# ---- design 1 ----
Figure 1. Met1 routing (design 1).
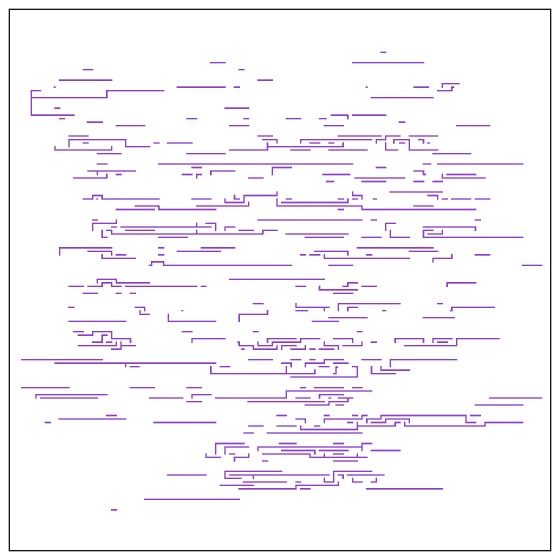

### src/rtl/lifo_pkg.sv
// Shared types and helpers for the LIFO stack and its readers.
package lifo_pkg;

    typedef enum logic [1:0] {
        RD_IDLE  = 2'd0,
        RD_RUN   = 2'd1,
        RD_FLUSH = 2'd2
    } rd_state_e;

    // Bits needed to hold the values 0..n, never less than one.
    function automatic int cnt_width(input int n);
        return (n < 1) ? 1 : $clog2(n + 1);
    endfunction

endpackage

### src/rtl/lifo_out_stage.sv
// Single-entry valid/ready output register carrying data plus a last flag.
module lifo_out_stage #(
    parameter int DATA_WIDTH = 8
) (
    input  logic                  clk,
    input  logic                  rst_n,
    input  logic                  load,
    input  logic [DATA_WIDTH-1:0] load_data,
    input  logic                  load_last,
    input  logic                  out_ready,
    output logic                  out_valid,
    output logic [DATA_WIDTH-1:0] out_data,
    output logic                  out_last,
    output logic                  free
);

    // Free when empty or when the held beat leaves this cycle.
    assign free = ~out_valid | out_ready;

    always_ff @(posedge clk) begin
        if (!rst_n) begin
            // NOTE: the data register is reset as well, so out_data reads 0 rather than X after reset.
            out_valid <= 1'b0;
            out_data  <= '0;
            out_last  <= 1'b0;
        end else if (load) begin
            // NOTE: non-blocking assignments, so every register here samples its pre-edge inputs.
            out_valid <= 1'b1;
            out_data  <= load_data;
            out_last  <= load_last;
        end else if (out_valid && out_ready) begin
            out_valid <= 1'b0;
        end
    end

endmodule

### src/rtl/lifo_burst_reader.sv
// Pops a requested burst from the LIFO stack onto a valid/ready stream.
// Optional stall abort is enabled by defining LIFO_RD_ABORT_EN.
module lifo_burst_reader
    import lifo_pkg::*;
#(
    parameter  int DATA_WIDTH   = 8,
    parameter  int MAX_BURST    = 16,
    parameter  int ABORT_CYCLES = 8,
    localparam int CNT_W        = cnt_width(MAX_BURST)
) (
    input  logic                  clk,
    input  logic                  rst_n,
    input  logic                  req_valid,
    output logic                  req_ready,
    input  logic [CNT_W-1:0]      req_count,
    input  logic [DATA_WIDTH-1:0] stk_top,
    input  logic                  stk_empty,
    output logic                  stk_pop,
    output logic                  out_valid,
    input  logic                  out_ready,
    output logic [DATA_WIDTH-1:0] out_data,
    output logic                  out_last,
    output logic                  busy,
    output logic                  done,
    output logic                  aborted
);

    if (MAX_BURST < 1 || ABORT_CYCLES < 1) begin : g_bad_params
        $fatal(1, "lifo_burst_reader: MAX_BURST and ABORT_CYCLES must be >= 1");
    end

    rd_state_e        state;
    logic [CNT_W-1:0] remaining;
    logic [CNT_W-1:0] req_sat;
    logic             stage_free;
    logic             capture;
    logic             beat_done;
    logic             abort_hit;

    assign req_ready = (state == RD_IDLE);
    assign busy      = (state != RD_IDLE);
    assign req_sat   = (req_count > CNT_W'(MAX_BURST)) ? CNT_W'(MAX_BURST) : req_count;
    assign capture   = (state == RD_RUN) && !stk_empty && (remaining != '0) && stage_free;
    assign stk_pop   = capture;
    assign beat_done = out_valid && out_ready;

    lifo_out_stage #(
        .DATA_WIDTH (DATA_WIDTH)
    ) u_out_stage (
        .clk       (clk),
        .rst_n     (rst_n),
        .load      (capture),
        .load_data (stk_top),
        .load_last (remaining == CNT_W'(1)),
        .out_ready (out_ready),
        .out_valid (out_valid),
        .out_data  (out_data),
        .out_last  (out_last),
        .free      (stage_free)
    );

`ifdef LIFO_RD_ABORT_EN
    localparam int STALL_W = cnt_width(ABORT_CYCLES);

    logic [STALL_W-1:0] stall_cnt;
    logic               stall_inc;
    logic               abort_flag;

    assign stall_inc = (state == RD_RUN) && stk_empty && (remaining != '0);
    assign abort_hit = stall_inc && (stall_cnt == STALL_W'(ABORT_CYCLES - 1));

    always_ff @(posedge clk) begin
        if (!rst_n) begin
            stall_cnt  <= '0;
            abort_flag <= 1'b0;
            aborted    <= 1'b0;
        end else begin
            aborted <= 1'b0;
            if (capture || state != RD_RUN) begin
                stall_cnt <= '0;
            end else if (stall_inc) begin
                stall_cnt <= stall_cnt + STALL_W'(1);
            end
            // A pending beat still drains first; the abort is reported with its done.
            if (abort_hit) begin
                if (out_valid && !out_ready) begin
                    abort_flag <= 1'b1;
                end else begin
                    aborted <= 1'b1;
                end
            end else if (state == RD_FLUSH && beat_done) begin
                aborted    <= abort_flag;
                abort_flag <= 1'b0;
            end
        end
    end
`else
    assign abort_hit = 1'b0;
    assign aborted   = 1'b0;
`endif

    always_ff @(posedge clk) begin
        if (!rst_n) begin
            state     <= RD_IDLE;
            remaining <= '0;
            done      <= 1'b0;
        end else begin
            done <= 1'b0;
            case (state)
                RD_IDLE: begin
                    if (req_valid) begin
                        if (req_sat == '0) begin
                            done <= 1'b1;
                        end else begin
                            state     <= RD_RUN;
                            remaining <= req_sat;
                        end
                    end
                end
                RD_RUN: begin
                    if (capture) begin
                        remaining <= remaining - CNT_W'(1);
                        if (remaining == CNT_W'(1)) begin
                            state <= RD_FLUSH;
                        end
                    end else if (abort_hit) begin
                        remaining <= '0;
                        if (out_valid && !out_ready) begin
                            state <= RD_FLUSH;
                        end else begin
                            state <= RD_IDLE;
                            done  <= 1'b1;
                        end
                    end
                end
                RD_FLUSH: begin
                    if (beat_done) begin
                        state <= RD_IDLE;
                        done  <= 1'b1;
                    end
                end
                default: state <= RD_IDLE;
            endcase
        end
    end

endmodule
### config.mk
export PLATFORM = sky130hd
export DESIGN_NAME = lifo_burst_reader
export DESIGN_NICKNAME = d
export VERILOG_FILES = /design/src/rtl/lifo_pkg.sv /design/src/rtl/lifo_out_stage.sv /design/src/rtl/lifo_burst_reader.sv
export SDC_FILE = /design/constraint.sdc
export NUM_CORES = 1
export LEC_CHECK = 0
export ABC_AREA = 1
export CORE_MARGIN = 2
export CORE_UTILIZATION = 40
export DETAILED_ROUTE_END_ITERATION = 7
export PLACE_DENSITY = 0.76
export SYNTH_ARGS = -nofsm -noshare
export SYNTH_HDL_FRONTEND = slang
export SYNTH_HIERARCHICAL = 1
export SYNTH_SLANG_ARGS = --single-unit
### constraint.sdc
create_clock -name clk -period 2.8 [get_ports clk]
set_input_delay 0.42 -clock clk [delete_from_list [all_inputs] [get_ports clk]]
set_output_delay 0.42 -clock clk [all_outputs]
set_load 0.005 [all_outputs]
# ---- design 2 ----
<file path="src/rtl/wb_arbiter_pkg.sv">
// Shared types for the writeback arbiter slice.
// Register index, data, source select and FIFO entry definitions.
package wb_arbiter_pkg;

  typedef logic [4:0]  reg_ind_t;
  typedef logic [63:0] data_t;

  localparam int MDU_BUF_DEPTH    = 2;
  localparam int MDU_STARVE_LIMIT = 4;

  typedef enum logic [1:0] {
    WB_NONE,
    WB_PIPE,
    WB_MDU_BUF,
    WB_MDU_BYP
  } wb_src_t;

  typedef struct packed {
    reg_ind_t rd;
    data_t    data;
  } wb_ent_t;

  function automatic logic is_live(
    input reg_ind_t r
  );
    return r != '0;
  endfunction

endpackage

</file>
<file path="src/rtl/wb_fifo.sv">
// Small synchronous FIFO holding MDU results awaiting a free slot.
// Depth is a power of two so pointers wrap naturally.
module wb_fifo
  import wb_arbiter_pkg::*;
#(
  parameter int BUF_DEPTH = MDU_BUF_DEPTH
) (
  input  logic    clk,
  input  logic    rst,
  input  logic    push,
  input  wb_ent_t push_ent,
  input  logic    pop,
  output wb_ent_t head,
  output logic    full,
  output logic    empty
);

  localparam int PW = $clog2(BUF_DEPTH);
  localparam logic [PW:0] FULL_CNT = (PW+1)'(BUF_DEPTH);

  wb_ent_t        mem [BUF_DEPTH];
  logic [PW-1:0]  wr_ptr;
  logic [PW-1:0]  rd_ptr;
  logic [PW:0]    count;
  logic           do_push;
  logic           do_pop;

  assign full    = count == FULL_CNT;
  assign empty   = count == '0;
  assign do_push = push && !full;
  assign do_pop  = pop && !empty;
  assign head    = mem[rd_ptr];

  always_ff @(posedge clk) begin
    if (do_push) begin
      mem[wr_ptr] <= push_ent;
    end
  end

  always_ff @(posedge clk) begin
    if (rst) begin
      wr_ptr <= '0;
      rd_ptr <= '0;
      count  <= '0;
    end else begin
      if (do_push) begin
        wr_ptr <= wr_ptr + 1'b1;
      end
      if (do_pop) begin
        rd_ptr <= rd_ptr + 1'b1;
      end
      unique case ({do_push, do_pop})
        2'b10:   count <= count + 1'b1;
        2'b01:   count <= count - 1'b1;
        default: count <= count;
      endcase
    end
  end

endmodule

</file>
<file path="src/rtl/wb_arbiter.sv">
// Register-file write-port arbiter: pipeline first, then buffered
// or bypassed MDU results, with a pending-register scoreboard.
module wb_arbiter
  import wb_arbiter_pkg::*;
#(
  parameter int BUF_DEPTH    = MDU_BUF_DEPTH,
  parameter int STARVE_LIMIT = MDU_STARVE_LIMIT
) (
  input  logic     clk,
  input  logic     rst,
  input  logic     pipe_we,
  input  reg_ind_t pipe_rd,
  input  data_t    pipe_wdata,
  input  logic     mdu_valid,
  output logic     mdu_ready,
  input  reg_ind_t mdu_rd,
  input  data_t    mdu_data,
  input  logic     iss_valid,
  input  reg_ind_t iss_rd,
  input  reg_ind_t chk_rs1,
  input  reg_ind_t chk_rs2,
  input  reg_ind_t chk_rd,
  output logic     busy_rs1,
  output logic     busy_rs2,
  output logic     busy_rd,
  output logic     stall_req,
  output logic     rf_we,
  output reg_ind_t rf_waddr,
  output data_t    rf_wdata
);

  localparam int CW = $clog2(STARVE_LIMIT + 1);
  localparam logic [CW-1:0] LIMIT = CW'(STARVE_LIMIT);

  wb_src_t        src;
  wb_ent_t        head;
  wb_ent_t        mdu_ent;
  logic           fifo_full;
  logic           fifo_empty;
  logic           push;
  logic           pop;
  logic           pipe_hit;
  logic           mdu_live;
  logic           mdu_fire;
  logic [31:0]    sb;
  logic [31:0]    sb_set;
  logic [31:0]    sb_clr;
  logic [CW-1:0]  starve_cnt;

  assign pipe_hit = pipe_we && is_live(pipe_rd);
  assign mdu_live = mdu_valid && is_live(mdu_rd);
  assign mdu_ent  = '{rd: mdu_rd, data: mdu_data};

  assign mdu_ready = !rst && !fifo_full;
  assign mdu_fire  = mdu_valid && mdu_ready;

  always_comb begin
    src = WB_NONE;
    priority case (1'b1)
      rst:                     src = WB_NONE;
      pipe_hit:                src = WB_PIPE;
      !fifo_empty:             src = WB_MDU_BUF;
      fifo_empty && mdu_live:  src = WB_MDU_BYP;
      default:                 src = WB_NONE;
    endcase
  end

  always_comb begin
    rf_we    = src != WB_NONE;
    rf_waddr = '0;
    rf_wdata = '0;
    unique case (src)
      WB_PIPE: begin
        rf_waddr = pipe_rd;
        rf_wdata = pipe_wdata;
      end
      WB_MDU_BUF: begin
        rf_waddr = head.rd;
        rf_wdata = head.data;
      end
      WB_MDU_BYP: begin
        rf_waddr = mdu_rd;
        rf_wdata = mdu_data;
      end
      default: begin
        rf_waddr = '0;
        rf_wdata = '0;
      end
    endcase
  end

  // x0 results are accepted but never stored; bypassed ones skip the FIFO
  assign pop  = src == WB_MDU_BUF;
  assign push = mdu_fire && is_live(mdu_rd) && (src != WB_MDU_BYP);

  wb_fifo #(
    .BUF_DEPTH (BUF_DEPTH)
  ) u_fifo (
    .clk      (clk),
    .rst      (rst),
    .push     (push),
    .push_ent (mdu_ent),
    .pop      (pop),
    .head     (head),
    .full     (fifo_full),
    .empty    (fifo_empty)
  );

  always_comb begin
    sb_set = '0;
    sb_clr = '0;
    if (iss_valid) begin
      sb_set[iss_rd] = 1'b1;
    end
    if (src == WB_MDU_BUF) begin
      sb_clr[head.rd] = 1'b1;
    end
    if (src == WB_MDU_BYP) begin
      sb_clr[mdu_rd] = 1'b1;
    end
  end

  // set is OR-ed in after the clear so a same-cycle reissue stays pending
  always_ff @(posedge clk) begin
    if (rst) begin
      sb <= '0;
    end else begin
      sb <= ((sb & ~sb_clr) | sb_set) & ~32'h1;
    end
  end

  assign busy_rs1 = !rst && sb[chk_rs1];
  assign busy_rs2 = !rst && sb[chk_rs2];
  assign busy_rd  = !rst && sb[chk_rd];

  always_ff @(posedge clk) begin
    if (rst || fifo_empty || pop) begin
      starve_cnt <= '0;
    end else if (starve_cnt != LIMIT) begin
      starve_cnt <= starve_cnt + 1'b1;
    end
  end

  assign stall_req = !rst && (starve_cnt == LIMIT);

endmodule

</file>
<file path="config.mk">
export PLATFORM = sky130hd
export DESIGN_NAME = wb_arbiter
export DESIGN_NICKNAME = d
export VERILOG_FILES = /design/src/rtl/wb_arbiter_pkg.sv /design/src/rtl/wb_fifo.sv /design/src/rtl/wb_arbiter.sv
export SDC_FILE = /design/constraint.sdc
export NUM_CORES = 1
export LEC_CHECK = 0
export ABC_CLOCK_PERIOD_IN_PS = 6250
export CORE_ASPECT_RATIO = 1.2
export CORE_MARGIN = 8
export CORE_UTILIZATION = 49
export CTS_CLUSTER_SIZE = 14
export DETAILED_ROUTE_END_ITERATION = 16
export GPL_TIMING_DRIVEN = 0
export PLACE_DENSITY_LB_ADDON = 0.15
export SLEW_MARGIN = 10
export SYNTH_ARGS = -nofsm -noshare
export SYNTH_HDL_FRONTEND = slang
export SYNTH_SLANG_ARGS = --single-unit
</file>
<file path="constraint.sdc">
create_clock -name clk -period 6.25 [get_ports clk]
set_input_delay 1.25 -clock clk [delete_from_list [all_inputs] [get_ports clk]]
set_output_delay 1.25 -clock clk [all_outputs]
set_load 0.01 [all_outputs]
</file>
# ---- design 3 ----
[src/rtl/cnt_date_pkg.sv]
// Shared constants and BCD helpers for the day/month counter and its month-length decoder.
package cnt_date_pkg;

  localparam logic [7:0] MON_JAN = 8'h01;
  localparam logic [7:0] MON_FEB = 8'h02;
  localparam logic [7:0] MON_MAR = 8'h03;
  localparam logic [7:0] MON_APR = 8'h04;
  localparam logic [7:0] MON_MAY = 8'h05;
  localparam logic [7:0] MON_JUN = 8'h06;
  localparam logic [7:0] MON_JUL = 8'h07;
  localparam logic [7:0] MON_AUG = 8'h08;
  localparam logic [7:0] MON_SEP = 8'h09;
  localparam logic [7:0] MON_OCT = 8'h10;
  localparam logic [7:0] MON_NOV = 8'h11;
  localparam logic [7:0] MON_DEC = 8'h12;

  localparam logic [7:0] DAY_01 = 8'h01;
  localparam logic [7:0] DAY_28 = 8'h28;
  localparam logic [7:0] DAY_29 = 8'h29;
  localparam logic [7:0] DAY_30 = 8'h30;
  localparam logic [7:0] DAY_31 = 8'h31;

  localparam int RUN_BIT = 0;
  localparam int SET_BIT = 1;

  function automatic logic [7:0] bcd_inc(input logic [7:0] v);
    logic [7:0] r;
    if (v[3:0] == 4'd9) r = {v[7:4] + 4'd1, 4'd0};
    else                r = {v[7:4], v[3:0] + 4'd1};
    return r;
  endfunction

  function automatic logic [7:0] bcd_dec(input logic [7:0] v);
    logic [7:0] r;
    if (v[3:0] == 4'd0) r = {v[7:4] - 4'd1, 4'd9};
    else                r = {v[7:4], v[3:0] - 4'd1};
    return r;
  endfunction

  // Last legal day of a BCD month; shared so clamp targets follow the same rule as MAXDAY.
  function automatic logic [7:0] month_len(input logic [7:0] month, input logic leap);
    logic [7:0] r;
    case (month)
      MON_FEB:                           r = leap ? DAY_29 : DAY_28;
      MON_APR, MON_JUN, MON_SEP, MON_NOV: r = DAY_30;
      default:                           r = DAY_31;
    endcase
    return r;
  endfunction

endpackage

[src/rtl/cnt_date_maxday.sv]
// Month length and leap-year decode from a BCD month and the year counter's {hundreds,tens,ones}.
module cnt_date_maxday
  import cnt_date_pkg::*;
#(
  parameter bit CENTURY_LEAP = 1'b0
) (
  input  logic [7:0]  month,
  input  logic [11:0] year_bcd,
  output logic [7:0]  maxday,
  output logic        leap
);

  logic [3:0] hund, tens, ones;

  assign {hund, tens, ones} = year_bcd;

  // NOTE: every output of a combinational block gets a default first so no path can infer a latch.
  always_comb begin
    leap = 1'b0;
    if (hund == 4'd0) begin
      // A two-digit year is divisible by 4 exactly when this tens-parity/ones pairing holds.
      if (!tens[0]) leap = (ones == 4'd0) || (ones == 4'd4) || (ones == 4'd8);
      else          leap = (ones == 4'd2) || (ones == 4'd6);
    end else if (year_bcd == 12'h100) begin
      leap = CENTURY_LEAP;
    end
  end

  assign maxday = month_len(month, leap);

endmodule

[src/rtl/cnt_date.sv]
// Day/month BCD counter between the hour and year counters; `define CNT_DATE_DEC_EN adds DEC_MODE.
module cnt_date
  import cnt_date_pkg::*;
#(
  parameter logic [7:0] RESET_DAY_BCD   = 8'h01,
  parameter logic [7:0] RESET_MONTH_BCD = 8'h01,
  parameter bit         CENTURY_LEAP    = 1'b0
) (
  input  logic        CLK,
  input  logic        RESET_N,
  input  logic        ENABLE,
  input  logic        CARRY_in,
  input  logic [1:0]  SET_CURRENT_STATE,
  input  logic        INC_MODE,
`ifdef CNT_DATE_DEC_EN
  input  logic        DEC_MODE,
`endif
  input  logic        SET_SEL,
  input  logic [11:0] YEAR_BCD,
  output logic [3:0]  DAY10,
  output logic [3:0]  DAY1,
  output logic [3:0]  MON10,
  output logic [3:0]  MON1,
  output logic        LEAP,
  output logic        CARRY_out
);

  logic [7:0] day, month;
  logic [7:0] day_nxt, month_nxt;
  logic [7:0] maxday, month_step, step_maxday;
  logic       run_adv, set_up, set_down, day_at_max, leap_loss;

  cnt_date_maxday #(.CENTURY_LEAP(CENTURY_LEAP)) u_maxday (
    .month    (month),
    .year_bcd (YEAR_BCD),
    .maxday   (maxday),
    .leap     (LEAP)
  );

  assign run_adv = ENABLE & CARRY_in & SET_CURRENT_STATE[RUN_BIT] & ~SET_CURRENT_STATE[SET_BIT];

`ifdef CNT_DATE_DEC_EN
  assign set_up   = SET_CURRENT_STATE[SET_BIT] & INC_MODE & ~DEC_MODE;
  assign set_down = SET_CURRENT_STATE[SET_BIT] & DEC_MODE & ~INC_MODE;
`else
  assign set_up   = SET_CURRENT_STATE[SET_BIT] & INC_MODE;
  assign set_down = 1'b0;
`endif

  assign day_at_max = (day == maxday);
  assign leap_loss  = (month == MON_FEB) && (day == DAY_29) && !LEAP;
  assign CARRY_out  = run_adv & day_at_max & (month == MON_DEC);

  // Neighbouring month for any month change this cycle, and its length for the day clamp.
  assign month_step = set_down ? ((month == MON_JAN) ? MON_DEC : bcd_dec(month))
                               : ((month == MON_DEC) ? MON_JAN : bcd_inc(month));
  assign step_maxday = month_len(month_step, LEAP);

  always_comb begin
    day_nxt   = day;
    month_nxt = month;
    if (leap_loss) begin
      day_nxt = DAY_28;
    end else if (set_up || set_down) begin
      if (!SET_SEL) begin
        if (set_down) day_nxt = (day == DAY_01) ? maxday : bcd_dec(day);
        else          day_nxt = day_at_max ? DAY_01 : bcd_inc(day);
      end else begin
        month_nxt = month_step;
        day_nxt   = (day > step_maxday) ? step_maxday : day;
      end
    end else if (run_adv) begin
      if (day_at_max) begin
        day_nxt   = DAY_01;
        month_nxt = month_step;
      end else begin
        day_nxt = bcd_inc(day);
      end
    end
  end

  // NOTE: registered state uses non-blocking assignments so every flop samples pre-edge values.
  always_ff @(posedge CLK or negedge RESET_N) begin
    if (!RESET_N) begin
      day   <= RESET_DAY_BCD;
      month <= RESET_MONTH_BCD;
    end else begin
      day   <= day_nxt;
      month <= month_nxt;
    end
  end

  assign {DAY10, DAY1} = day;
  assign {MON10, MON1} = month;

endmodule

[config.mk]
export PLATFORM = sky130hd
export DESIGN_NAME = cnt_date
export DESIGN_NICKNAME = d
export VERILOG_FILES = /design/src/rtl/cnt_date_pkg.sv /design/src/rtl/cnt_date_maxday.sv /design/src/rtl/cnt_date.sv
export SDC_FILE = /design/constraint.sdc
export NUM_CORES = 1
export LEC_CHECK = 0
export CELL_PAD_IN_SITES_DETAIL_PLACEMENT = 2
export CELL_PAD_IN_SITES_GLOBAL_PLACEMENT = 2
export CORE_ASPECT_RATIO = 1.4
export CORE_UTILIZATION = 32
export CTS_BUF_LIST = sky130_fd_sc_hd__clkbuf_4 sky130_fd_sc_hd__clkbuf_8 sky130_fd_sc_hd__clkbuf_16
export CTS_CLUSTER_SIZE = 40
export DETAILED_ROUTE_END_ITERATION = 12
export PLACE_DENSITY = 0.88
export SKIP_CTS_REPAIR_TIMING = 1
export SLEW_MARGIN = 20
export SYNTH_ARGS = -nofsm -noshare
export SYNTH_HDL_FRONTEND = slang
export SYNTH_HIERARCHICAL = 1
export SYNTH_SLANG_ARGS = --single-unit
[constraint.sdc]
create_clock -name CLK -period 8.25 [get_ports CLK]
set_clock_uncertainty 0.15 [all_clocks]
set_input_delay 2.475 -clock CLK [delete_from_list [all_inputs] [get_ports CLK]]
set_output_delay 2.475 -clock CLK [all_outputs]
set_load 0.005 [all_outputs]
# ---- design 4 ----
**src/rtl/mem_wbuf_ctrl.sv**
```systemverilog
// mem_wbuf_ctrl
//   Store buffer in front of a synchronous single-port RAM. Processor stores
//   are queued in a small FIFO and drained to the RAM when no load needs the
//   RAM port. Loads are first looked up in the buffer. A hit returns the
//   newest buffered data one edge after the request. A miss reads the RAM
//   through a two-state issue/capture sequence.
//
// Ports
//   Clock     : sole clock, rising edge
//   Resetn    : asynchronous active-low reset
//   addrM     : processor load/store address (low AW bits used)
//   doutM     : processor store data
//   wM        : store strobe
//   rdReq     : load request (honoured only when the controller is idle)
//   mem       : registered load data
//   rdValid   : one-cycle pulse qualifying mem
//   busy      : buffer full or RAM read in flight
//   overflow  : sticky, a store was dropped because the buffer was full
//   ram_addr  : registered RAM address
//   ram_din   : registered RAM write data
//   ram_we    : registered RAM write enable
//   ram_dout  : RAM read data, one edge after ram_addr is sampled
module mem_wbuf_ctrl #(
    parameter int DEPTH = 4,
    parameter int AW    = 8
) (
    input  logic          Clock,
    input  logic          Resetn,
    input  logic [15:0]   addrM,
    input  logic [15:0]   doutM,
    input  logic          wM,
    input  logic          rdReq,
    output logic [15:0]   mem,
    output logic          rdValid,
    output logic          busy,
    output logic          overflow,
    output logic [AW-1:0] ram_addr,
    output logic [15:0]   ram_din,
    output logic          ram_we,
    input  logic [15:0]   ram_dout
);

    localparam int DATA_W = 16;
    localparam int PW     = $clog2(DEPTH);
    localparam int CW     = $clog2(DEPTH + 1);

    typedef enum logic [1:0] {
        IDLE     = 2'd0,
        RD_ISSUE = 2'd1,
        RD_CAPT  = 2'd2
    } state_t;

    state_t state, state_nxt;

    // Buffer storage is plain data and is never reset; head/tail/count
    // define which slots hold valid entries.
    logic [AW-1:0]     buf_addr [DEPTH];
    logic [DATA_W-1:0] buf_data [DEPTH];
    logic [PW-1:0]     head, tail;
    logic [CW-1:0]     count;

    logic              full;
    logic              rd_start;
    logic              pop;
    logic              push;
    logic              drop;
    logic              fwd_hit;
    logic [DATA_W-1:0] fwd_data;
    logic [PW-1:0]     idx;
    logic              hit;
    logic              miss;

    assign full     = (count == CW'(DEPTH));
    assign rd_start = (state == IDLE) && rdReq;
    assign pop      = (state == IDLE) && !rdReq && (count != '0);
    // A pop at the same edge frees the slot being written, so a full
    // buffer can still accept a store while it drains.
    assign push     = wM && (!full || pop);
    assign drop     = wM && full && !pop;
    assign hit      = rd_start && fwd_hit;
    assign miss     = rd_start && !fwd_hit;
    assign busy     = full || (state != IDLE);

    // Scan from oldest to newest so the last match wins, giving the newest
    // store to that address. Only entries present before this edge are seen.
    always_comb begin
        fwd_hit  = 1'b0;
        fwd_data = '0;
        idx      = '0;
        for (int i = 0; i < DEPTH; i++) begin
            idx = head + PW'(i);
            if ((CW'(i) < count) && (buf_addr[idx] == addrM[AW-1:0])) begin
                fwd_hit  = 1'b1;
                fwd_data = buf_data[idx];
            end
        end
    end

    always_comb begin
        state_nxt = state;
        case (state)
            IDLE:     if (miss) state_nxt = RD_ISSUE;
            RD_ISSUE: state_nxt = RD_CAPT;
            RD_CAPT:  state_nxt = IDLE;
            default:  state_nxt = IDLE;
        endcase
    end

    always_ff @(posedge Clock or negedge Resetn) begin
        if (!Resetn) begin
            state    <= IDLE;
            head     <= '0;
            tail     <= '0;
            count    <= '0;
            overflow <= 1'b0;
            mem      <= '0;
            rdValid  <= 1'b0;
            ram_addr <= '0;
            ram_din  <= '0;
            ram_we   <= 1'b0;
        end else begin
            state <= state_nxt;
            if (push) tail <= tail + 1'b1;
            if (pop)  head <= head + 1'b1;
            count <= count + CW'(push) - CW'(pop);
            if (drop) overflow <= 1'b1;

            rdValid <= 1'b0;
            ram_we  <= 1'b0;
            if (hit) begin
                mem     <= fwd_data;
                rdValid <= 1'b1;
            end else if (miss) begin
                ram_addr <= addrM[AW-1:0];
            end else if (pop) begin
                ram_addr <= buf_addr[head];
                ram_din  <= buf_data[head];
                ram_we   <= 1'b1;
            end

            // RAM data became valid at the previous edge (RD_ISSUE).
            if (state == RD_CAPT) begin
                mem     <= ram_dout;
                rdValid <= 1'b1;
            end
        end
    end

    always_ff @(posedge Clock) begin
        if (push) begin
            buf_addr[tail] <= addrM[AW-1:0];
            buf_data[tail] <= doutM;
        end
    end

    generate
        if (AW < 16) begin : g_unused
            logic unused_addr_hi;
            assign unused_addr_hi = ^addrM[15:AW];
        end
    endgenerate

endmodule

```
**config.mk**
```make
export PLATFORM = sky130hd
export DESIGN_NAME = mem_wbuf_ctrl
export DESIGN_NICKNAME = d
export VERILOG_FILES = /design/src/rtl/mem_wbuf_ctrl.sv
export SDC_FILE = /design/constraint.sdc
export NUM_CORES = 1
export LEC_CHECK = 0
export ABC_AREA = 1
export CORE_MARGIN = 3
export CORE_UTILIZATION = 52
export CTS_CLUSTER_SIZE = 12
export DETAILED_ROUTE_END_ITERATION = 12
export GPL_ROUTABILITY_DRIVEN = 0
export PLACE_DENSITY_LB_ADDON = 0.15
export RECOVER_POWER = 50
export SLEW_MARGIN = 25
export SYNTH_ARGS = -nofsm -noshare
export SYNTH_HDL_FRONTEND = slang
export SYNTH_SLANG_ARGS = --single-unit
```
**constraint.sdc**
```tcl
create_clock -name Clock -period 2.41 [get_ports Clock]
set_input_delay 0.482 -clock Clock [delete_from_list [all_inputs] [get_ports Clock]]
set_output_delay 0.482 -clock Clock [all_outputs]
set_load 0.01 [all_outputs]
```
Figure 2. Placed standard cells (design 1).
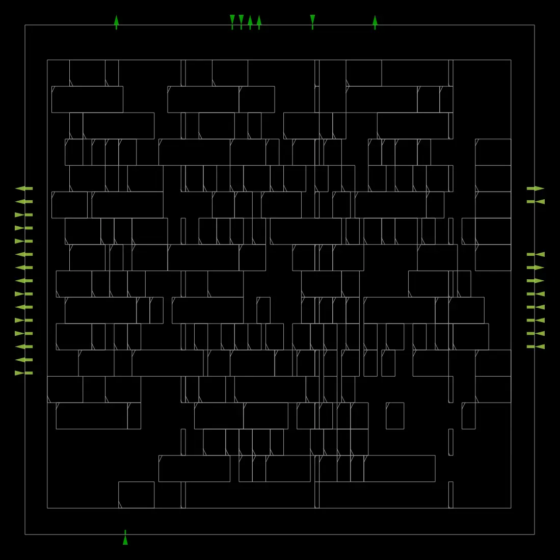
fillcell total: 222
flop share of the area: 0.276
Flop Count: 18
placement row count: 17
n_taps: 28

Figure 3. Cell area per tile (design 1).
11 x 11 tiles, from white (low) to dark blue (high), 0 to 100% covered.
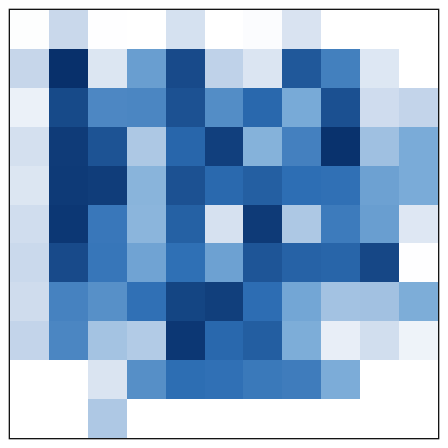
27% of the tiles are over 75% full. The mean over all tiles is 46%. The fullest tile reaches 100%. The emptiest ninth of the die: south-east. 20% of the tiles are nearly empty.

## Picture notes: Figure 1
The wires run mostly horizontal. The longest straight run is 18.9 µm. 165 nets have wire on it.
DRT Wirelength: 2180 µm
vias: 948
met1 Resource Use GR: 0.211

==> impl_metrics.json, design 1 <==
{
  "status": "finished, final reports clean",
  "ys_seq_frac": 0.382,
  "postCtsHoldBufs": 0,
  "regArea_um2": 360,
  "setup.worst_path.start": "out_ready",
  "finalInstanceArea_um2": 1310,
  "p_switching_mw": 0.224,
  "num_antenna_cells": 0,
  "fin_skew_ns": 0.00209,
  "clock-root-buffer": "clkbuf_4",
  "cp-endpoint": "stk_pop",
  "grt_overflow": 0,
  "crit_type": "primary input to output port",
  "avgSynthCellArea_um2": 6.84,
  "crit_chain": "clkdlybuf4s50_1 > inv_1 > nand2_1 > nand2_1 > nor2_2 > nand2_2 > inv_2 > clkdlybuf4s50_1",
  "routed.top_layer": "met4",
  "cts-resized-gates": 0,
  "drc_errors": 0,
  "wl_per_cell_um": 11.0,
  "nets": 193,
  "met1_length_um": 954,
  "ys_warn_count": 6,
  "min_period_ns": 2.41,
  "whs_ns": 0.511,
  "startpoint_type": "primary input",
  "fp.dieW_um": 52.6,
  "grt_max_degree": 16,
  "worst_r2r_path_depth": 8,
  "total_power_mw": 0.695,
  "seq_power_share": 0.438,
  "cp_max_fo": 12,
  "fmax_mhz": 415
}
-- design 1: cell usage in the layout (no fill, tap or decap), drive strengths merged --
cell and instances:
nand4 1, dfxtp 18, clkdlybuf4s50 31, ha 3, a21oi 5, nand2 31
nand3 10, conb 1, o21ai 14, clkbuf 4, nor2 36, inv 17
-- design 1: sequential cells by signal (all words and copies together) (netlist names) --
| signal | cells |
|---|---|
| u_out_stage/out_last | 1 |
| state | 2 |
| u_out_stage/out_valid | 1 |
| u_out_stage/out_data | 8 |
| done | 1 |
| remaining | 5 |
-- design 1: synth_stat cells (all sizes together) --
cell   instances  share of area
nor2          36           0.17
nand3         10          0.053
dfxtp         18           0.38
buf            2          0.020
o21ai         14          0.074
nand4          1         0.0066
ha             3          0.040
a21oi          5          0.031
conb           1         0.0040
nand2         31           0.15
inv           17          0.070
-- design 1: cell type report --
class | count | share of cell area
tap | 28 | 0.0268
timing repair buffer | 31 | 0.238
clock buffer | 4 | 0.0278
inverter | 17 | 0.0508
multi-input combinational | 101 | 0.381
sequential | 18 | 0.276
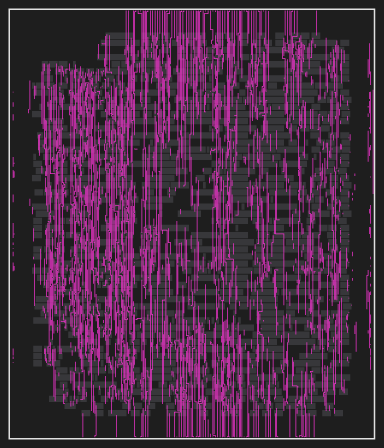
Figure 4: design 2, met2 routing.
The wires run mostly vertical. The layer carries 13800 µm of wire. The longest straight run is 54.7 µm.

==> impl_metrics.json, design 2 <==
{
  "fillers": 1414,
  "total_power_mw": 2.84,
  "cts-resized-gates": 0,
  "comb_share": 0.307,
  "grtUsageMet2": 0.411,
  "reg.largest.list": "u_fifo.mem: 138 flops, sb: 31 flops, starve_cnt: 3 flops",
  "setup.worst_path.start": "pipe_rd[2]",
  "powerDensity_nw_per_um2": 232,
  "avgSynthCellArea_um2": 12.4,
  "clock-sinks": 177,
  "dominant-cell-class": "registers",
  "power_switching_share": 0.242,
  "p_leak_nw": 4.01,
  "grt_util_all_layers": 0.234,
  "final_layout_top_logic_cell": "clkdlybuf4s50_1",
  "largest-register": "u_fifo.mem",
  "finalClockPeriodUsage": 0.946,
  "cts_tree": "done",
  "min_period_ns": 5.91,
  "grt_pass1_wl_um": 41400,
  "status": "finished, final reports clean",
  "pwr-share-clk": 0.369,
  "slew-limit-headroom": 0.475,
  "p_switching_mw": 0.687,
  "gp_congestion": 0.936,
  "vias": 7265,
  "coreArea_um2": 18000,
  "ys_cells": 717,
  "ys_seq_frac": 0.554,
  "clockBufferDepth": 2,
  "num_antenna_cells": 1,
  "dieArea_um2": 22700,
  "finish.utilization": 0.679,
  "hold_violations": 0,
  "place_area_um2": 11600,
  "cp_max_fo": 10,
  "worst_hold_path_type": "flop to flop",
  "yosys_area_um2": 8890,
  "portBuffers": 234,
  "synthXorXnorAreaFrac": 0.00394,
  "p_comb_mw": 0.473,
  "whs_path_depth": 2
}
==> design 2: Yosys cell counts, types with 2 or more instances <==
cell        n  share of area
o41ai_1     2         0.0020
nor2_1     93          0.039
nand3_1     9         0.0051
a311oi_1    4         0.0039
nand2_1    20         0.0084
o21a_1      2         0.0017
o211ai_2    2         0.0028
buf_1       7         0.0030
buf_2       3         0.0017
or3b_2      2         0.0020
inv_1       8         0.0034
xnor2_1     2         0.0020
xor2_1      2         0.0020
dfxtp_1    39          0.088
nand4b_1    2         0.0020
nand4_1     5         0.0035
mux2i_1    89           0.10
mux4_2     12          0.030
a21oi_1     3         0.0017
edfxtp_1  138           0.47
o211ai_1    9         0.0076
a221o_1    71          0.080
or3_1       5         0.0035
clkbuf_1   39          0.016
nand3b_1   13          0.011
o21ai_0    27          0.015
nor3_1      7         0.0039
a31oi_1     3         0.0021
nand2b_1    7         0.0049
o21ai_1     2         0.0011
ha_1        3         0.0042
a41o_1      2         0.0023
o221ai_1   23          0.023
nor3b_1     3         0.0025
mux2_2      6         0.0076
nor2b_1    29          0.020
and4b_1     2         0.0023
o22ai_1     6         0.0042
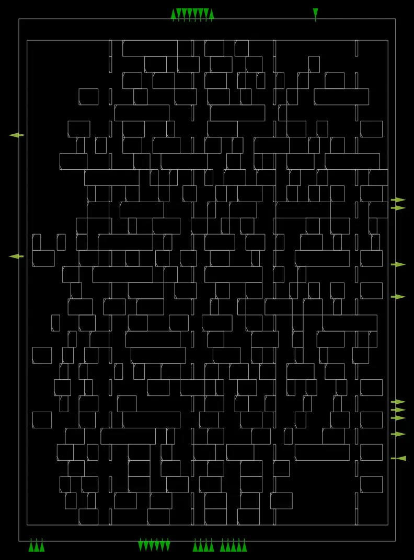
Figure 5: design 3, placed standard cells.
post-layout util: 0.422
CORE AREA: 4950 µm²

==> impl_metrics.json, design 3 <==
{
  "htree_levels": 1,
  "ys_warn_count": 6,
  "fmax_mhz": 131,
  "die.size.y_um": 87.9,
  "area.growth.synth_to_final_pct": 23.9,
  "status": "finished, final reports clean",
  "powerDensity_nw_per_um2": 262,
  "num_antenna_cells": 0,
  "min_period_ns": 7.65,
  "clk_share": 0.0233,
  "place_area_um2": 2040,
  "ant_nets": 0,
  "gp_congestion": 0.787,
  "hpwl_um": 4210,
  "vdd_ir_drop_max_v": 0.000114,
  "comb_area_um2": 1170,
  "slew-limit-headroom": 0.432,
  "inverters": 11,
  "timing.max_cap.violations": 0,
  "cp-endpoint": "CARRY_out",
  "grt_overflow": 0,
  "syn_area_um2": 1690,
  "async_flop_share": 1.00
}
design 3: per-layer routing:
| metal | routed length (µm) | part of all wire | vias to the layer above | track usage |
|---|---|---|---|---|
| met3 | 97 | 0.018 | 12 | 0.0221 |
| met5 | 0 | 0 | - | 0 |
| li1 | - | - | 779 | - |
| met4 | 139 | 0.025 | 0 | 0.0826 |
| met2 | 3120 | 0.57 | 27 | 0.420 |
| met1 | 2130 | 0.39 | 850 | 0.229 |
design 3: flip-flops by register name, indices dropped and copies added, names as in the netlist:
name	count
month	8
day	8
design 3: report_power, final:
group / internal, mW / switching [mW]
registers: 0.108 / 0.0913
logic: 0.150 / 0.130
clock network: 0.0377 / 0.0310
design 3: cells by family (layout without fill, tap and decap cells):
kind of cell | count (synthesis) | count (layout) | synth area share
buf+inv | 23 | 50 | 0.0749
mux | 2 | 2 | 0.0119
xor+xnor | 15 | 15 | 0.0778
compound gates | 54 | 54 | 0.249
flops | 16 | 16 | 0.239
other cells | 2 | 5 | 0.00445
simple gates | 74 | 74 | 0.269
fa+ha+maj | 10 | 10 | 0.0741
Figure 6. Register map, names as in the netlist (design 4).
Other sequential cells in the stronger gray, the rest of the logic in the fainter gray.
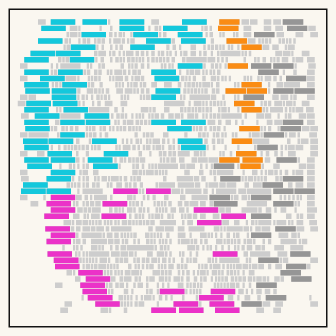
Magenta shows buf_addr, sequential cells 32. Cyan shows buf_data, sequential cells 64. Orange shows ram_din, sequential cells 16.
Another 36 sequential cells are not colored.
Reg area: 4190 µm²
post-layout util: 0.692
flop share of the area: 0.362

Figure 7. Met2 routing (design 4).
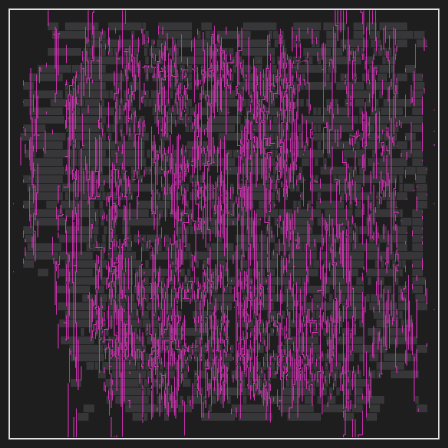
The longest straight run is 44.2 µm. The layer carries 10200 µm of wire.
met2 GRT Util: 0.366
vias: 8307
DRT Wirelength: 24400 µm

==> impl_metrics.json, design 4 <==
{
  "status": "finished with violations",
  "violations": "negative setup slack",
  "fp_nets": 1261,
  "clockBufferDepth": 2,
  "slew-limit-headroom": 0.294,
  "final_layout_size_suffix_gt1_frac": 0.157,
  "via_per_inst": 5.25,
  "inverters": 113,
  "setup_slack_ns": -0.0530,
  "setup.worst_path.start": "head[0]",
  "comb_share": 0.364,
  "fillers": 1381,
  "slowest_stage": "dfrtp_4",
  "yosys_area_um2": 8950,
  "p_seq_mw": 3.84,
  "design.seq.count": 148,
  "setup_violations": 12,
  "grt_util_all_layers": 0.260,
  "dieArea_um2": 18800,
  "clock-root-buffer": "clkbuf_16",
  "place_area_um2": 10700,
  "area_leaders": "edfxtp_1, nand2_1, dfrtp_1",
  "cp_max_fo": 32,
  "yosysTopAreaCellShare": 0.322,
  "cts-resized-gates": 35,
  "worst-path-buf-inv": 5,
  "pwr-share-comb": 0.561,
  "grt_use_met1": 0.407
}
design 4: layout by cell type, fill, tap and decap left out, types with 2 or more instances in the layout:
cell             instances
a21oi_1                  7
a21oi_2                 13
buf_12                  13
buf_4                   81
clkbuf_1                10
clkbuf_16               18
clkbuf_2                 2
clkdlybuf4s50_1         62
clkinvlp_4               2
dfrtp_1                 51
dlygate4sd3_1           24
edfxtp_1                96
ha_1                     8
inv_1                  107
inv_2                    4
inv_4                    2
inv_6                    4
inv_8                    3
mux2i_1                 16
nand2_1                463
nand2_2                 28
nand2_4                  2
nand3_1                112
nand3_2                 13
nor2_1                  34
nor2_2                   8
nor2_4                   5
o211ai_1                10
o21ai_0                112
o21ai_1                 22
o21ai_2                  4
xor2_1                   5
design 4: how the worst min path moves through the flow:
stage               slack (ns)  depth (start not counted)     endpoint     start
floorplan                 0.19                          0     count[0]    Resetn
global placement          0.37                          1  ram_addr[1]    Resetn
detailed placement        0.37                          1  ram_addr[1]    Resetn
CTS                       0.45                          2  ram_addr[1]    Resetn
global route              0.49                          1     state[1]  state[1]
finish                    0.47                          1     state[1]  state[1]

# ---- design 5 ----
Figure 8. Placed standard cells (design 5).
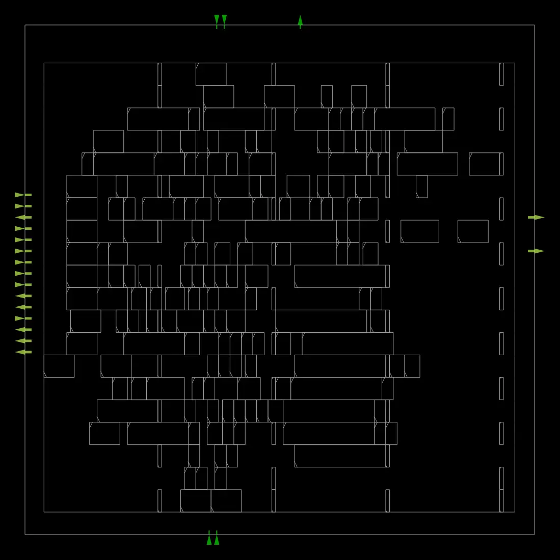

===== src/rtl/upc_pkg.sv =====
// Shared types and request decode for the micro-program sequencer.
// The decode maps the active-low request pins onto one operation by fixed priority.
package upc_pkg;

  typedef enum logic [2:0] {
    UPC_HOLD = 3'd0,
    UPC_CLR  = 3'd1,
    UPC_RET  = 3'd2,
    UPC_CALL = 3'd3,
    UPC_JMP  = 3'd4,
    UPC_INC  = 3'd5
  } upc_op_t;

  // Priority: HALT#/WS# freeze, then END#/ENDEXT#, RET#, CALL#, JMP#, else increment.
  function automatic upc_op_t upc_decode(
    input logic nend,
    input logic nendext,
    input logic nws,
    input logic nhalt,
    input logic njmp,
    input logic ncall,
    input logic nret
  );
    upc_op_t op;
    if (!nhalt || !nws) begin
      op = UPC_HOLD;
    end else if (!nend || !nendext) begin
      op = UPC_CLR;
    end else if (!nret) begin
      op = UPC_RET;
    end else if (!ncall) begin
      op = UPC_CALL;
    end else if (!njmp) begin
      op = UPC_JMP;
    end else begin
      op = UPC_INC;
    end
    return op;
  endfunction

endpackage


===== src/rtl/upc_stack.sv =====
// Return-address LIFO for micro-subroutine calls.
// Push when full and pop when empty leave the stack untouched; the parent raises the flags.
module upc_stack
  import upc_pkg::*;
#(
  parameter int WIDTH = 4,
  parameter int DEPTH = 2,
  parameter int DW    = $clog2(DEPTH + 1)
) (
  input  logic             clk4,
  input  logic             reset,
  input  logic             clr,
  input  logic             push,
  input  logic             pop,
  input  logic [WIDTH-1:0] din,
  output logic [WIDTH-1:0] top,
  output logic [DW-1:0]    depth,
  output logic             full,
  output logic             empty
);

  logic [WIDTH-1:0] r_mem [DEPTH];
  logic [DW-1:0]    r_depth;
  logic             w_do_push;
  logic             w_do_pop;

  assign full      = (r_depth == DW'(DEPTH));
  assign empty     = (r_depth == '0);
  assign depth     = r_depth;
  assign w_do_push = push && !full;
  assign w_do_pop  = pop && !empty;

  // Occupancy counter; reset and clear both empty the stack.
  always_ff @(posedge clk4) begin
    if (reset) begin
      r_depth <= '0;
    end else if (clr) begin
      r_depth <= '0;
    end else if (w_do_push) begin
      r_depth <= r_depth + DW'(1);
    end else if (w_do_pop) begin
      r_depth <= r_depth - DW'(1);
    end else begin
      r_depth <= r_depth;
    end
  end

  // Entry storage: a push writes the slot just above the current top.
  always_ff @(posedge clk4) begin
    for (int i = 0; i < DEPTH; i++) begin
      if (!reset && !clr && w_do_push && (r_depth == DW'(i))) begin
        r_mem[i] <= din;
      end else begin
        r_mem[i] <= r_mem[i];
      end
    end
  end

  always_comb begin
    top = '0;
    for (int i = 0; i < DEPTH; i++) begin
      if (r_depth == DW'(i + 1)) begin
        top = r_mem[i];
      end else begin
        top = top;
      end
    end
  end

endmodule


===== src/rtl/upc_seq.sv =====
// Micro-program sequencer: registered micro-address with clear, jump, call/return
// and increment, plus sticky stack overflow/underflow flags.
module upc_seq
  import upc_pkg::*;
#(
  parameter int WIDTH = 4,
  parameter int DEPTH = 2,
  parameter int DW    = $clog2(DEPTH + 1)
) (
  input  logic             clk4,
  input  logic             reset,
  input  logic             nend,
  input  logic             nendext,
  input  logic             nws,
  input  logic             nhalt,
  input  logic             njmp,
  input  logic             ncall,
  input  logic             nret,
  input  logic [WIDTH-1:0] target,
  output logic [WIDTH-1:0] upc,
  output logic [DW-1:0]    depth,
  output logic             ovf,
  output logic             unf,
  output logic             tc
);

  logic [WIDTH-1:0] r_upc;
  logic             r_ovf;
  logic             r_unf;
  upc_op_t          w_op;
  logic [WIDTH-1:0] w_upc_nxt;
  logic [WIDTH-1:0] w_upc_inc;
  logic [WIDTH-1:0] w_top;
  logic             w_full;
  logic             w_empty;
  logic             w_push;
  logic             w_pop;
  logic             w_clr;
  logic             w_ovf_set;
  logic             w_unf_set;

  assign w_op      = upc_decode(nend, nendext, nws, nhalt, njmp, ncall, nret);
  assign w_upc_inc = r_upc + WIDTH'(1);

  upc_stack #(
    .WIDTH (WIDTH),
    .DEPTH (DEPTH),
    .DW    (DW)
  ) u_stack (
    .clk4  (clk4),
    .reset (reset),
    .clr   (w_clr),
    .push  (w_push),
    .pop   (w_pop),
    .din   (w_upc_inc),
    .top   (w_top),
    .depth (depth),
    .full  (w_full),
    .empty (w_empty)
  );

  // Next-address mux and stack/flag side effects for the decoded operation.
  always_comb begin
    w_upc_nxt = r_upc;
    w_push    = 1'b0;
    w_pop     = 1'b0;
    w_clr     = 1'b0;
    w_ovf_set = 1'b0;
    w_unf_set = 1'b0;
    case (w_op)
      UPC_HOLD: w_upc_nxt = r_upc;
      UPC_CLR: begin
        w_upc_nxt = '0;
        w_clr     = 1'b1;
      end
      UPC_RET: begin
        if (!w_empty) begin
          w_upc_nxt = w_top;
          w_pop     = 1'b1;
        end else begin
          w_upc_nxt = '0;
          w_unf_set = 1'b1;
        end
      end
      UPC_CALL: begin
        if (!w_full) begin
          w_upc_nxt = target;
          w_push    = 1'b1;
        end else begin
          w_upc_nxt = w_upc_inc;
          w_ovf_set = 1'b1;
        end
      end
      UPC_JMP: w_upc_nxt = target;
      UPC_INC: w_upc_nxt = w_upc_inc;
      default: w_upc_nxt = r_upc;
    endcase
  end

  // Address and sticky flags; only reset clears the flags.
  always_ff @(posedge clk4) begin
    if (reset) begin
      r_upc <= '0;
      r_ovf <= 1'b0;
      r_unf <= 1'b0;
    end else begin
      r_upc <= w_upc_nxt;
      r_ovf <= r_ovf | w_ovf_set;
      r_unf <= r_unf | w_unf_set;
    end
  end

  assign upc = r_upc;
  assign ovf = r_ovf;
  assign unf = r_unf;
  assign tc  = (r_upc == '1) && (w_op == UPC_INC);

endmodule


===== config.mk =====
export PLATFORM = sky130hd
export DESIGN_NAME = upc_seq
export DESIGN_NICKNAME = d
export VERILOG_FILES = /design/src/rtl/upc_pkg.sv /design/src/rtl/upc_stack.sv /design/src/rtl/upc_seq.sv
export SDC_FILE = /design/constraint.sdc
export NUM_CORES = 1
export LEC_CHECK = 0
export ABC_AREA = 1
export CORE_MARGIN = 2
export CORE_UTILIZATION = 30
export DETAILED_ROUTE_END_ITERATION = 6
export SYNTH_ARGS = -nofsm -noshare
export SYNTH_HDL_FRONTEND = slang
export SYNTH_HIERARCHICAL = 1
export SYNTH_SLANG_ARGS = --single-unit

===== constraint.sdc =====
create_clock -name clk4 -period 3.2 [get_ports clk4]
set_clock_uncertainty 0.1 [all_clocks]
set_input_delay 0.64 -clock clk4 [delete_from_list [all_inputs] [get_ports clk4]]
set_output_delay 0.64 -clock clk4 [all_outputs]
set_load 0.02 [all_outputs]

# ---- design 6 ----
[config.mk]
export PLATFORM = sky130hd
export DESIGN_NAME = vis_sequencer
export DESIGN_NICKNAME = d
export VERILOG_FILES = /design/src/rtl/vis_sequencer.sv
export SDC_FILE = /design/constraint.sdc
export NUM_CORES = 1
export LEC_CHECK = 0
export CAP_MARGIN = 25
export CORE_ASPECT_RATIO = 0.75
export CORE_MARGIN = 2
export CORE_UTILIZATION = 45
export CTS_BUF_LIST = sky130_fd_sc_hd__clkbuf_4
export DETAILED_ROUTE_END_ITERATION = 6
export PLACE_DENSITY = 0.71
export SLEW_MARGIN = 20
export SYNTH_ARGS = -nofsm -noshare
export SYNTH_HDL_FRONTEND = slang
export SYNTH_SLANG_ARGS = --single-unit
[constraint.sdc]
create_clock -name clock -period 2.35 [get_ports clock]
set_input_delay 0.705 -clock clock [delete_from_list [all_inputs] [get_ports clock]]
set_output_delay 0.705 -clock clock [all_outputs]
set_load 0.1 [all_outputs]
[src/rtl/vis_sequencer.sv]
// Slice/sample/window sequencer for the correlator chain: walks TRATE slices per
// buffered sample, COUNT samples per window, then idles DRAIN cycles for the merge chain.
module vis_sequencer #(
  parameter  int TRATE = 30,
  parameter  int COUNT = 16,
  parameter  int DRAIN = 8,
  parameter  int WBITS = 16,
  localparam int TBITS = (TRATE > 1) ? $clog2(TRATE) : 1,
  localparam int CBITS = (COUNT > 1) ? $clog2(COUNT) : 1
) (
  input  logic             clock,
  input  logic             reset,
  input  logic             enable_i,
  input  logic             buf_ready_i,
  output logic             buf_take_o,
  output logic             sig_valid_o,
  output logic             sig_first_o,
  output logic             sig_next_o,
  output logic             sig_emit_o,
  output logic             sig_last_o,
  output logic [TBITS-1:0] sig_addr_o,
  output logic             busy_o,
  output logic             stall_o,
  output logic [WBITS-1:0] win_count_o
);

  localparam int GBITS = (DRAIN > 1) ? $clog2(DRAIN) : 1;
  localparam logic [TBITS-1:0] SLICE_LAST = TBITS'(TRATE - 1);
  localparam logic [CBITS-1:0] SAMP_LAST  = CBITS'(COUNT - 1);
  localparam logic [GBITS-1:0] GAP_LAST   = GBITS'((DRAIN > 0) ? DRAIN - 1 : 0);

  typedef enum logic [1:0] {S_IDLE, S_RUN, S_DRAIN} state_e;

  state_e           state_q, state_d;
  logic [TBITS-1:0] slice_q, slice_d;
  logic [CBITS-1:0] samp_q, samp_d;
  logic [GBITS-1:0] gap_q, gap_d;

  logic             valid_q, first_q, next_q, emit_q, last_q, take_q, busy_q, stall_q;
  logic             valid_d, first_d, next_d, emit_d, last_d, take_d, stall_d;
  logic [TBITS-1:0] addr_q, addr_d;
  logic [WBITS-1:0] win_q;

  always_comb begin
    state_d = state_q;
    slice_d = slice_q;
    samp_d  = samp_q;
    gap_d   = gap_q;
    valid_d = 1'b0;
    first_d = 1'b0;
    next_d  = 1'b0;
    emit_d  = 1'b0;
    last_d  = 1'b0;
    take_d  = 1'b0;
    stall_d = 1'b0;
    addr_d  = '0;
    case (state_q)
      S_IDLE: begin
        if (enable_i) begin
          state_d = S_RUN;
          slice_d = '0;
          samp_d  = '0;
        end
      end
      S_RUN: begin
        // Only slice 0 waits on the buffer; the sample is held until it is taken.
        if (slice_q != '0 || buf_ready_i) begin
          valid_d = 1'b1;
          addr_d  = slice_q;
          next_d  = (slice_q == '0);
          first_d = (slice_q == '0) && (samp_q == '0);
          if (slice_q == SLICE_LAST) begin
            last_d  = 1'b1;
            take_d  = 1'b1;
            slice_d = '0;
            if (samp_q == SAMP_LAST) begin
              emit_d = 1'b1;
              samp_d = '0;
              if (DRAIN > 0) begin
                state_d = S_DRAIN;
                gap_d   = '0;
              end else if (!enable_i) begin
                state_d = S_IDLE;
              end
            end else begin
              samp_d = samp_q + 1'b1;
            end
          end else begin
            slice_d = slice_q + 1'b1;
          end
        end else begin
          stall_d = 1'b1;
        end
      end
      S_DRAIN: begin
        if (gap_q == GAP_LAST) begin
          state_d = enable_i ? S_RUN : S_IDLE;
        end else begin
          gap_d = gap_q + 1'b1;
        end
      end
      default: state_d = S_IDLE;
    endcase
  end

  always_ff @(posedge clock) begin
    if (reset) begin
      state_q <= S_IDLE;
      slice_q <= '0;
      samp_q  <= '0;
      gap_q   <= '0;
      valid_q <= 1'b0;
      first_q <= 1'b0;
      next_q  <= 1'b0;
      emit_q  <= 1'b0;
      last_q  <= 1'b0;
      take_q  <= 1'b0;
      stall_q <= 1'b0;
      busy_q  <= 1'b0;
      addr_q  <= '0;
      win_q   <= '0;
    end else begin
      state_q <= state_d;
      slice_q <= slice_d;
      samp_q  <= samp_d;
      gap_q   <= gap_d;
      valid_q <= valid_d;
      first_q <= first_d;
      next_q  <= next_d;
      emit_q  <= emit_d;
      last_q  <= last_d;
      take_q  <= take_d;
      stall_q <= stall_d;
      busy_q  <= (state_d != S_IDLE);
      addr_q  <= addr_d;
      // Counts the emit one cycle after it is presented.
      if (emit_q) win_q <= win_q + 1'b1;
    end
  end

  assign buf_take_o  = take_q;
  assign sig_valid_o = valid_q;
  assign sig_first_o = first_q;
  assign sig_next_o  = next_q;
  assign sig_emit_o  = emit_q;
  assign sig_last_o  = last_q;
  assign sig_addr_o  = addr_q;
  assign busy_o      = busy_q;
  assign stall_o     = stall_q;
  assign win_count_o = win_q;

endmodule

# ---- design 7 ----
$ cat src/rtl/mem_view_sequencer.sv
// Data-memory viewer sequencer: arbitrates the DataMemory read port between the CPU and the
// 7-segment display path, then walks a window of words after a finish request, latching the
// low 16 bits of each word for the scan driver.
module mem_view_sequencer #(
   parameter logic [31:0] BASE_ADDR  = 32'h0000_0004,
   parameter int unsigned WORD_COUNT = 16,
   parameter int unsigned DWELL      = 1000,
   parameter bit          WRAP       = 1'b1
) (
   input  logic        clk_1k,
   input  logic        reset,
   input  logic        finish_btn,
   input  logic        step_btn,
   input  logic        auto_mode,
   input  logic        pause,
   input  logic        cpu_mem_wr,
   input  logic [31:0] mem_rd_data,
   output logic        disp_sel,
   output logic        mem_rd,
   output logic [31:0] mem_addr,
   output logic [15:0] disp_word,
   output logic [15:0] word_idx,
   output logic        at_end,
   output logic        collision
);

   typedef enum logic [2:0] {StIdle, StFetch, StCapture, StShow, StHalt} state_e;

   localparam logic [15:0] LastIdx   = 16'(WORD_COUNT - 1);
   localparam logic [31:0] DwellLast = 32'(DWELL - 1);

   state_e      state_q, state_d;
   logic [15:0] word_idx_q, word_idx_d;
   logic [31:0] mem_addr_q, mem_addr_d;
   logic [15:0] disp_word_q, disp_word_d;
   logic [31:0] dwell_q, dwell_d;
   logic        collision_q;
   logic [2:0]  fin_sync_q;
   logic [2:0]  step_sync_q;
   logic        fin_p;
   logic        step_p;
   logic        advance;

   // Only the low half of each word is displayed.
   logic        unused_rd_hi;
   assign unused_rd_hi = ^mem_rd_data[31:16];

   // Two-flop synchronisers plus a history flop for rising-edge detection.
   always_ff @(posedge clk_1k or posedge reset) begin
      if (reset) begin
         fin_sync_q  <= 3'b000;
         step_sync_q <= 3'b000;
      end else begin
         fin_sync_q  <= {fin_sync_q[1:0], finish_btn};
         step_sync_q <= {step_sync_q[1:0], step_btn};
      end
   end

   assign fin_p  = fin_sync_q[1] & ~fin_sync_q[2];
   assign step_p = step_sync_q[1] & ~step_sync_q[2];

   // Sequencer state and datapath registers.
   always_ff @(posedge clk_1k or posedge reset) begin
      if (reset) begin
         state_q     <= StIdle;
         word_idx_q  <= 16'd0;
         mem_addr_q  <= BASE_ADDR;
         disp_word_q <= 16'd0;
         dwell_q     <= 32'd0;
      end else begin
         state_q     <= state_d;
         word_idx_q  <= word_idx_d;
         mem_addr_q  <= mem_addr_d;
         disp_word_q <= disp_word_d;
         dwell_q     <= dwell_d;
      end
   end

   // Sticky flag: a CPU write landed while the display owned the port.
   always_ff @(posedge clk_1k or posedge reset) begin
      if (reset) begin
         collision_q <= 1'b0;
      end else if (cpu_mem_wr && disp_sel) begin
         collision_q <= 1'b1;
      end
   end

   // Next-state logic; a finish pulse restarts the walk and outranks any advance.
   always_comb begin
      state_d     = state_q;
      word_idx_d  = word_idx_q;
      mem_addr_d  = mem_addr_q;
      disp_word_d = disp_word_q;
      dwell_d     = dwell_q;
      advance     = 1'b0;

      if (state_q == StShow) begin
         if (auto_mode) begin
            if (!pause) begin
               if (dwell_q == DwellLast) begin
                  advance = 1'b1;
               end else begin
                  dwell_d = dwell_q + 32'd1;
               end
            end
         end else begin
            advance = step_p;
         end
      end

      if (fin_p) begin
         state_d    = StFetch;
         word_idx_d = 16'd0;
         mem_addr_d = BASE_ADDR;
      end else begin
         case (state_q)
            StIdle: begin
               state_d = StIdle;
            end
            StFetch: begin
               state_d = StCapture;
            end
            StCapture: begin
               disp_word_d = mem_rd_data[15:0];
               dwell_d     = 32'd0;
               state_d     = StShow;
            end
            StShow: begin
               if (advance) begin
                  if (word_idx_q < LastIdx) begin
                     word_idx_d = word_idx_q + 16'd1;
                     mem_addr_d = mem_addr_q + 32'd4;
                     state_d    = StFetch;
                  end else if (WRAP) begin
                     word_idx_d = 16'd0;
                     mem_addr_d = BASE_ADDR;
                     state_d    = StFetch;
                  end else begin
                     state_d = StHalt;
                  end
               end
            end
            StHalt: begin
               state_d = StHalt;
            end
            default: begin
               state_d = StIdle;
            end
         endcase
      end
   end

   // Port grant, read strobe and end-of-window flag decoded from state.
   always_comb begin
      disp_sel = (state_q != StIdle);
      mem_rd   = (state_q == StFetch) || (state_q == StCapture);
      at_end   = ((state_q == StCapture) || (state_q == StShow) || (state_q == StHalt)) &&
                 (word_idx_q == LastIdx);
   end

   assign mem_addr  = mem_addr_q;
   assign disp_word = disp_word_q;
   assign word_idx  = word_idx_q;
   assign collision = collision_q;

endmodule

$ cat config.mk
export PLATFORM = sky130hd
export DESIGN_NAME = mem_view_sequencer
export DESIGN_NICKNAME = d
export VERILOG_FILES = /design/src/rtl/mem_view_sequencer.sv
export SDC_FILE = /design/constraint.sdc
export NUM_CORES = 1
export LEC_CHECK = 0
export ABC_AREA = 1
export CORE_MARGIN = 2
export CORE_UTILIZATION = 50
export CTS_BUF_LIST = sky130_fd_sc_hd__clkbuf_8
export DETAILED_ROUTE_END_ITERATION = 10
export GPL_TIMING_DRIVEN = 0
export HOLD_SLACK_MARGIN = 0.05
export PLACE_DENSITY = 0.84
export SLEW_MARGIN = 20
export SYNTH_ARGS = -nofsm -noshare
export SYNTH_HDL_FRONTEND = slang
export SYNTH_SLANG_ARGS = --single-unit
$ cat constraint.sdc
create_clock -name clk_1k -period 5.45 [get_ports clk_1k]
set_input_delay 1.09 -clock clk_1k [delete_from_list [all_inputs] [get_ports clk_1k]]
set_output_delay 1.09 -clock clk_1k [all_outputs]
set_load 0.03 [all_outputs]
# ---- design 8 ----
### src/rtl/pkt_gen_esw.sv
// pkt_gen_esw: configurable pktin frame generator (metadata, Ethernet header, payload, gap)
module pkt_gen_esw #(
    parameter int unsigned NUM_W     = 16,
    parameter int unsigned LEN_W     = 8,
    parameter int unsigned GAP_W     = 8,
    parameter logic [15:0] ETHERTYPE = 16'h0800
) (
    input  logic               clk,
    input  logic               rst,
    input  logic               start,
    input  logic               stop,
    input  logic [NUM_W-1:0]   cfg_pkt_num,
    input  logic [LEN_W-1:0]   cfg_len_beats,
    input  logic [GAP_W-1:0]   cfg_gap,
    input  logic [3:0]         cfg_last_inv,
    input  logic [5:0]         cfg_inport,
    input  logic [7:0]         cfg_smid,
    input  logic [47:0]        cfg_dmac,
    input  logic [47:0]        cfg_smac,
    input  logic               cfg_pat,
    input  logic               pktin_alf,
    output logic [133:0]       pktin_data,
    output logic               pktin_data_wr,
    output logic               pktin_valid,
    output logic               pktin_valid_wr,
    output logic               busy,
    output logic               done,
    output logic [31:0]        sent_cnt
);

    localparam int unsigned BEAT_W = 134;
    localparam int unsigned DATA_W = 128;
    localparam int unsigned LB_W   = LEN_W + 4;

    typedef enum logic [2:0] {
        S_IDLE  = 3'd0,
        S_WAIT  = 3'd1,
        S_META0 = 3'd2,
        S_META1 = 3'd3,
        S_DATA  = 3'd4,
        S_GAP   = 3'd5
    } state_t;

    state_t           state;

    // Run configuration captured at start
    logic [NUM_W-1:0] r_pkt_num;
    logic [LEN_W-1:0] r_len;
    logic [GAP_W-1:0] r_gap;
    logic [3:0]       r_last_inv;
    logic [5:0]       r_inport;
    logic [7:0]       r_smid;
    logic [47:0]      r_dmac;
    logic [47:0]      r_smac;
    logic             r_pat;

    logic [LEN_W-1:0] beat_idx;
    logic [GAP_W-1:0] gap_cnt;
    logic [NUM_W-1:0] seq;
    logic             stop_pend;

    logic [LEN_W-1:0]  len_clamp_c;
    logic [LB_W-1:0]   frame_bytes_c;
    logic [11:0]       byte_len_c;
    logic [BEAT_W-1:0] meta0_c;
    logic [BEAT_W-1:0] meta1_c;
    logic [LEN_W-1:0]  nidx_c;
    logic              last_c;
    logic [DATA_W-1:0] pat_c;
    logic [DATA_W-1:0] payload_c;
    logic [BEAT_W-1:0] data_c;
    logic              frame_last_c;
    logic              end_c;
    logic              launch_c;
    logic              in_frame_c;

    // Beat contents and control decisions derived from the current state
    always_comb begin
        len_clamp_c   = (cfg_len_beats < LEN_W'(2)) ? LEN_W'(2) : cfg_len_beats;
        frame_bytes_c = {r_len, 4'b0000} - LB_W'(r_last_inv);
        byte_len_c    = 12'(frame_bytes_c);
        meta0_c       = {2'b01, 4'b0000, 2'b00, r_inport, 12'h000, byte_len_c,
                         r_smid, 8'h01, 80'h0};
        meta1_c       = {2'b11, 4'b0000, 128'h0};

        nidx_c        = (state == S_META1) ? '0 : beat_idx + LEN_W'(1);
        last_c        = (nidx_c == r_len - LEN_W'(1));
        pat_c         = r_pat ? {16{8'(nidx_c)}} : '0;

        if (nidx_c == '0) begin
            payload_c = {r_dmac, r_smac, ETHERTYPE, 16'h4500};
        end else if (nidx_c == LEN_W'(1)) begin
            payload_c = {32'(seq), pat_c[95:0]};
        end else begin
            payload_c = pat_c;
        end
        data_c        = {(last_c ? 2'b10 : 2'b11), (last_c ? r_last_inv : 4'b0000), payload_c};

        frame_last_c  = (state == S_DATA) && (beat_idx == r_len - LEN_W'(1));
        in_frame_c    = (state == S_META0) || (state == S_META1) || (state == S_DATA);
        end_c         = stop || stop_pend || ((r_pkt_num != '0) && (seq == r_pkt_num));
        launch_c      = (state == S_WAIT)
                     || (frame_last_c && (r_gap == '0))
                     || ((state == S_GAP) && !stop && (gap_cnt == '0));
    end

    // Frame sequencer with registered outputs
    always_ff @(posedge clk) begin
        if (rst) begin
            state          <= S_IDLE;
            r_pkt_num      <= '0;
            r_len          <= LEN_W'(2);
            r_gap          <= '0;
            r_last_inv     <= '0;
            r_inport       <= '0;
            r_smid         <= '0;
            r_dmac         <= '0;
            r_smac         <= '0;
            r_pat          <= 1'b0;
            beat_idx       <= '0;
            gap_cnt        <= '0;
            seq            <= '0;
            stop_pend      <= 1'b0;
            pktin_data     <= '0;
            pktin_data_wr  <= 1'b0;
            pktin_valid    <= 1'b0;
            pktin_valid_wr <= 1'b0;
            busy           <= 1'b0;
            done           <= 1'b0;
            sent_cnt       <= '0;
        end else begin
            pktin_data_wr  <= 1'b0;
            pktin_valid    <= 1'b0;
            pktin_valid_wr <= 1'b0;
            done           <= 1'b0;

            if (stop && in_frame_c) begin
                stop_pend <= 1'b1;
            end

            case (state)
                S_IDLE: begin
                    if (start) begin
                        r_pkt_num  <= cfg_pkt_num;
                        r_len      <= len_clamp_c;
                        r_gap      <= cfg_gap;
                        r_last_inv <= cfg_last_inv;
                        r_inport   <= cfg_inport;
                        r_smid     <= cfg_smid;
                        r_dmac     <= cfg_dmac;
                        r_smac     <= cfg_smac;
                        r_pat      <= cfg_pat;
                        seq        <= '0;
                        stop_pend  <= 1'b0;
                        busy       <= 1'b1;
                        state      <= S_WAIT;
                    end
                end
                S_META0: begin
                    pktin_data    <= meta1_c;
                    pktin_data_wr <= 1'b1;
                    state         <= S_META1;
                end
                S_META1: begin
                    pktin_data    <= data_c;
                    pktin_data_wr <= 1'b1;
                    beat_idx      <= nidx_c;
                    state         <= S_DATA;
                end
                S_DATA: begin
                    if (!frame_last_c) begin
                        pktin_data    <= data_c;
                        pktin_data_wr <= 1'b1;
                        beat_idx      <= nidx_c;
                        if (last_c) begin
                            pktin_valid    <= 1'b1;
                            pktin_valid_wr <= 1'b1;
                            seq            <= seq + NUM_W'(1);
                            sent_cnt       <= sent_cnt + 32'd1;
                        end
                    end else if (r_gap != '0) begin
                        gap_cnt <= r_gap - GAP_W'(1);
                        state   <= S_GAP;
                    end
                end
                S_GAP: begin
                    if (stop) begin
                        busy  <= 1'b0;
                        done  <= 1'b1;
                        state <= S_IDLE;
                    end else if (gap_cnt != '0) begin
                        gap_cnt <= gap_cnt - GAP_W'(1);
                    end
                end
                default: ;
            endcase

            // Frame-start decision: end the run, issue META0, or hold for alf
            if (launch_c) begin
                if (end_c) begin
                    busy  <= 1'b0;
                    done  <= 1'b1;
                    state <= S_IDLE;
                end else if (!pktin_alf) begin
                    pktin_data    <= meta0_c;
                    pktin_data_wr <= 1'b1;
                    state         <= S_META0;
                end else begin
                    state <= S_WAIT;
                end
            end
        end
    end

endmodule

### config.mk
export PLATFORM = sky130hd
export DESIGN_NAME = pkt_gen_esw
export DESIGN_NICKNAME = d
export VERILOG_FILES = /design/src/rtl/pkt_gen_esw.sv
export SDC_FILE = /design/constraint.sdc
export NUM_CORES = 1
export LEC_CHECK = 0
export CELL_PAD_IN_SITES_DETAIL_PLACEMENT = 0
export CELL_PAD_IN_SITES_GLOBAL_PLACEMENT = 1
export CORE_UTILIZATION = 34
export DETAILED_ROUTE_END_ITERATION = 8
export PLACE_DENSITY_LB_ADDON = 0.3
export RECOVER_POWER = 50
export SLEW_MARGIN = 20
export SYNTH_ARGS = -nofsm -noshare
export SYNTH_HDL_FRONTEND = slang
export SYNTH_SLANG_ARGS = --single-unit
### constraint.sdc
create_clock -name clk -period 2.7 [get_ports clk]
set_input_delay 0.54 -clock clk [delete_from_list [all_inputs] [get_ports clk]]
set_output_delay 0.54 -clock clk [all_outputs]
set_load 0.05 [all_outputs]
# ---- design 9 ----
## src/rtl/neuron_input_arbiter.sv

```systemverilog
// Round-robin arbiter sharing the neuron's synaptic input path between channels A and B,
// with bounded bursts and a single-entry registered output stage under valid/ready backpressure.
module neuron_input_arbiter #(
    parameter int DATA_W    = 8,
    parameter int MAX_BURST = 4
) (
    input  logic              clk,
    input  logic              rst,
    input  logic              req_a,
    input  logic [DATA_W-1:0] data_a,
    output logic              gnt_a,
    input  logic              req_b,
    input  logic [DATA_W-1:0] data_b,
    output logic              gnt_b,
    output logic              sel,
    output logic              out_valid,
    output logic [DATA_W-1:0] out_data,
    input  logic              out_ready,
    output logic              busy
);

    typedef enum logic [1:0] {
        IDLE  = 2'd0,
        GNT_A = 2'd1,
        GNT_B = 2'd2
    } state_t;

    localparam logic       CH_A      = 1'b0;
    localparam logic       CH_B      = 1'b1;
    localparam logic [3:0] BURST_MAX = 4'(MAX_BURST);

    state_t      state;
    state_t      state_n;
    logic        last;
    logic        last_n;
    logic [3:0]  burst_cnt;
    logic [3:0]  burst_cnt_n;
    logic [3:0]  cnt_inc;
    logic        can_load;
    logic        xfer;
    logic [DATA_W-1:0] sel_data;

    assign can_load = !out_valid || out_ready;
    assign gnt_a    = (state == GNT_A) && req_a && can_load;
    assign gnt_b    = (state == GNT_B) && req_b && can_load;
    assign xfer     = gnt_a || gnt_b;
    assign sel      = (state == GNT_B);
    assign busy     = (state != IDLE);
    assign sel_data = sel ? data_b : data_a;
    assign cnt_inc  = (burst_cnt == BURST_MAX) ? burst_cnt : burst_cnt + 4'd1;

    // A stalled grant cycle transfers nothing, so it neither advances the burst nor moves the FSM.
    always_comb begin
        state_n     = state;
        last_n      = last;
        burst_cnt_n = burst_cnt;
        case (state)
            IDLE: begin
                burst_cnt_n = 4'd0;
                if (req_a && (!req_b || last == CH_B)) begin
                    state_n = GNT_A;
                end else if (req_b) begin
                    state_n = GNT_B;
                end
            end
            GNT_A: begin
                if (!req_a) begin
                    state_n = IDLE;
                    last_n  = CH_A;
                end else if (can_load) begin
                    if (cnt_inc == BURST_MAX) begin
                        burst_cnt_n = 4'd0;
                        if (req_b) begin
                            state_n = GNT_B;
                            last_n  = CH_A;
                        end
                    end else begin
                        burst_cnt_n = cnt_inc;
                    end
                end
            end
            GNT_B: begin
                if (!req_b) begin
                    state_n = IDLE;
                    last_n  = CH_B;
                end else if (can_load) begin
                    if (cnt_inc == BURST_MAX) begin
                        burst_cnt_n = 4'd0;
                        if (req_a) begin
                            state_n = GNT_A;
                            last_n  = CH_B;
                        end
                    end else begin
                        burst_cnt_n = cnt_inc;
                    end
                end
            end
            default: begin
                state_n     = IDLE;
                burst_cnt_n = 4'd0;
            end
        endcase
    end

    always_ff @(posedge clk or posedge rst) begin
        if (rst) begin
            state     <= IDLE;
            last      <= CH_B;
            burst_cnt <= 4'd0;
        end else begin
            state     <= state_n;
            last      <= last_n;
            burst_cnt <= burst_cnt_n;
        end
    end

    // A load in the same cycle as a consume keeps the stage full, giving one word per cycle.
    always_ff @(posedge clk or posedge rst) begin
        if (rst) begin
            out_valid <= 1'b0;
            out_data  <= '0;
        end else if (xfer) begin
            out_valid <= 1'b1;
            out_data  <= sel_data;
        end else if (out_valid && out_ready) begin
            out_valid <= 1'b0;
        end
    end

endmodule

```

## config.mk

```make
export PLATFORM = sky130hd
export DESIGN_NAME = neuron_input_arbiter
export DESIGN_NICKNAME = d
export VERILOG_FILES = /design/src/rtl/neuron_input_arbiter.sv
export SDC_FILE = /design/constraint.sdc
export NUM_CORES = 1
export LEC_CHECK = 0
export ABC_AREA = 1
export CAP_MARGIN = 30
export CORE_MARGIN = 5
export CORE_UTILIZATION = 40
export DETAILED_ROUTE_END_ITERATION = 10
export HOLD_SLACK_MARGIN = 0.1
export PLACE_DENSITY = 0.75
export SYNTH_ARGS = -nofsm -noshare
export SYNTH_HDL_FRONTEND = slang
export SYNTH_SLANG_ARGS = --single-unit
```

## constraint.sdc

```tcl
create_clock -name clk -period 1.3 [get_ports clk]
set_input_delay 0.325 -clock clk [delete_from_list [all_inputs] [get_ports clk]]
set_output_delay 0.325 -clock clk [all_outputs]
set_load 0.01 [all_outputs]
```

Figure 9. Cell area per tile (design 9).
12 x 12 tiles, from white (low) to dark blue (high), 0 to 100% covered.
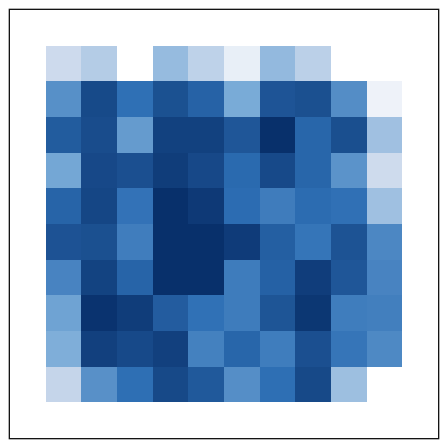
The fullest tile reaches 100%. 37% of the tiles are over 75% full. 33% of the tiles are nearly empty.
post-layout util: 0.771
fp_density: 0.428
CORE AREA: 2280 µm²

==> impl_metrics.json, design 9 <==
{
  "top_cell": "nand2_1",
  "setup_violations": 20,
  "setup_slack_ns": -0.357,
  "grt_overflow": 0,
  "crit_type": "flop to output port",
  "gp_congestion": 0.781,
  "row_count": 17,
  "final_layout_size_suffix_gt1_frac": 0.425,
  "clockBufferDepth": 2,
  "hpwl_um": 2030,
  "violations": "negative setup slack",
  "setup.worst_path.start": "state[0]",
  "rsz0062_at_grt": "yes",
  "numCtsBuffers": 3,
  "status": "finished with violations",
  "required_ns": 0.98,
  "die.size.y_um": 59.4,
  "timing.max_cap.violations": 0,
  "use_met3": 0.0784,
  "wl_um": 3260,
  "ys_types": 21,
  "portBuffers": 33,
  "ys_sh_aoi": 0.121,
  "reg2reg_to": "burst_cnt[2]",
  "yosys_area_um2": 975,
  "slew-limit-headroom": 0.831,
  "topCombFamilyByArea": "simple AND/OR/NAND/NOR gates",
  "grt_pass1_vias": 1206
}
## design 9: state kept, by name, indices dropped and copies added (netlist names)
register,cells
last,1
out_data,8
burst_cnt,4
out_valid,1
state,2
## design 9: placed cells by master (no fill, tap or decap), drive strengths merged, types with 6 or more instances in the layout
cell type	synthesis	final
buf	1	33
nand2	45	45
dfrtp	15	15
clkbuf	1	8
a31oi	8	8
clkdlybuf4s50	0	20
o21ai	6	6
inv	18	17
ha	6	6
nor2	24	24
## design 9: how the worst min path moves through the flow
stage / to
after detailed placement: last
after global placement: last
after global routing: burst_cnt[3]
final: burst_cnt[3]
after floorplan: burst_cnt[0]
after CTS: burst_cnt[3]
## design 9: power by group
group / leakage [nW] / total, mW / internal, mW / switching, mW
Sequential: 0.190 / 0.880 / 0.713 / 0.167
Combinational: 0.607 / 2.47 / 1.18 / 1.29
Clock: 0.0210 / 0.344 / 0.171 / 0.173
## design 9: cell type report
cell class                      count  area (µm²)
Fill cell                         158         520
Inverter                           18        91.3
Timing Repair inverter              1        6.26
Multi-Input combinational cell    100         663
Sequential cell                    16         403
Timing Repair Buffer               61         520
Clock buffer                        4        36.3
Tap cell                           28        35.0
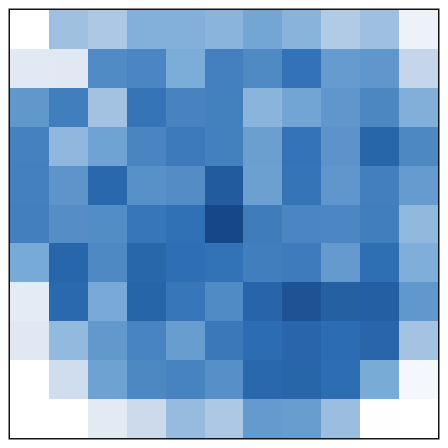
Figure 10: design 7, cell area per tile.
11 x 11 tiles, from white (low) to dark blue (high), 0 to 100% covered.
16% of the tiles are over 75% full. The mean over all tiles is 55%. 5.0% of the tiles are nearly empty. The fullest tile reaches 91%. The emptiest ninth of the die: south-west. The densest ninth of the die: center.
fp_density: 0.513
CORE AREA: 11400 µm²
post-layout util: 0.623

Figure 11. Placed standard cells (design 7).
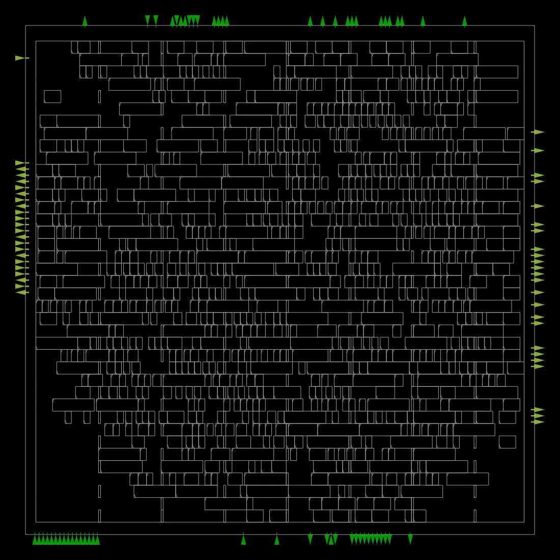
Non-Filler Instances: 1062
flop share of the area: 0.366
n_taps: 143
fillcell total: 1053

==> impl_metrics.json, design 7 <==
{
  "status": "finished, final reports clean",
  "final_layout_size_suffix_gt1_frac": 0.0511,
  "top_cell": "nand2_1",
  "min_from": "fin_sync_q[0]",
  "dp_cells": 1047,
  "grt_overflow": 0,
  "async_flop_share": 1.00,
  "nets": 957,
  "wl_um": 15200,
  "setup.worst_path.start": "word_idx[10]",
  "clk_pin_slew_worst_paths_ns": 0.09,
  "vias": 5532,
  "ant_nets": 0,
  "yosys_area_um2": 5860,
  "antenna_found_initial": 0,
  "whs_path_depth": 0,
  "dr.pass1.iters": 5,
  "clockBufferDepth": 2
}
## design 7: critical path, cell delays in order, from the launching register on
cell and delay, ns:
dfrtp_1 0.40, nor4_1 0.36, nand3_1 0.13, a211oi_1 0.23
clkdlybuf4s50_1 0.72
## design 7: area by class of cell
type                       instances  area [µm²]  share of cell area
tap                              143         179              0.0252
buffer                            24         143              0.0201
multi-input combinational        600        2790               0.392
clock buffer                       9         124              0.0174
sequential                       104        2600               0.366
clock inverter                     6        30.0             0.00422
inverter                          87         332              0.0466
timing repair buffer              89         908               0.128
## design 7: cell families after synthesis
group | after synthesis | synth area share
AOI/OAI and AO/OA | 50 | 0.0506
xor gates and xnor gates | 22 | 0.0329
adders and majority gates | 3 | 0.00641
buffers and inverters | 111 | 0.0801
DFF | 104 | 0.444
other | 1 | 0.000640
and+or+nand+nor | 523 | 0.385
## design 7: per-layer routing
metal | up-vias | wire length [µm] | GRT usage
met5 | - | 0 | 0
met3 | 22 | 861 | 0.0486
met4 | 0 | 283 | 0.0878
li1 | 2784 | - | -
met2 | 163 | 7520 | 0.425
met1 | 2563 | 6560 | 0.327
## design 7: report_power, final
group          switching (mW)  internal [mW]
combinational           0.483          0.287
sequential             0.0867          0.873
clock                   0.265          0.159
Figure 12. Cell area per tile (design 6).
8 x 6 tiles, from white (low) to dark blue (high), 0 to 100% covered.
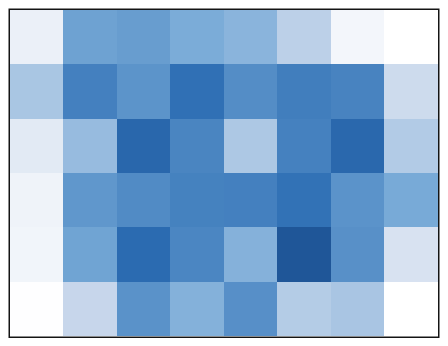
8.3% of the tiles are over 75% full. The mean over all tiles is 46%. The fullest tile reaches 85%.
post-layout util: 0.558
fp_density: 0.466

==> impl_metrics.json, design 6 <==
{
  "status": "finished, final reports clean",
  "worst_setup_path_end_kind": "output port",
  "required_ns": 1.64,
  "p_leak_nw": 0.923,
  "pre_cts_ws_ns": 0.273,
  "p_seq_mw": 0.731,
  "crit_arrival_ns": 1.15,
  "whs_ns": 0.510,
  "grt_use_met1": 0.240,
  "drtIter0Drc": 55,
  "grt_overflow": 0,
  "clk_latency_ns": 0.34,
  "dp_cells": 287,
  "yosys_area_um2": 1860,
  "fp.dieW_um": 78.3,
  "ys_warn_count": 0,
  "row_count": 20,
  "seq_power_share": 0.615,
  "clockBufferDepth": 2,
  "ys_seq_elements": 42,
  "avgSynthCellArea_um2": 9.09,
  "gp_congestion": 0.851,
  "powerDensity_nw_per_um2": 532,
  "numCtsBuffers": 5,
  "final_layout_size_suffix_gt1_frac": 0.217,
  "setup_violations": 0,
  "clock-root-buffer": "clkbuf_4",
  "yosysTopAreaCellShare": 0.451,
  "clock_power_mw": 0.348,
  "grt.busiest_layer": "met1",
  "setup_tns_ns": 0,
  "startpoint_type": "flop",
  "clock-sinks": 42,
  "total_power_mw": 1.19,
  "fmax_mhz": 539,
  "dieArea_um2": 4680
}
==> design 6: Yosys cell counts (all sizes together) <==
cell,number
nor4b,2
xor2,3
nand2b,3
mux2i,2
a31oi,2
mux2,1
buf,2
dfxtp,42
and3,6
nor3b,1
o21bai,1
nand4,5
o221ai,1
inv,11
nor2,28
a31o,2
nand3b,1
a21boi,1
and4,1
clkbuf,6
nor2b,4
nor3,6
or3b,2
nand2,12
nor4,3
or3,3
a211oi,2
o21ai,8
a21oi,9
a311oi,1
ha,8
a2bb2oi,2
or2,2
nand3,10
xnor2,9
o22ai,3
==> design 6: layout make-up <==
class	instances	area, µm²	share of cell area
Clock buffer	6	45.0	0.0202
Clock inverter	2	8.76	0.00392
Inverter	11	41.3	0.0185
Multi-Input combinational cell	144	946	0.424
Sequential cell	42	841	0.376
Tap cell	55	68.8	0.0308
Timing Repair Buffer	35	283	0.127
==> design 6: logic make-up (layout without fill, tap and decap cells) <==
group,after synthesis,count (layout),share of synthesized area
xor gates and xnor gates,12,12,0.0564
DFF,42,42,0.451
muxes,3,3,0.0168
buffers and inverters,19,54,0.0416
AOI/OAI and AO/OA,32,32,0.109
adders and majority gates,8,8,0.0537
and+or+nand+nor,89,89,0.271
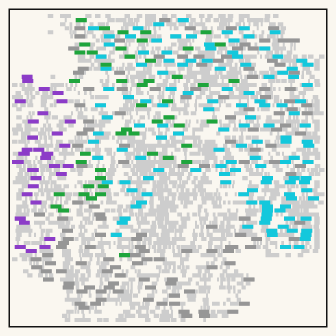
Figure 13: design 8, register map, names as in the netlist.
Other sequential cells in the stronger gray, the rest of the logic in the fainter gray.
Green shows r_dmac, sequential cells 48. Purple shows sent_cnt, sequential cells 32. Cyan shows pktin_data, sequential cells 134.
flop share of the area: 0.317
post-layout util: 0.515
total sequential power: 5.60 mW

Figure 14. Cell area per tile (design 8).
21 x 21 tiles, from white (low) to dark blue (high), 0 to 100% covered.
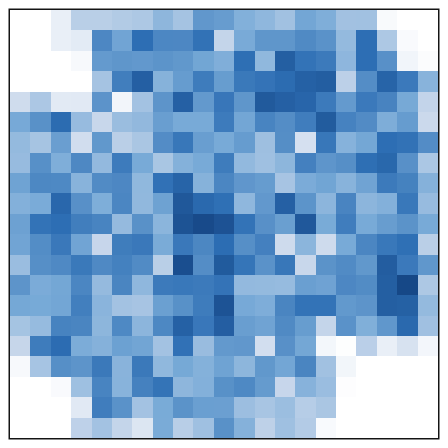
9.8% of the tiles are nearly empty. The mean over all tiles is 48%. 8.4% of the tiles are over 75% full. The emptiest ninth of the die: south-east. The fullest tile reaches 90%.

==> impl_metrics.json, design 8 <==
{
  "io_pins": 323,
  "dp_cells": 2768,
  "crit_arrival_ns": 3.30,
  "clock-root-buffer": "clkbuf_16",
  "violations": "negative setup slack",
  "status": "finished with violations",
  "wl_per_cell_um": 19.6,
  "slew-limit-headroom": 0.347,
  "floorplan.core_util": 0.346,
  "num_antenna_cells": 2,
  "setup_slack_ns": -0.151,
  "topCombFamilyByArea": "simple AND/OR/NAND/NOR gates",
  "cp_max_fo": 5,
  "setup_violations": 117,
  "fillers": 4187
}
## design 8: layout by cell type, fill, tap and decap left out, drive strengths merged, types with 6 or more instances in the layout
| cell | n |
|---|---|
| a2bb2oi | 50 |
| clkdlybuf4s50 | 293 |
| inv | 27 |
| o21ai | 62 |
| or3 | 32 |
| ha | 6 |
| a211oi | 25 |
| a21o | 6 |
| nand2 | 399 |
| nand3 | 33 |
| xor2 | 31 |
| clkbuf | 66 |
| dlygate4sd3 | 28 |
| clkinv | 8 |
| o31ai | 11 |
| and3 | 13 |
| or4 | 7 |
| nor4 | 17 |
| and2 | 12 |
| a221oi | 13 |
| a21oi | 270 |
| nand4 | 21 |
| nor3 | 23 |
| buf | 171 |
| dfxtp | 353 |
| xnor2 | 37 |
| a22oi | 9 |
| nor2 | 181 |
| o21bai | 9 |
| a221o | 12 |
## design 8: per-layer routing
| metal | part of all wire | track usage | vias to the layer above | wire (µm) |
|---|---|---|---|---|
| li1 | - | - | 7272 | - |
| met1 | 0.44 | 0.314 | 7134 | 24700 |
| met2 | 0.46 | 0.395 | 499 | 25800 |
| met3 | 0.079 | 0.0617 | 82 | 4500 |
| met4 | 0.027 | 0.0802 | 2 | 1560 |
| met5 | 0.00030 | 0 | - | 17 |
Figure 15. Met2 routing (design 5).
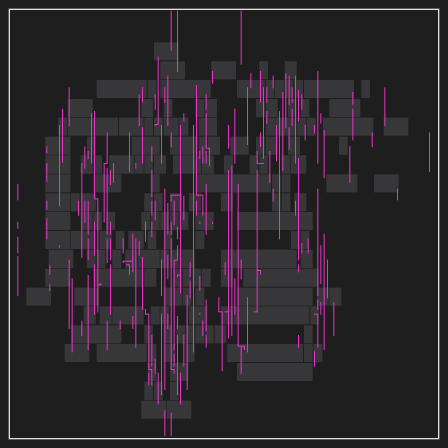
140 nets have wire on it. The longest straight run is 32.6 µm.
met2 GRT Util: 0.224
DRT Wirelength: 2190 µm
vias: 919

About Figure 8:
fillcell total: 356
flop share of the area: 0.308

==> impl_metrics.json, design 5 <==
{
  "status": "finished, final reports clean",
  "comb_share": 0.407,
  "row_count": 20,
  "rsz0062_at_grt": "no",
  "via_per_inst": 4.36,
  "die.size.y_um": 61.7,
  "required_ns": 2.46,
  "num-multi-input-gates": 106,
  "ys_warn_count": 6,
  "crit_chain": "clkdlybuf4s50_1 > nand2_2 > nor2_4 > nand3_2 > nor2_1 > clkdlybuf4s50_1",
  "crit_arrival_ns": 2.25,
  "postCtsHoldBufs": 0,
  "numCtsBuffers": 3,
  "powerDensity_nw_per_um2": 287,
  "hpwl_um": 1760,
  "clk_pin_slew_worst_paths_ns": 0.09,
  "grt_overflow": 0,
  "yosysTopAreaCellShare": 0.240,
  "p_switching_mw": 0.0909,
  "area.growth.synth_to_final_pct": 29.9,
  "crit_type": "primary input to output port",
  "async_flop_share": 0
}
-- design 5: per-stage QoR --
step	area, µm²	instances	worst slack [ns]	hold slack (ns)
final	1300	211	0.211	0.363
after global routing	1300	211	0.127	0.411
after CTS	1300	211	0.213	0.368
after detailed placement	1270	207	0.228	0.352
after global placement	1270	207	0.230	0.354
after floorplan	1000	141	1.07	0.420
-- design 5: per-layer routing --
| layer | share of wire | wire length, µm | vias to the layer above |
|---|---|---|---|
| met3 | 0.053 | 115 | 5 |
| met1 | 0.48 | 1040 | 394 |
| met4 | 0.013 | 29 | 0 |
| li1 | - | - | 500 |
| met5 | 0 | 0 | - |
| met2 | 0.46 | 999 | 20 |
-- design 5: cell families after synthesis --
logic type / after synthesis
xor+xnor: 1
flops: 16
simple gates: 93
fa+ha+maj: 4
compound gates: 8
buf+inv: 19
-- design 5: registers in the layout, summed over array words and instances, names as in the netlist --
name / count
u_stack/depth: 2
u_stack/r_mem: 8
upc: 4
unf: 1
ovf: 1
-- design 5: worst paths after layout --
check / start / endpoint / slack [ns]
worst max register to register: u_stack/depth[0] / u_stack/r_mem[1][1] / 1.15
worst min-delay path: ovf / ovf / 0.36
worst min register to register: ovf / ovf / 0.36
worst max-delay path: nws / tc / 0.21

# ---- design 10 ----
Figure 16. Met2 routing (design 10).
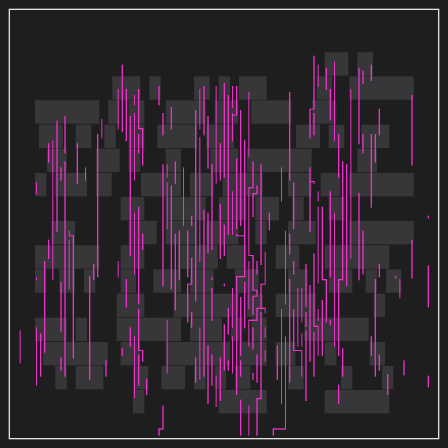

**src/rtl/timer_counter.sv**
```systemverilog
// 8-bit up/down timer count register with sticky overflow/underflow flags.
// The counting core lives in module `counter`; timer_counter is the top-level
// wrapper that exposes it. A wrap is first captured in a one-cycle event
// register, so a flag goes high one edge after the wrapping edge.

module counter (
    input  logic       clk,
    input  logic       rst_n,
    input  logic       clk_ena,
    input  logic [7:0] start_counter,
    input  logic       up_down,
    input  logic       load,
    input  logic       enable,
    input  logic       clr_overflow,
    input  logic       clr_underflow,
    output logic       overflow,
    output logic       underflow
);

    logic [7:0] reg_TCNT;
    logic       r_ovf_evt;
    logic       r_unf_evt;
    logic       w_tick;
    logic       w_tick_up;
    logic       w_tick_dn;

    // Load has priority over counting, so a tick only counts while load is low.
    assign w_tick    = enable && clk_ena && !load;
    assign w_tick_up = w_tick && up_down;
    assign w_tick_dn = w_tick && !up_down;

    // Count register: load beats counting, and it holds when there is no tick.
    always_ff @(posedge clk) begin
        if (!rst_n) begin
            reg_TCNT <= 8'h00;
        end else if (load) begin
            reg_TCNT <= start_counter;
        end else if (w_tick_up) begin
            reg_TCNT <= reg_TCNT + 8'd1;
        end else if (w_tick_dn) begin
            reg_TCNT <= reg_TCNT - 8'd1;
        end
    end

    // Wrap events: each pulses for one cycle after the edge where the count wraps.
    always_ff @(posedge clk) begin
        if (!rst_n) begin
            r_ovf_evt <= 1'b0;
            r_unf_evt <= 1'b0;
        end else begin
            r_ovf_evt <= w_tick_up && (reg_TCNT == 8'hFF);
            r_unf_evt <= w_tick_dn && (reg_TCNT == 8'h00);
        end
    end

    // Sticky flags: a pending event wins over a clear that arrives at the same edge.
    always_ff @(posedge clk) begin
        if (!rst_n) begin
            overflow  <= 1'b0;
            underflow <= 1'b0;
        end else begin
            if (r_ovf_evt) begin
                overflow <= 1'b1;
            end else if (clr_overflow) begin
                overflow <= 1'b0;
            end
            if (r_unf_evt) begin
                underflow <= 1'b1;
            end else if (clr_underflow) begin
                underflow <= 1'b0;
            end
        end
    end

endmodule

module timer_counter (
    input  logic       clk,
    input  logic       rst_n,
    input  logic       clk_ena,
    input  logic [7:0] start_counter,
    input  logic       up_down,
    input  logic       load,
    input  logic       enable,
    input  logic       clr_overflow,
    input  logic       clr_underflow,
    output logic       overflow,
    output logic       underflow
);

    counter u_counter (
        .clk           (clk),
        .rst_n         (rst_n),
        .clk_ena       (clk_ena),
        .start_counter (start_counter),
        .up_down       (up_down),
        .load          (load),
        .enable        (enable),
        .clr_overflow  (clr_overflow),
        .clr_underflow (clr_underflow),
        .overflow      (overflow),
        .underflow     (underflow)
    );

endmodule

```
**config.mk**
```make
export PLATFORM = sky130hd
export DESIGN_NAME = timer_counter
export DESIGN_NICKNAME = d
export VERILOG_FILES = /design/src/rtl/timer_counter.sv
export SDC_FILE = /design/constraint.sdc
export NUM_CORES = 1
export LEC_CHECK = 0
export ABC_AREA = 0
export CAP_MARGIN = 10
export CELL_PAD_IN_SITES_DETAIL_PLACEMENT = 1
export CELL_PAD_IN_SITES_GLOBAL_PLACEMENT = 1
export CORE_MARGIN = 2
export CORE_UTILIZATION = 44
export DETAILED_ROUTE_END_ITERATION = 7
export DONT_BUFFER_PORTS = 1
export PLACE_DENSITY_LB_ADDON = 0.05
export SLEW_MARGIN = 5
export SYNTH_ARGS = -nofsm -noshare
export SYNTH_HDL_FRONTEND = slang
export SYNTH_SLANG_ARGS = --single-unit
export TNS_END_PERCENT = 10
```
**constraint.sdc**
```tcl
create_clock -name clk -period 3.5 [get_ports clk]
set_input_delay 0.7 -clock clk [delete_from_list [all_inputs] [get_ports clk]]
set_output_delay 0.7 -clock clk [all_outputs]
set_load 0.005 [all_outputs]
```
# ---- design 11 ----
<file path="src/rtl/pipe_ctrl_unit.sv">
// Single-clock pipeline sequencer for the 8-bit core: per-stage valid tracking,
// stage/PC enables, flush, HALT/RESTART control and RAW-hazard stall insertion.
// Stage 0=IF, 1=ID, 2..NUM_STAGES-1 = EX..WB. Optional perf counters: PIPE_PERF_CNT_EN.
//
// Ports:
//   clk_i, rst_i        clock (rising edge), asynchronous active-high reset
//   enable_i            global run gate; low freezes all state and zeroes enables
//   resume_i/restart_i  leave HALT / drain pipeline and clear PC
//   halt_req_i          HLT retiring in last stage
//   br_taken_i          redirect retiring in last stage
//   id_rs*_i            ID-stage source registers and their use flags
//   wr_rd_i, wr_en_i    destination reg / write flag of stages 2..N-1 (stage k at slice k-2)
//   stage_en_o          per-stage latch load enables (combinational)
//   stage_valid_o       per-stage valid bits (registered)
//   pc_en_o, pc_load_o, pc_rst_o, flush_o   PC / squash controls (combinational)
//   halted_o, state_o   HALT indication and FSM state (RUN=0, HALT=1, RESTART=2)
//   cyc_cnt_o, stall_cnt_o, retire_cnt_o    perf counters (PIPE_PERF_CNT_EN only)
module pipe_ctrl_unit #(
  parameter int NUM_STAGES = 4,
  parameter int REG_AW     = 3,
  parameter int CNT_W      = 16
) (
  input  logic                             clk_i,
  input  logic                             rst_i,
  input  logic                             enable_i,
  input  logic                             resume_i,
  input  logic                             restart_i,
  input  logic                             halt_req_i,
  input  logic                             br_taken_i,
  input  logic [REG_AW-1:0]                id_rs1_i,
  input  logic [REG_AW-1:0]                id_rs2_i,
  input  logic                             id_rs1_use_i,
  input  logic                             id_rs2_use_i,
  input  logic [(NUM_STAGES-2)*REG_AW-1:0] wr_rd_i,
  input  logic [NUM_STAGES-3:0]            wr_en_i,
  output logic [NUM_STAGES-1:0]            stage_en_o,
  output logic [NUM_STAGES-1:0]            stage_valid_o,
  output logic                             pc_en_o,
  output logic                             pc_load_o,
  output logic                             pc_rst_o,
  output logic                             flush_o,
  output logic                             halted_o,
  output logic [1:0]                       state_o
`ifdef PIPE_PERF_CNT_EN
  ,
  output logic [CNT_W-1:0]                 cyc_cnt_o,
  output logic [CNT_W-1:0]                 stall_cnt_o,
  output logic [CNT_W-1:0]                 retire_cnt_o
`endif
);

  localparam int N  = NUM_STAGES;
  localparam int NW = NUM_STAGES - 2;

  typedef enum logic [1:0] {
    ST_RUN     = 2'd0,
    ST_HALT    = 2'd1,
    ST_RESTART = 2'd2
  } state_e;

  state_e         state_q, state_d;
  logic [N-1:0]   valid_q, valid_d;
  logic           halted_q;
  logic           rv;
  logic           haz;
  logic           stall;
  logic           retire;

  assign rv = valid_q[N-1];

  // RAW check against every valid writer downstream of ID; no forwarding,
  // so any pending write to a used source stalls IF/ID.
  always_comb begin
    haz = 1'b0;
    for (int k = 2; k < N; k++) begin
      if (valid_q[k] && wr_en_i[k-2]) begin
        if ((id_rs1_use_i && (wr_rd_i[(k-2)*REG_AW +: REG_AW] == id_rs1_i)) ||
            (id_rs2_use_i && (wr_rd_i[(k-2)*REG_AW +: REG_AW] == id_rs2_i))) begin
          haz = 1'b1;
        end
      end
    end
    haz = haz & valid_q[1];
  end

  always_comb begin
    stage_en_o = '0;
    pc_en_o    = 1'b0;
    pc_load_o  = 1'b0;
    pc_rst_o   = 1'b0;
    flush_o    = 1'b0;
    valid_d    = valid_q;
    state_d    = state_q;
    stall      = 1'b0;
    retire     = 1'b0;
    if (enable_i) begin
      case (state_q)
        ST_RUN: begin
          if (restart_i) begin
            pc_rst_o = 1'b1;
            flush_o  = 1'b1;
            valid_d  = '0;
            state_d  = ST_RESTART;
          end else if (halt_req_i && rv) begin
            // HLT still retires even though the last stage latch is not loaded
            flush_o  = 1'b1;
            valid_d  = '0;
            state_d  = ST_HALT;
            retire   = 1'b1;
          end else if (br_taken_i && rv) begin
            pc_load_o  = 1'b1;
            flush_o    = 1'b1;
            stage_en_o = '1;
            valid_d    = '0;
            retire     = 1'b1;
          end else if (haz) begin
            // IF/ID hold, a bubble enters stage 2, downstream keeps draining
            stage_en_o = {{NW{1'b1}}, 2'b00};
            stall      = 1'b1;
            valid_d[2] = 1'b0;
            for (int k = 3; k < N; k++) valid_d[k] = valid_q[k-1];
            retire     = rv;
          end else begin
            stage_en_o = '1;
            pc_en_o    = 1'b1;
            valid_d    = {valid_q[N-2:0], 1'b1};
            retire     = rv;
          end
        end
        ST_HALT: begin
          if (restart_i) begin
            pc_rst_o = 1'b1;
            state_d  = ST_RESTART;
          end else if (resume_i) begin
            state_d = ST_RUN;
          end
        end
        ST_RESTART: begin
          valid_d = '0;
          if (restart_i) pc_rst_o = 1'b1;
          else           state_d  = ST_RUN;
        end
        default: state_d = ST_RUN;
      endcase
    end
  end

  always_ff @(posedge clk_i or posedge rst_i) begin
    if (rst_i) begin
      state_q  <= ST_RUN;
      valid_q  <= '0;
      halted_q <= 1'b0;
    end else begin
      state_q  <= state_d;
      valid_q  <= valid_d;
      halted_q <= (state_d == ST_HALT);
    end
  end

  assign stage_valid_o = valid_q;
  assign halted_o      = halted_q;
  assign state_o       = state_q;

`ifdef PIPE_PERF_CNT_EN
  logic [CNT_W-1:0] cyc_q, stall_q, retire_q;

  always_ff @(posedge clk_i or posedge rst_i) begin
    if (rst_i) begin
      cyc_q    <= '0;
      stall_q  <= '0;
      retire_q <= '0;
    end else if (enable_i) begin
      cyc_q <= cyc_q + 1'b1;
      if (stall)  stall_q  <= stall_q + 1'b1;
      if (retire) retire_q <= retire_q + 1'b1;
    end
  end

  assign cyc_cnt_o    = cyc_q;
  assign stall_cnt_o  = stall_q;
  assign retire_cnt_o = retire_q;
`endif

endmodule

</file>
<file path="config.mk">
export PLATFORM = sky130hd
export DESIGN_NAME = pipe_ctrl_unit
export DESIGN_NICKNAME = d
export VERILOG_FILES = /design/src/rtl/pipe_ctrl_unit.sv
export SDC_FILE = /design/constraint.sdc
export NUM_CORES = 1
export LEC_CHECK = 0
export CORE_MARGIN = 2
export CORE_UTILIZATION = 37
export CTS_CLUSTER_SIZE = 14
export DETAILED_ROUTE_END_ITERATION = 10
export PLACE_DENSITY = 0.83
export SKIP_CTS_REPAIR_TIMING = 1
export SLEW_MARGIN = 20
export SYNTH_ARGS = -nofsm -noshare
export SYNTH_HDL_FRONTEND = slang
export SYNTH_SLANG_ARGS = --single-unit
</file>
<file path="constraint.sdc">
create_clock -name clk_i -period 3.05 [get_ports clk_i]
set_input_delay 0.61 -clock clk_i [delete_from_list [all_inputs] [get_ports clk_i]]
set_output_delay 0.61 -clock clk_i [all_outputs]
set_load 0.005 [all_outputs]
</file>
# ---- design 12 ----
<file path="src/rtl/ir_emitter_if.sv">
// ir_emitter_if -- request/status bundle between game logic and the IR emitter.
//   master : game logic side (drives start, burst_len, repeat_en)
//   slave  : ir_emitter side (drives ir_led, busy, done, frame_cnt)
//   start      1  request one frame (honoured only while idle)
//   burst_len  8  carrier periods per mark
//   repeat_en  1  chain another frame when the current space ends
//   ir_led     1  LED drive, 1 = on
//   busy       1  high during mark and space
//   done       1  one-cycle pulse on return to idle
//   frame_cnt  8  frames completed since reset, modulo 256
interface ir_emitter_if;
    logic       start;
    logic [7:0] burst_len;
    logic       repeat_en;
    logic       ir_led;
    logic       busy;
    logic       done;
    logic [7:0] frame_cnt;

    modport master (
        output start, burst_len, repeat_en,
        input  ir_led, busy, done, frame_cnt
    );

    modport slave (
        input  start, burst_len, repeat_en,
        output ir_led, busy, done, frame_cnt
    );
endinterface

</file>
<file path="src/rtl/ir_emitter.sv">
// ir_emitter -- IR LED burst generator: a mark of burst_len carrier periods
// followed by a fixed space of GAP_CYCLES clocks, optionally chained.
//   i_clk_100MHz  system clock, rising edge
//   i_reset       synchronous, active-high
//   ir_if         ir_emitter_if.slave (start/burst_len/repeat_en in,
//                 ir_led/busy/done/frame_cnt out, all outputs registered)
// Build option: define IR_EMITTER_CARRIER_EN to modulate the mark at
// CARRIER_HZ; without it the LED is held on for the whole mark (same timing).
//
// state | meaning
// IDLE  | waiting for start with non-zero burst_len
// MARK  | emitting burst_len carrier periods
// SPACE | LED off for GAP_CYCLES clocks, then repeat or return to IDLE
module ir_emitter #(
    parameter int CLK_HZ     = 100_000_000,
    parameter int CARRIER_HZ = 38_000,
    parameter int GAP_CYCLES = 20_000
) (
    input  logic          i_clk_100MHz,
    input  logic          i_reset,
    ir_emitter_if.slave   ir_if
);

    localparam int HALF_PERIOD = CLK_HZ / (2 * CARRIER_HZ);
    localparam int HC_W = (HALF_PERIOD > 1) ? $clog2(HALF_PERIOD) : 1;
    localparam int GC_W = (GAP_CYCLES > 1) ? $clog2(GAP_CYCLES) : 1;
    localparam logic [HC_W-1:0] HC_TC = HC_W'(HALF_PERIOD - 1);
    localparam logic [GC_W-1:0] GC_TC = GC_W'(GAP_CYCLES - 1);

    typedef enum logic [1:0] {S_IDLE, S_MARK, S_SPACE} state_t;

    state_t          r_state,      w_state;
    logic [HC_W-1:0] r_half_cnt,   w_half_cnt;
    logic [7:0]      r_period_cnt, w_period_cnt;
    logic [GC_W-1:0] r_gap_cnt,    w_gap_cnt;
    logic [7:0]      r_burst,      w_burst;
    logic            r_phase,      w_phase;
    logic            r_led,        w_led;
    logic            r_busy,       w_busy;
    logic            r_done,       w_done;
    logic [7:0]      r_frame_cnt,  w_frame_cnt;
    logic [7:0]      w_period_inc;

    assign w_period_inc = r_period_cnt + 8'd1;

    always_comb begin
        w_state      = r_state;
        w_half_cnt   = r_half_cnt;
        w_period_cnt = r_period_cnt;
        w_gap_cnt    = r_gap_cnt;
        w_burst      = r_burst;
        w_phase      = r_phase;
        w_frame_cnt  = r_frame_cnt;
        w_done       = 1'b0;

        case (r_state)
            S_IDLE: begin
                if (ir_if.start && (ir_if.burst_len != 8'd0)) begin
                    w_state      = S_MARK;
                    w_burst      = ir_if.burst_len;
                    w_half_cnt   = '0;
                    w_period_cnt = 8'd0;
                    w_phase      = 1'b1;
                end
            end
            S_MARK: begin
                if (r_half_cnt == HC_TC) begin
                    w_half_cnt = '0;
                    w_phase    = ~r_phase;
                    // Low->high edge closes one full carrier period.
                    if (!r_phase) begin
                        w_period_cnt = w_period_inc;
                        if (w_period_inc == r_burst) begin
                            w_state   = S_SPACE;
                            w_phase   = 1'b0;
                            w_gap_cnt = '0;
                        end
                    end
                end else begin
                    w_half_cnt = r_half_cnt + HC_W'(1);
                end
            end
            S_SPACE: begin
                if (r_gap_cnt == GC_TC) begin
                    w_frame_cnt = r_frame_cnt + 8'd1;
                    w_gap_cnt   = '0;
                    if (ir_if.repeat_en && (ir_if.burst_len != 8'd0)) begin
                        w_state      = S_MARK;
                        w_burst      = ir_if.burst_len;
                        w_half_cnt   = '0;
                        w_period_cnt = 8'd0;
                        w_phase      = 1'b1;
                    end else begin
                        w_state = S_IDLE;
                        w_done  = 1'b1;
                    end
                end else begin
                    w_gap_cnt = r_gap_cnt + GC_W'(1);
                end
            end
            default: begin
                w_state = S_IDLE;
            end
        endcase

        w_busy = (w_state != S_IDLE);
`ifdef IR_EMITTER_CARRIER_EN
        w_led  = (w_state == S_MARK) && w_phase;
`else
        // Phase still tracks internally so the mark length is unchanged.
        w_led  = (w_state == S_MARK);
`endif
    end

    always_ff @(posedge i_clk_100MHz) begin
        if (i_reset) begin
            r_state      <= S_IDLE;
            r_half_cnt   <= '0;
            r_period_cnt <= 8'd0;
            r_gap_cnt    <= '0;
            r_burst      <= 8'd0;
            r_phase      <= 1'b0;
            r_led        <= 1'b0;
            r_busy       <= 1'b0;
            r_done       <= 1'b0;
            r_frame_cnt  <= 8'd0;
        end else begin
            r_state      <= w_state;
            r_half_cnt   <= w_half_cnt;
            r_period_cnt <= w_period_cnt;
            r_gap_cnt    <= w_gap_cnt;
            r_burst      <= w_burst;
            r_phase      <= w_phase;
            r_led        <= w_led;
            r_busy       <= w_busy;
            r_done       <= w_done;
            r_frame_cnt  <= w_frame_cnt;
        end
    end

    assign ir_if.ir_led    = r_led;
    assign ir_if.busy      = r_busy;
    assign ir_if.done      = r_done;
    assign ir_if.frame_cnt = r_frame_cnt;

endmodule
</file>
<file path="src/flat_wrapper.sv">
// flat-port wrapper written by rule: the top's interface ports become plain ports
module ir_emitter_flat 
#(
    parameter int CLK_HZ     = 100_000_000,
    parameter int CARRIER_HZ = 38_000,
    parameter int GAP_CYCLES = 20_000
)
  (i_clk_100MHz, i_reset, ir_if_start, ir_if_burst_len, ir_if_repeat_en, ir_if_ir_led, ir_if_busy, ir_if_done, ir_if_frame_cnt);
  ir_emitter_if ir_if_i ();
  input  logic i_clk_100MHz;
  input  logic i_reset;
  input wire logic [$bits(ir_if_i.start)-1:0] ir_if_start;
  input wire logic [$bits(ir_if_i.burst_len)-1:0] ir_if_burst_len;
  input wire logic [$bits(ir_if_i.repeat_en)-1:0] ir_if_repeat_en;
  output wire logic [$bits(ir_if_i.ir_led)-1:0] ir_if_ir_led;
  output wire logic [$bits(ir_if_i.busy)-1:0] ir_if_busy;
  output wire logic [$bits(ir_if_i.done)-1:0] ir_if_done;
  output wire logic [$bits(ir_if_i.frame_cnt)-1:0] ir_if_frame_cnt;
  assign ir_if_i.start = ir_if_start;
  assign ir_if_i.burst_len = ir_if_burst_len;
  assign ir_if_i.repeat_en = ir_if_repeat_en;
  assign ir_if_ir_led = ir_if_i.ir_led;
  assign ir_if_busy = ir_if_i.busy;
  assign ir_if_done = ir_if_i.done;
  assign ir_if_frame_cnt = ir_if_i.frame_cnt;
  ir_emitter #(.CLK_HZ(CLK_HZ), .CARRIER_HZ(CARRIER_HZ), .GAP_CYCLES(GAP_CYCLES)) u_core (.i_clk_100MHz(i_clk_100MHz), .i_reset(i_reset), .ir_if(ir_if_i));
endmodule
</file>
<file path="config.mk">
export PLATFORM = sky130hd
export DESIGN_NAME = ir_emitter_flat
export DESIGN_NICKNAME = d
export VERILOG_FILES = /design/src/rtl/ir_emitter_if.sv /design/src/rtl/ir_emitter.sv /design/src/flat_wrapper.sv
export SDC_FILE = /design/constraint.sdc
export NUM_CORES = 1
export LEC_CHECK = 0
export ABC_AREA = 1
export ABC_CLOCK_PERIOD_IN_PS = 2100
export CAP_MARGIN = 40
export CORE_MARGIN = 3
export CORE_UTILIZATION = 40
export CTS_BUF_LIST = sky130_fd_sc_hd__clkbuf_2
export DETAILED_ROUTE_END_ITERATION = 10
export PLACE_DENSITY = 0.55
export SYNTH_ARGS = -nofsm -noshare
export SYNTH_HDL_FRONTEND = slang
export SYNTH_SLANG_ARGS = --single-unit
</file>
<file path="constraint.sdc">
create_clock -name i_clk_100MHz -period 2.1 [get_ports i_clk_100MHz]
set_input_delay 0.21 -clock i_clk_100MHz [delete_from_list [all_inputs] [get_ports i_clk_100MHz]]
set_output_delay 0.21 -clock i_clk_100MHz [all_outputs]
set_load 0.02 [all_outputs]
</file>
Figure 17. Register map, names as in the netlist (design 12).
Other sequential cells in the stronger gray, the rest of the logic in the fainter gray.
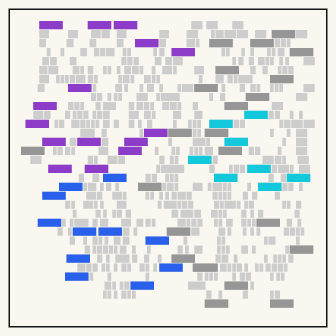
Blue shows u_core.r_half_cnt, sequential cells 11. Cyan shows u_core.r_burst, sequential cells 8, where east. Purple shows u_core.r_gap_cnt, sequential cells 15.

==> impl_metrics.json, design 12 <==
{
  "status": "finished, final reports clean",
  "grt_use_met1": 0.229,
  "timing.rr.start": "u_core.r_period_cnt[0]",
  "total_power_mw": 1.73,
  "syn_area_um2": 3220,
  "grt_max_degree": 28,
  "cp_max_fo": 15,
  "setup_violations": 0,
  "tightest_slew_ns": 0.450,
  "wl_um": 7330,
  "cp-endpoint": "u_core.r_gap_cnt[0]",
  "num_antenna_cells": 0,
  "ys_types": 36,
  "clock_buffers": 5,
  "postCtsHoldBufs": 0,
  "ys_seq_elements": 56,
  "pwr-share-clk": 0.263,
  "internal_power_mw": 1.25,
  "crit_top_cell": "nand2_1",
  "powerDensity_nw_per_um2": 476,
  "hpwl_um": 5450,
  "area.growth.synth_to_final_pct": 13.0,
  "met1_length_um": 3700,
  "worst_hold_path_type": "primary input to flop",
  "ant_nets": 0,
  "numCtsBuffers": 5,
  "dp_cells": 598,
  "startpoint_type": "flop",
  "worst_setup_path_end_kind": "flop",
  "design.seq.count": 56
}
-- design 12: cell families (layout without fill, tap and decap cells) --
kind of cell	count (synthesis)	in the layout	share of synthesized area
AOI/OAI and AO/OA	70	70	0.125
xor gates and xnor gates	7	7	0.0190
adders and majority gates	5	5	0.0194
buffers and inverters	77	107	0.101
DFF	56	56	0.348
and+or+nand+nor	259	259	0.387
-- design 12: state kept, by name, indices dropped and copies added, names as in the netlist --
signal,cells
u_core.ir_if.busy,1
u_core.ir_if.frame_cnt,8
u_core.r_burst,8
u_core.ir_if.ir_led,1
u_core.r_gap_cnt,15
u_core.r_phase,1
u_core.r_state,2
u_core.r_half_cnt,11
u_core.ir_if.done,1
u_core.r_period_cnt,8
-- design 12: synth_stat cells (3+ instances only) --
library cell	count
a21oi_1	37
a21oi_2	10
buf_4	3
clkbuf_1	6
dfxtp_1	56
ha_1	5
inv_1	61
nand2_1	98
nand2_2	15
nand3_1	46
nand3_2	3
nand3b_1	3
nand4_1	19
nor2_1	44
nor2_2	5
nor2_4	3
nor3_1	9
nor4_1	4
o21ai_0	18
or2_2	4
xor2_1	5
Figure 18. Cell area per tile (design 10).
10 x 10 tiles, from white (low) to dark blue (high), 0 to 100% covered.
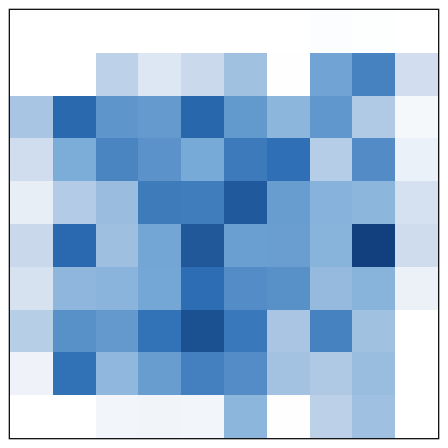
The fullest tile reaches 93%. 8.0% of the tiles are over 75% full. The densest ninth of the die: center. 19% of the tiles are nearly empty. The mean over all tiles is 38%.
CORE AREA: 1780 µm²
post-layout util: 0.509
fp_density: 0.483

Notes on Figure 16 above:
The layer holds 47% of the routed length. The longest straight run is 24.1 µm. The layer carries 1060 µm of wire. The wires run mostly vertical. 112 nets have wire on it.

==> impl_metrics.json, design 10 <==
{
  "worst_hold_path_type": "flop to flop",
  "timing.max_cap.violations": 0,
  "avgSynthCellArea_um2": 8.44,
  "grt_util_all_layers": 0.236,
  "inverters": 6,
  "fp_nets": 126,
  "num-multi-input-gates": 82,
  "clk_pin_slew_worst_paths_ns": 0.08,
  "io_pins": 18,
  "whs_ns": 0.445,
  "status": "finished, final reports clean",
  "slew-limit-headroom": 0.725,
  "grt_overflow": 0,
  "netlist_instances": 102,
  "regArea_um2": 240,
  "top_cell": "dfxtp_1",
  "antenna_found_initial": 0,
  "design.seq.count": 12,
  "pwr-share-comb": 0.269,
  "setup_tns_ns": 0,
  "buf_share": 0,
  "cp-endpoint": "u_counter.reg_TCNT[7]",
  "ys_sh_aoi": 0.235,
  "portBuffers": 0,
  "yosysTopAreaCellShare": 0.279,
  "hold_violations": 0,
  "setup.worst_path.start": "enable",
  "total_power_mw": 0.335,
  "p_switching_mw": 0.108,
  "cts-resized-gates": 0,
  "seq_share": 0.265,
  "grt_pass1_vias": 781,
  "via_per_inst": 6.35,
  "min_period_ns": 2.69,
  "finalInstanceArea_um2": 907,
  "ys_seq_elements": 12
}
-- design 10: worst min path at each step --
stage / slack [ns] / endpoint / cells after the start
after global placement: 0.42 / u_counter.underflow / 2
after CTS: 0.45 / u_counter.underflow / 2
after floorplan: 0.41 / u_counter.overflow / 2
after detailed placement: 0.43 / u_counter.underflow / 2
final: 0.44 / u_counter.underflow / 2
after global routing: 0.47 / u_counter.underflow / 2
-- design 10: metal layers --
| metal | track usage | wire length [µm] | vias up |
|---|---|---|---|
| li1 | - | - | 388 |
| met1 | 0.316 | 1090 | 393 |
| met2 | 0.363 | 1060 | 28 |
| met3 | 0.0593 | 96 | 4 |
| met4 | 0.0865 | 25 | 0 |
| met5 | 0 | 0 | - |
-- design 10: worst max-delay path: stages --
cell      delay, ns
nand2_1        0.24
nor2_1         0.23
nand2_1        0.24
ha_1           0.41
a211o_1        0.33
a211oi_1       0.23
nor4bb_1       0.08
or3_1          0.37
-- design 10: power groups by stage --
stage,clock [mW],sequential (mW),combinational [mW]
after detailed placement,0,0.159,0.0892
after floorplan,0,0.155,0.0755
after CTS,0.0907,0.155,0.0899
after global routing,0.0970,0.157,0.102
final,0.0892,0.156,0.0900
after global placement,0,0.158,0.0868
Figure 19. Met1 routing (design 11).
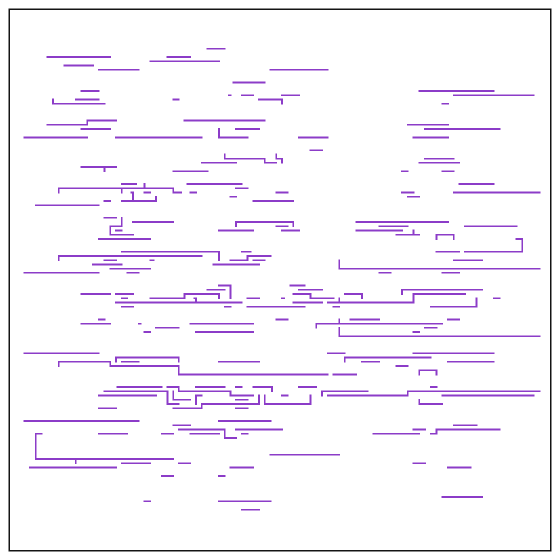
The layer holds 40% of the routed length. 111 nets have wire on it. The longest straight run is 16.1 µm.
vias: 627
DRT Wirelength: 1580 µm
met1 Resource Use GR: 0.196

==> impl_metrics.json, design 11 <==
{
  "status": "finished, final reports clean",
  "final_layout_top_logic_cell": "clkdlybuf4s50_1",
  "drtIter0Drc": 4,
  "crit_chain": "clkdlybuf4s50_1 > xnor2_1 > nand4_1 > a211oi_2 > a211oi_2 > and2_1 > clkdlybuf4s50_1",
  "grt_overflow": 0,
  "vdd_ir_drop_max_v": 0.000236,
  "topCombFamilyByArea": "simple AND/OR/NAND/NOR gates",
  "avgSynthCellArea_um2": 9.12,
  "drc_errors": 0,
  "slowest_stage": "clkdlybuf4s50_1",
  "ant_nets": 0,
  "worst_hold_path_type": "flop to flop",
  "area_leaders": "dfrtp_1, xnor2_1, a211oi_2",
  "clock-root-buffer": "clkbuf_4",
  "yosys.area.top_type": "dfrtp_1",
  "power_switching_share": 0.263,
  "powerDensity_nw_per_um2": 281
}
[design 11: worst max-delay path by stage]
stage	to	slack (ns)
6_report	pc_en_o	0.08
5_1_grt	pc_en_o	-0.02
4_1_cts	pc_en_o	0.03
3_5_place_dp	pc_en_o	0.03
3_3_place_gp	pc_en_o	0.04
2_1_floorplan	stage_en_o[1]	0.99
[design 11: per-stage QoR]
stage	setup slack [ns]	power, mW	hold WS (ns)	utilization	area (µm²)
finish	0.0766	0.288	0.526	0.698	1030
global placement	0.0419	0.201	0.503	0.661	972
CTS	0.0294	0.291	0.534	0.679	998
floorplan	0.985	0.141	0.413	-	574
global route	-0.0163	0.307	0.554	0.698	1030
detailed placement	0.0343	0.203	0.521	0.661	972
[design 11: cell type report]
| type | instances | area, µm² |
|---|---|---|
| well taps | 16 | 20.0 |
| inverters | 5 | 18.8 |
| fillers | 129 | 444 |
| multi-input cells | 49 | 377 |
| flip-flops and latches | 7 | 175 |
| repair buffers | 42 | 410 |
| clock buffers | 4 | 26.3 |
[design 11: sequential cells by signal (all words and copies together) (netlist names)]
name           count
halted_o           1
state_o            2
stage_valid_o      4


==> gallery <==
Met1 routing.
shot_01.png
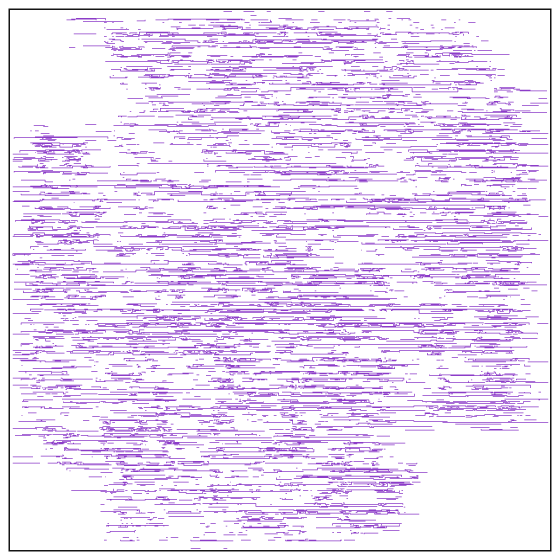
shot_02.png
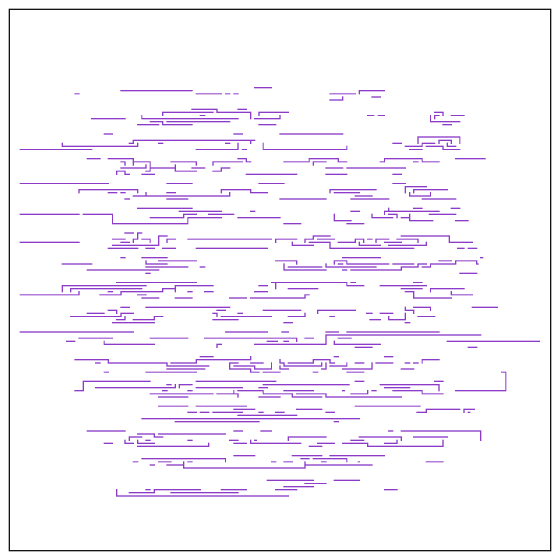
shot_03.png
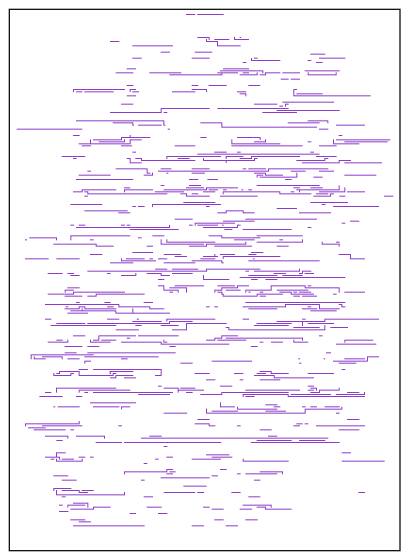
shot_04.png
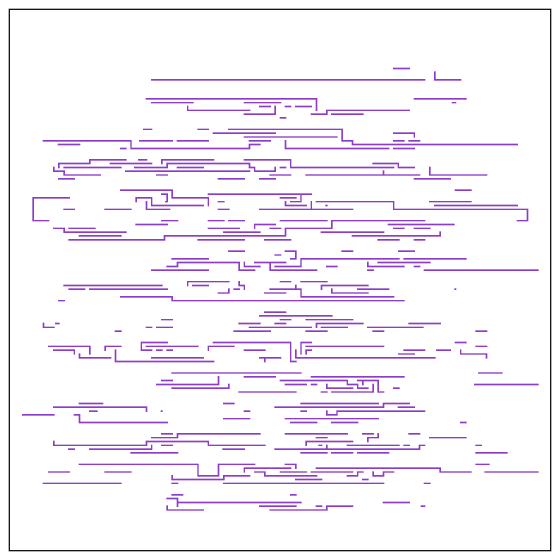
shot_05.png
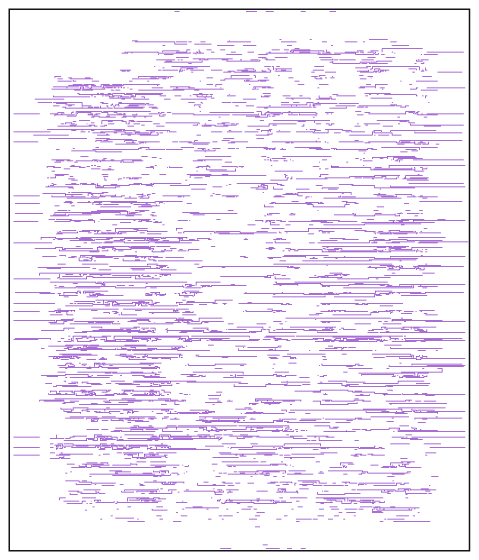
shot_06.png
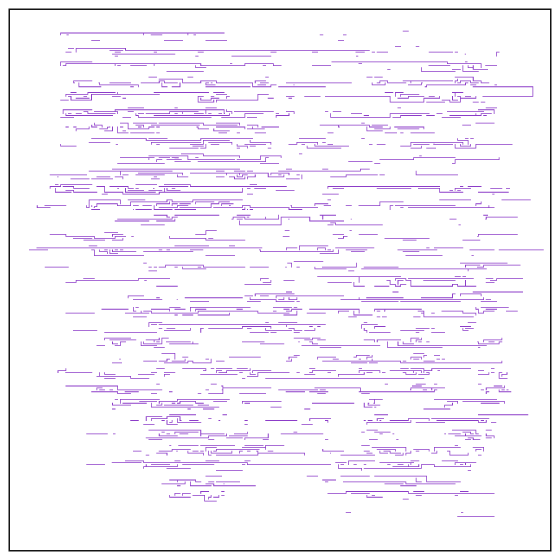
shot_02.png comes from design 9.
shot_04.png comes from design 10.
shot_06.png comes from design 12.
shot_05.png comes from design 2.
shot_03.png comes from design 3.
shot_01.png comes from design 8.


==> screenshots <==
Placed standard cells.
image #1
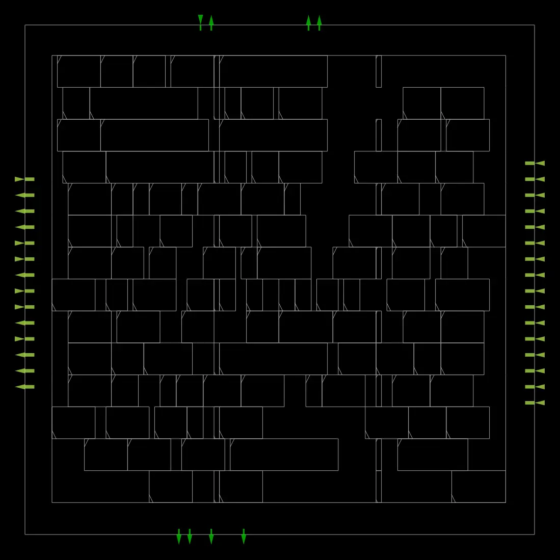
image #2
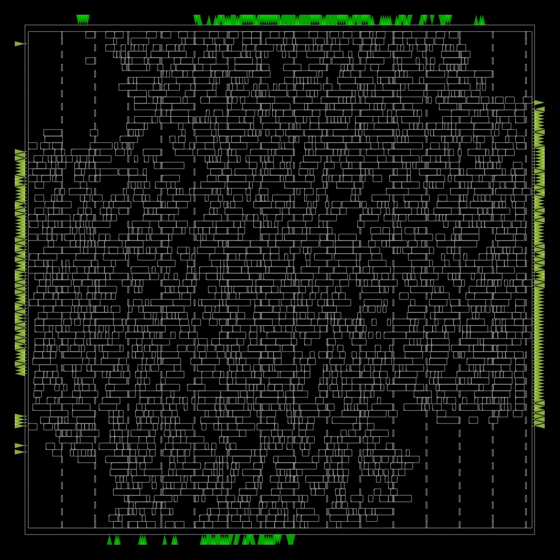
image #3
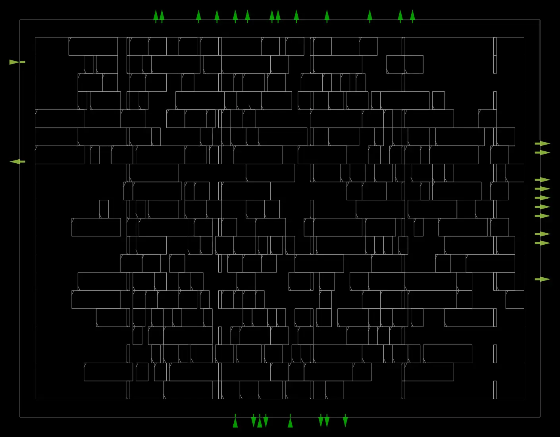
image #4
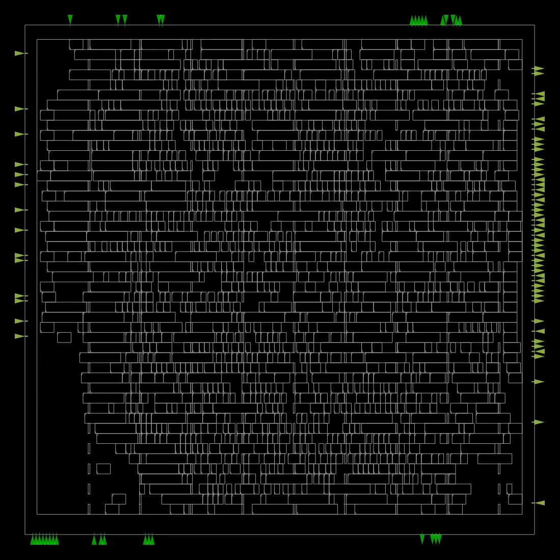
image #5
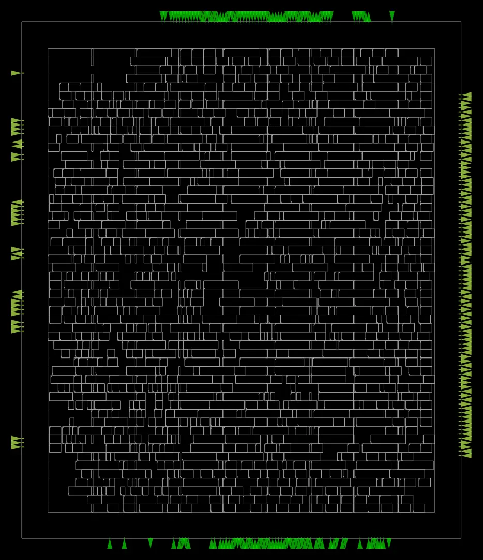
image #6
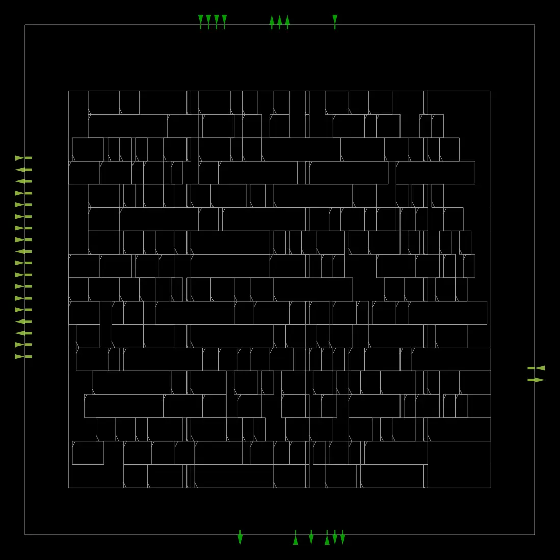
Of these, most sequential cells: image #2
Of these, fewest cells: image #1
- design 9 = image #6
- design 2 = image #5
- design 11 = image #1
- design 4 = image #4
- design 8 = image #2
- design 6 = image #3

Power figures rest on the tool's default switching activity, not on a simulated workload.
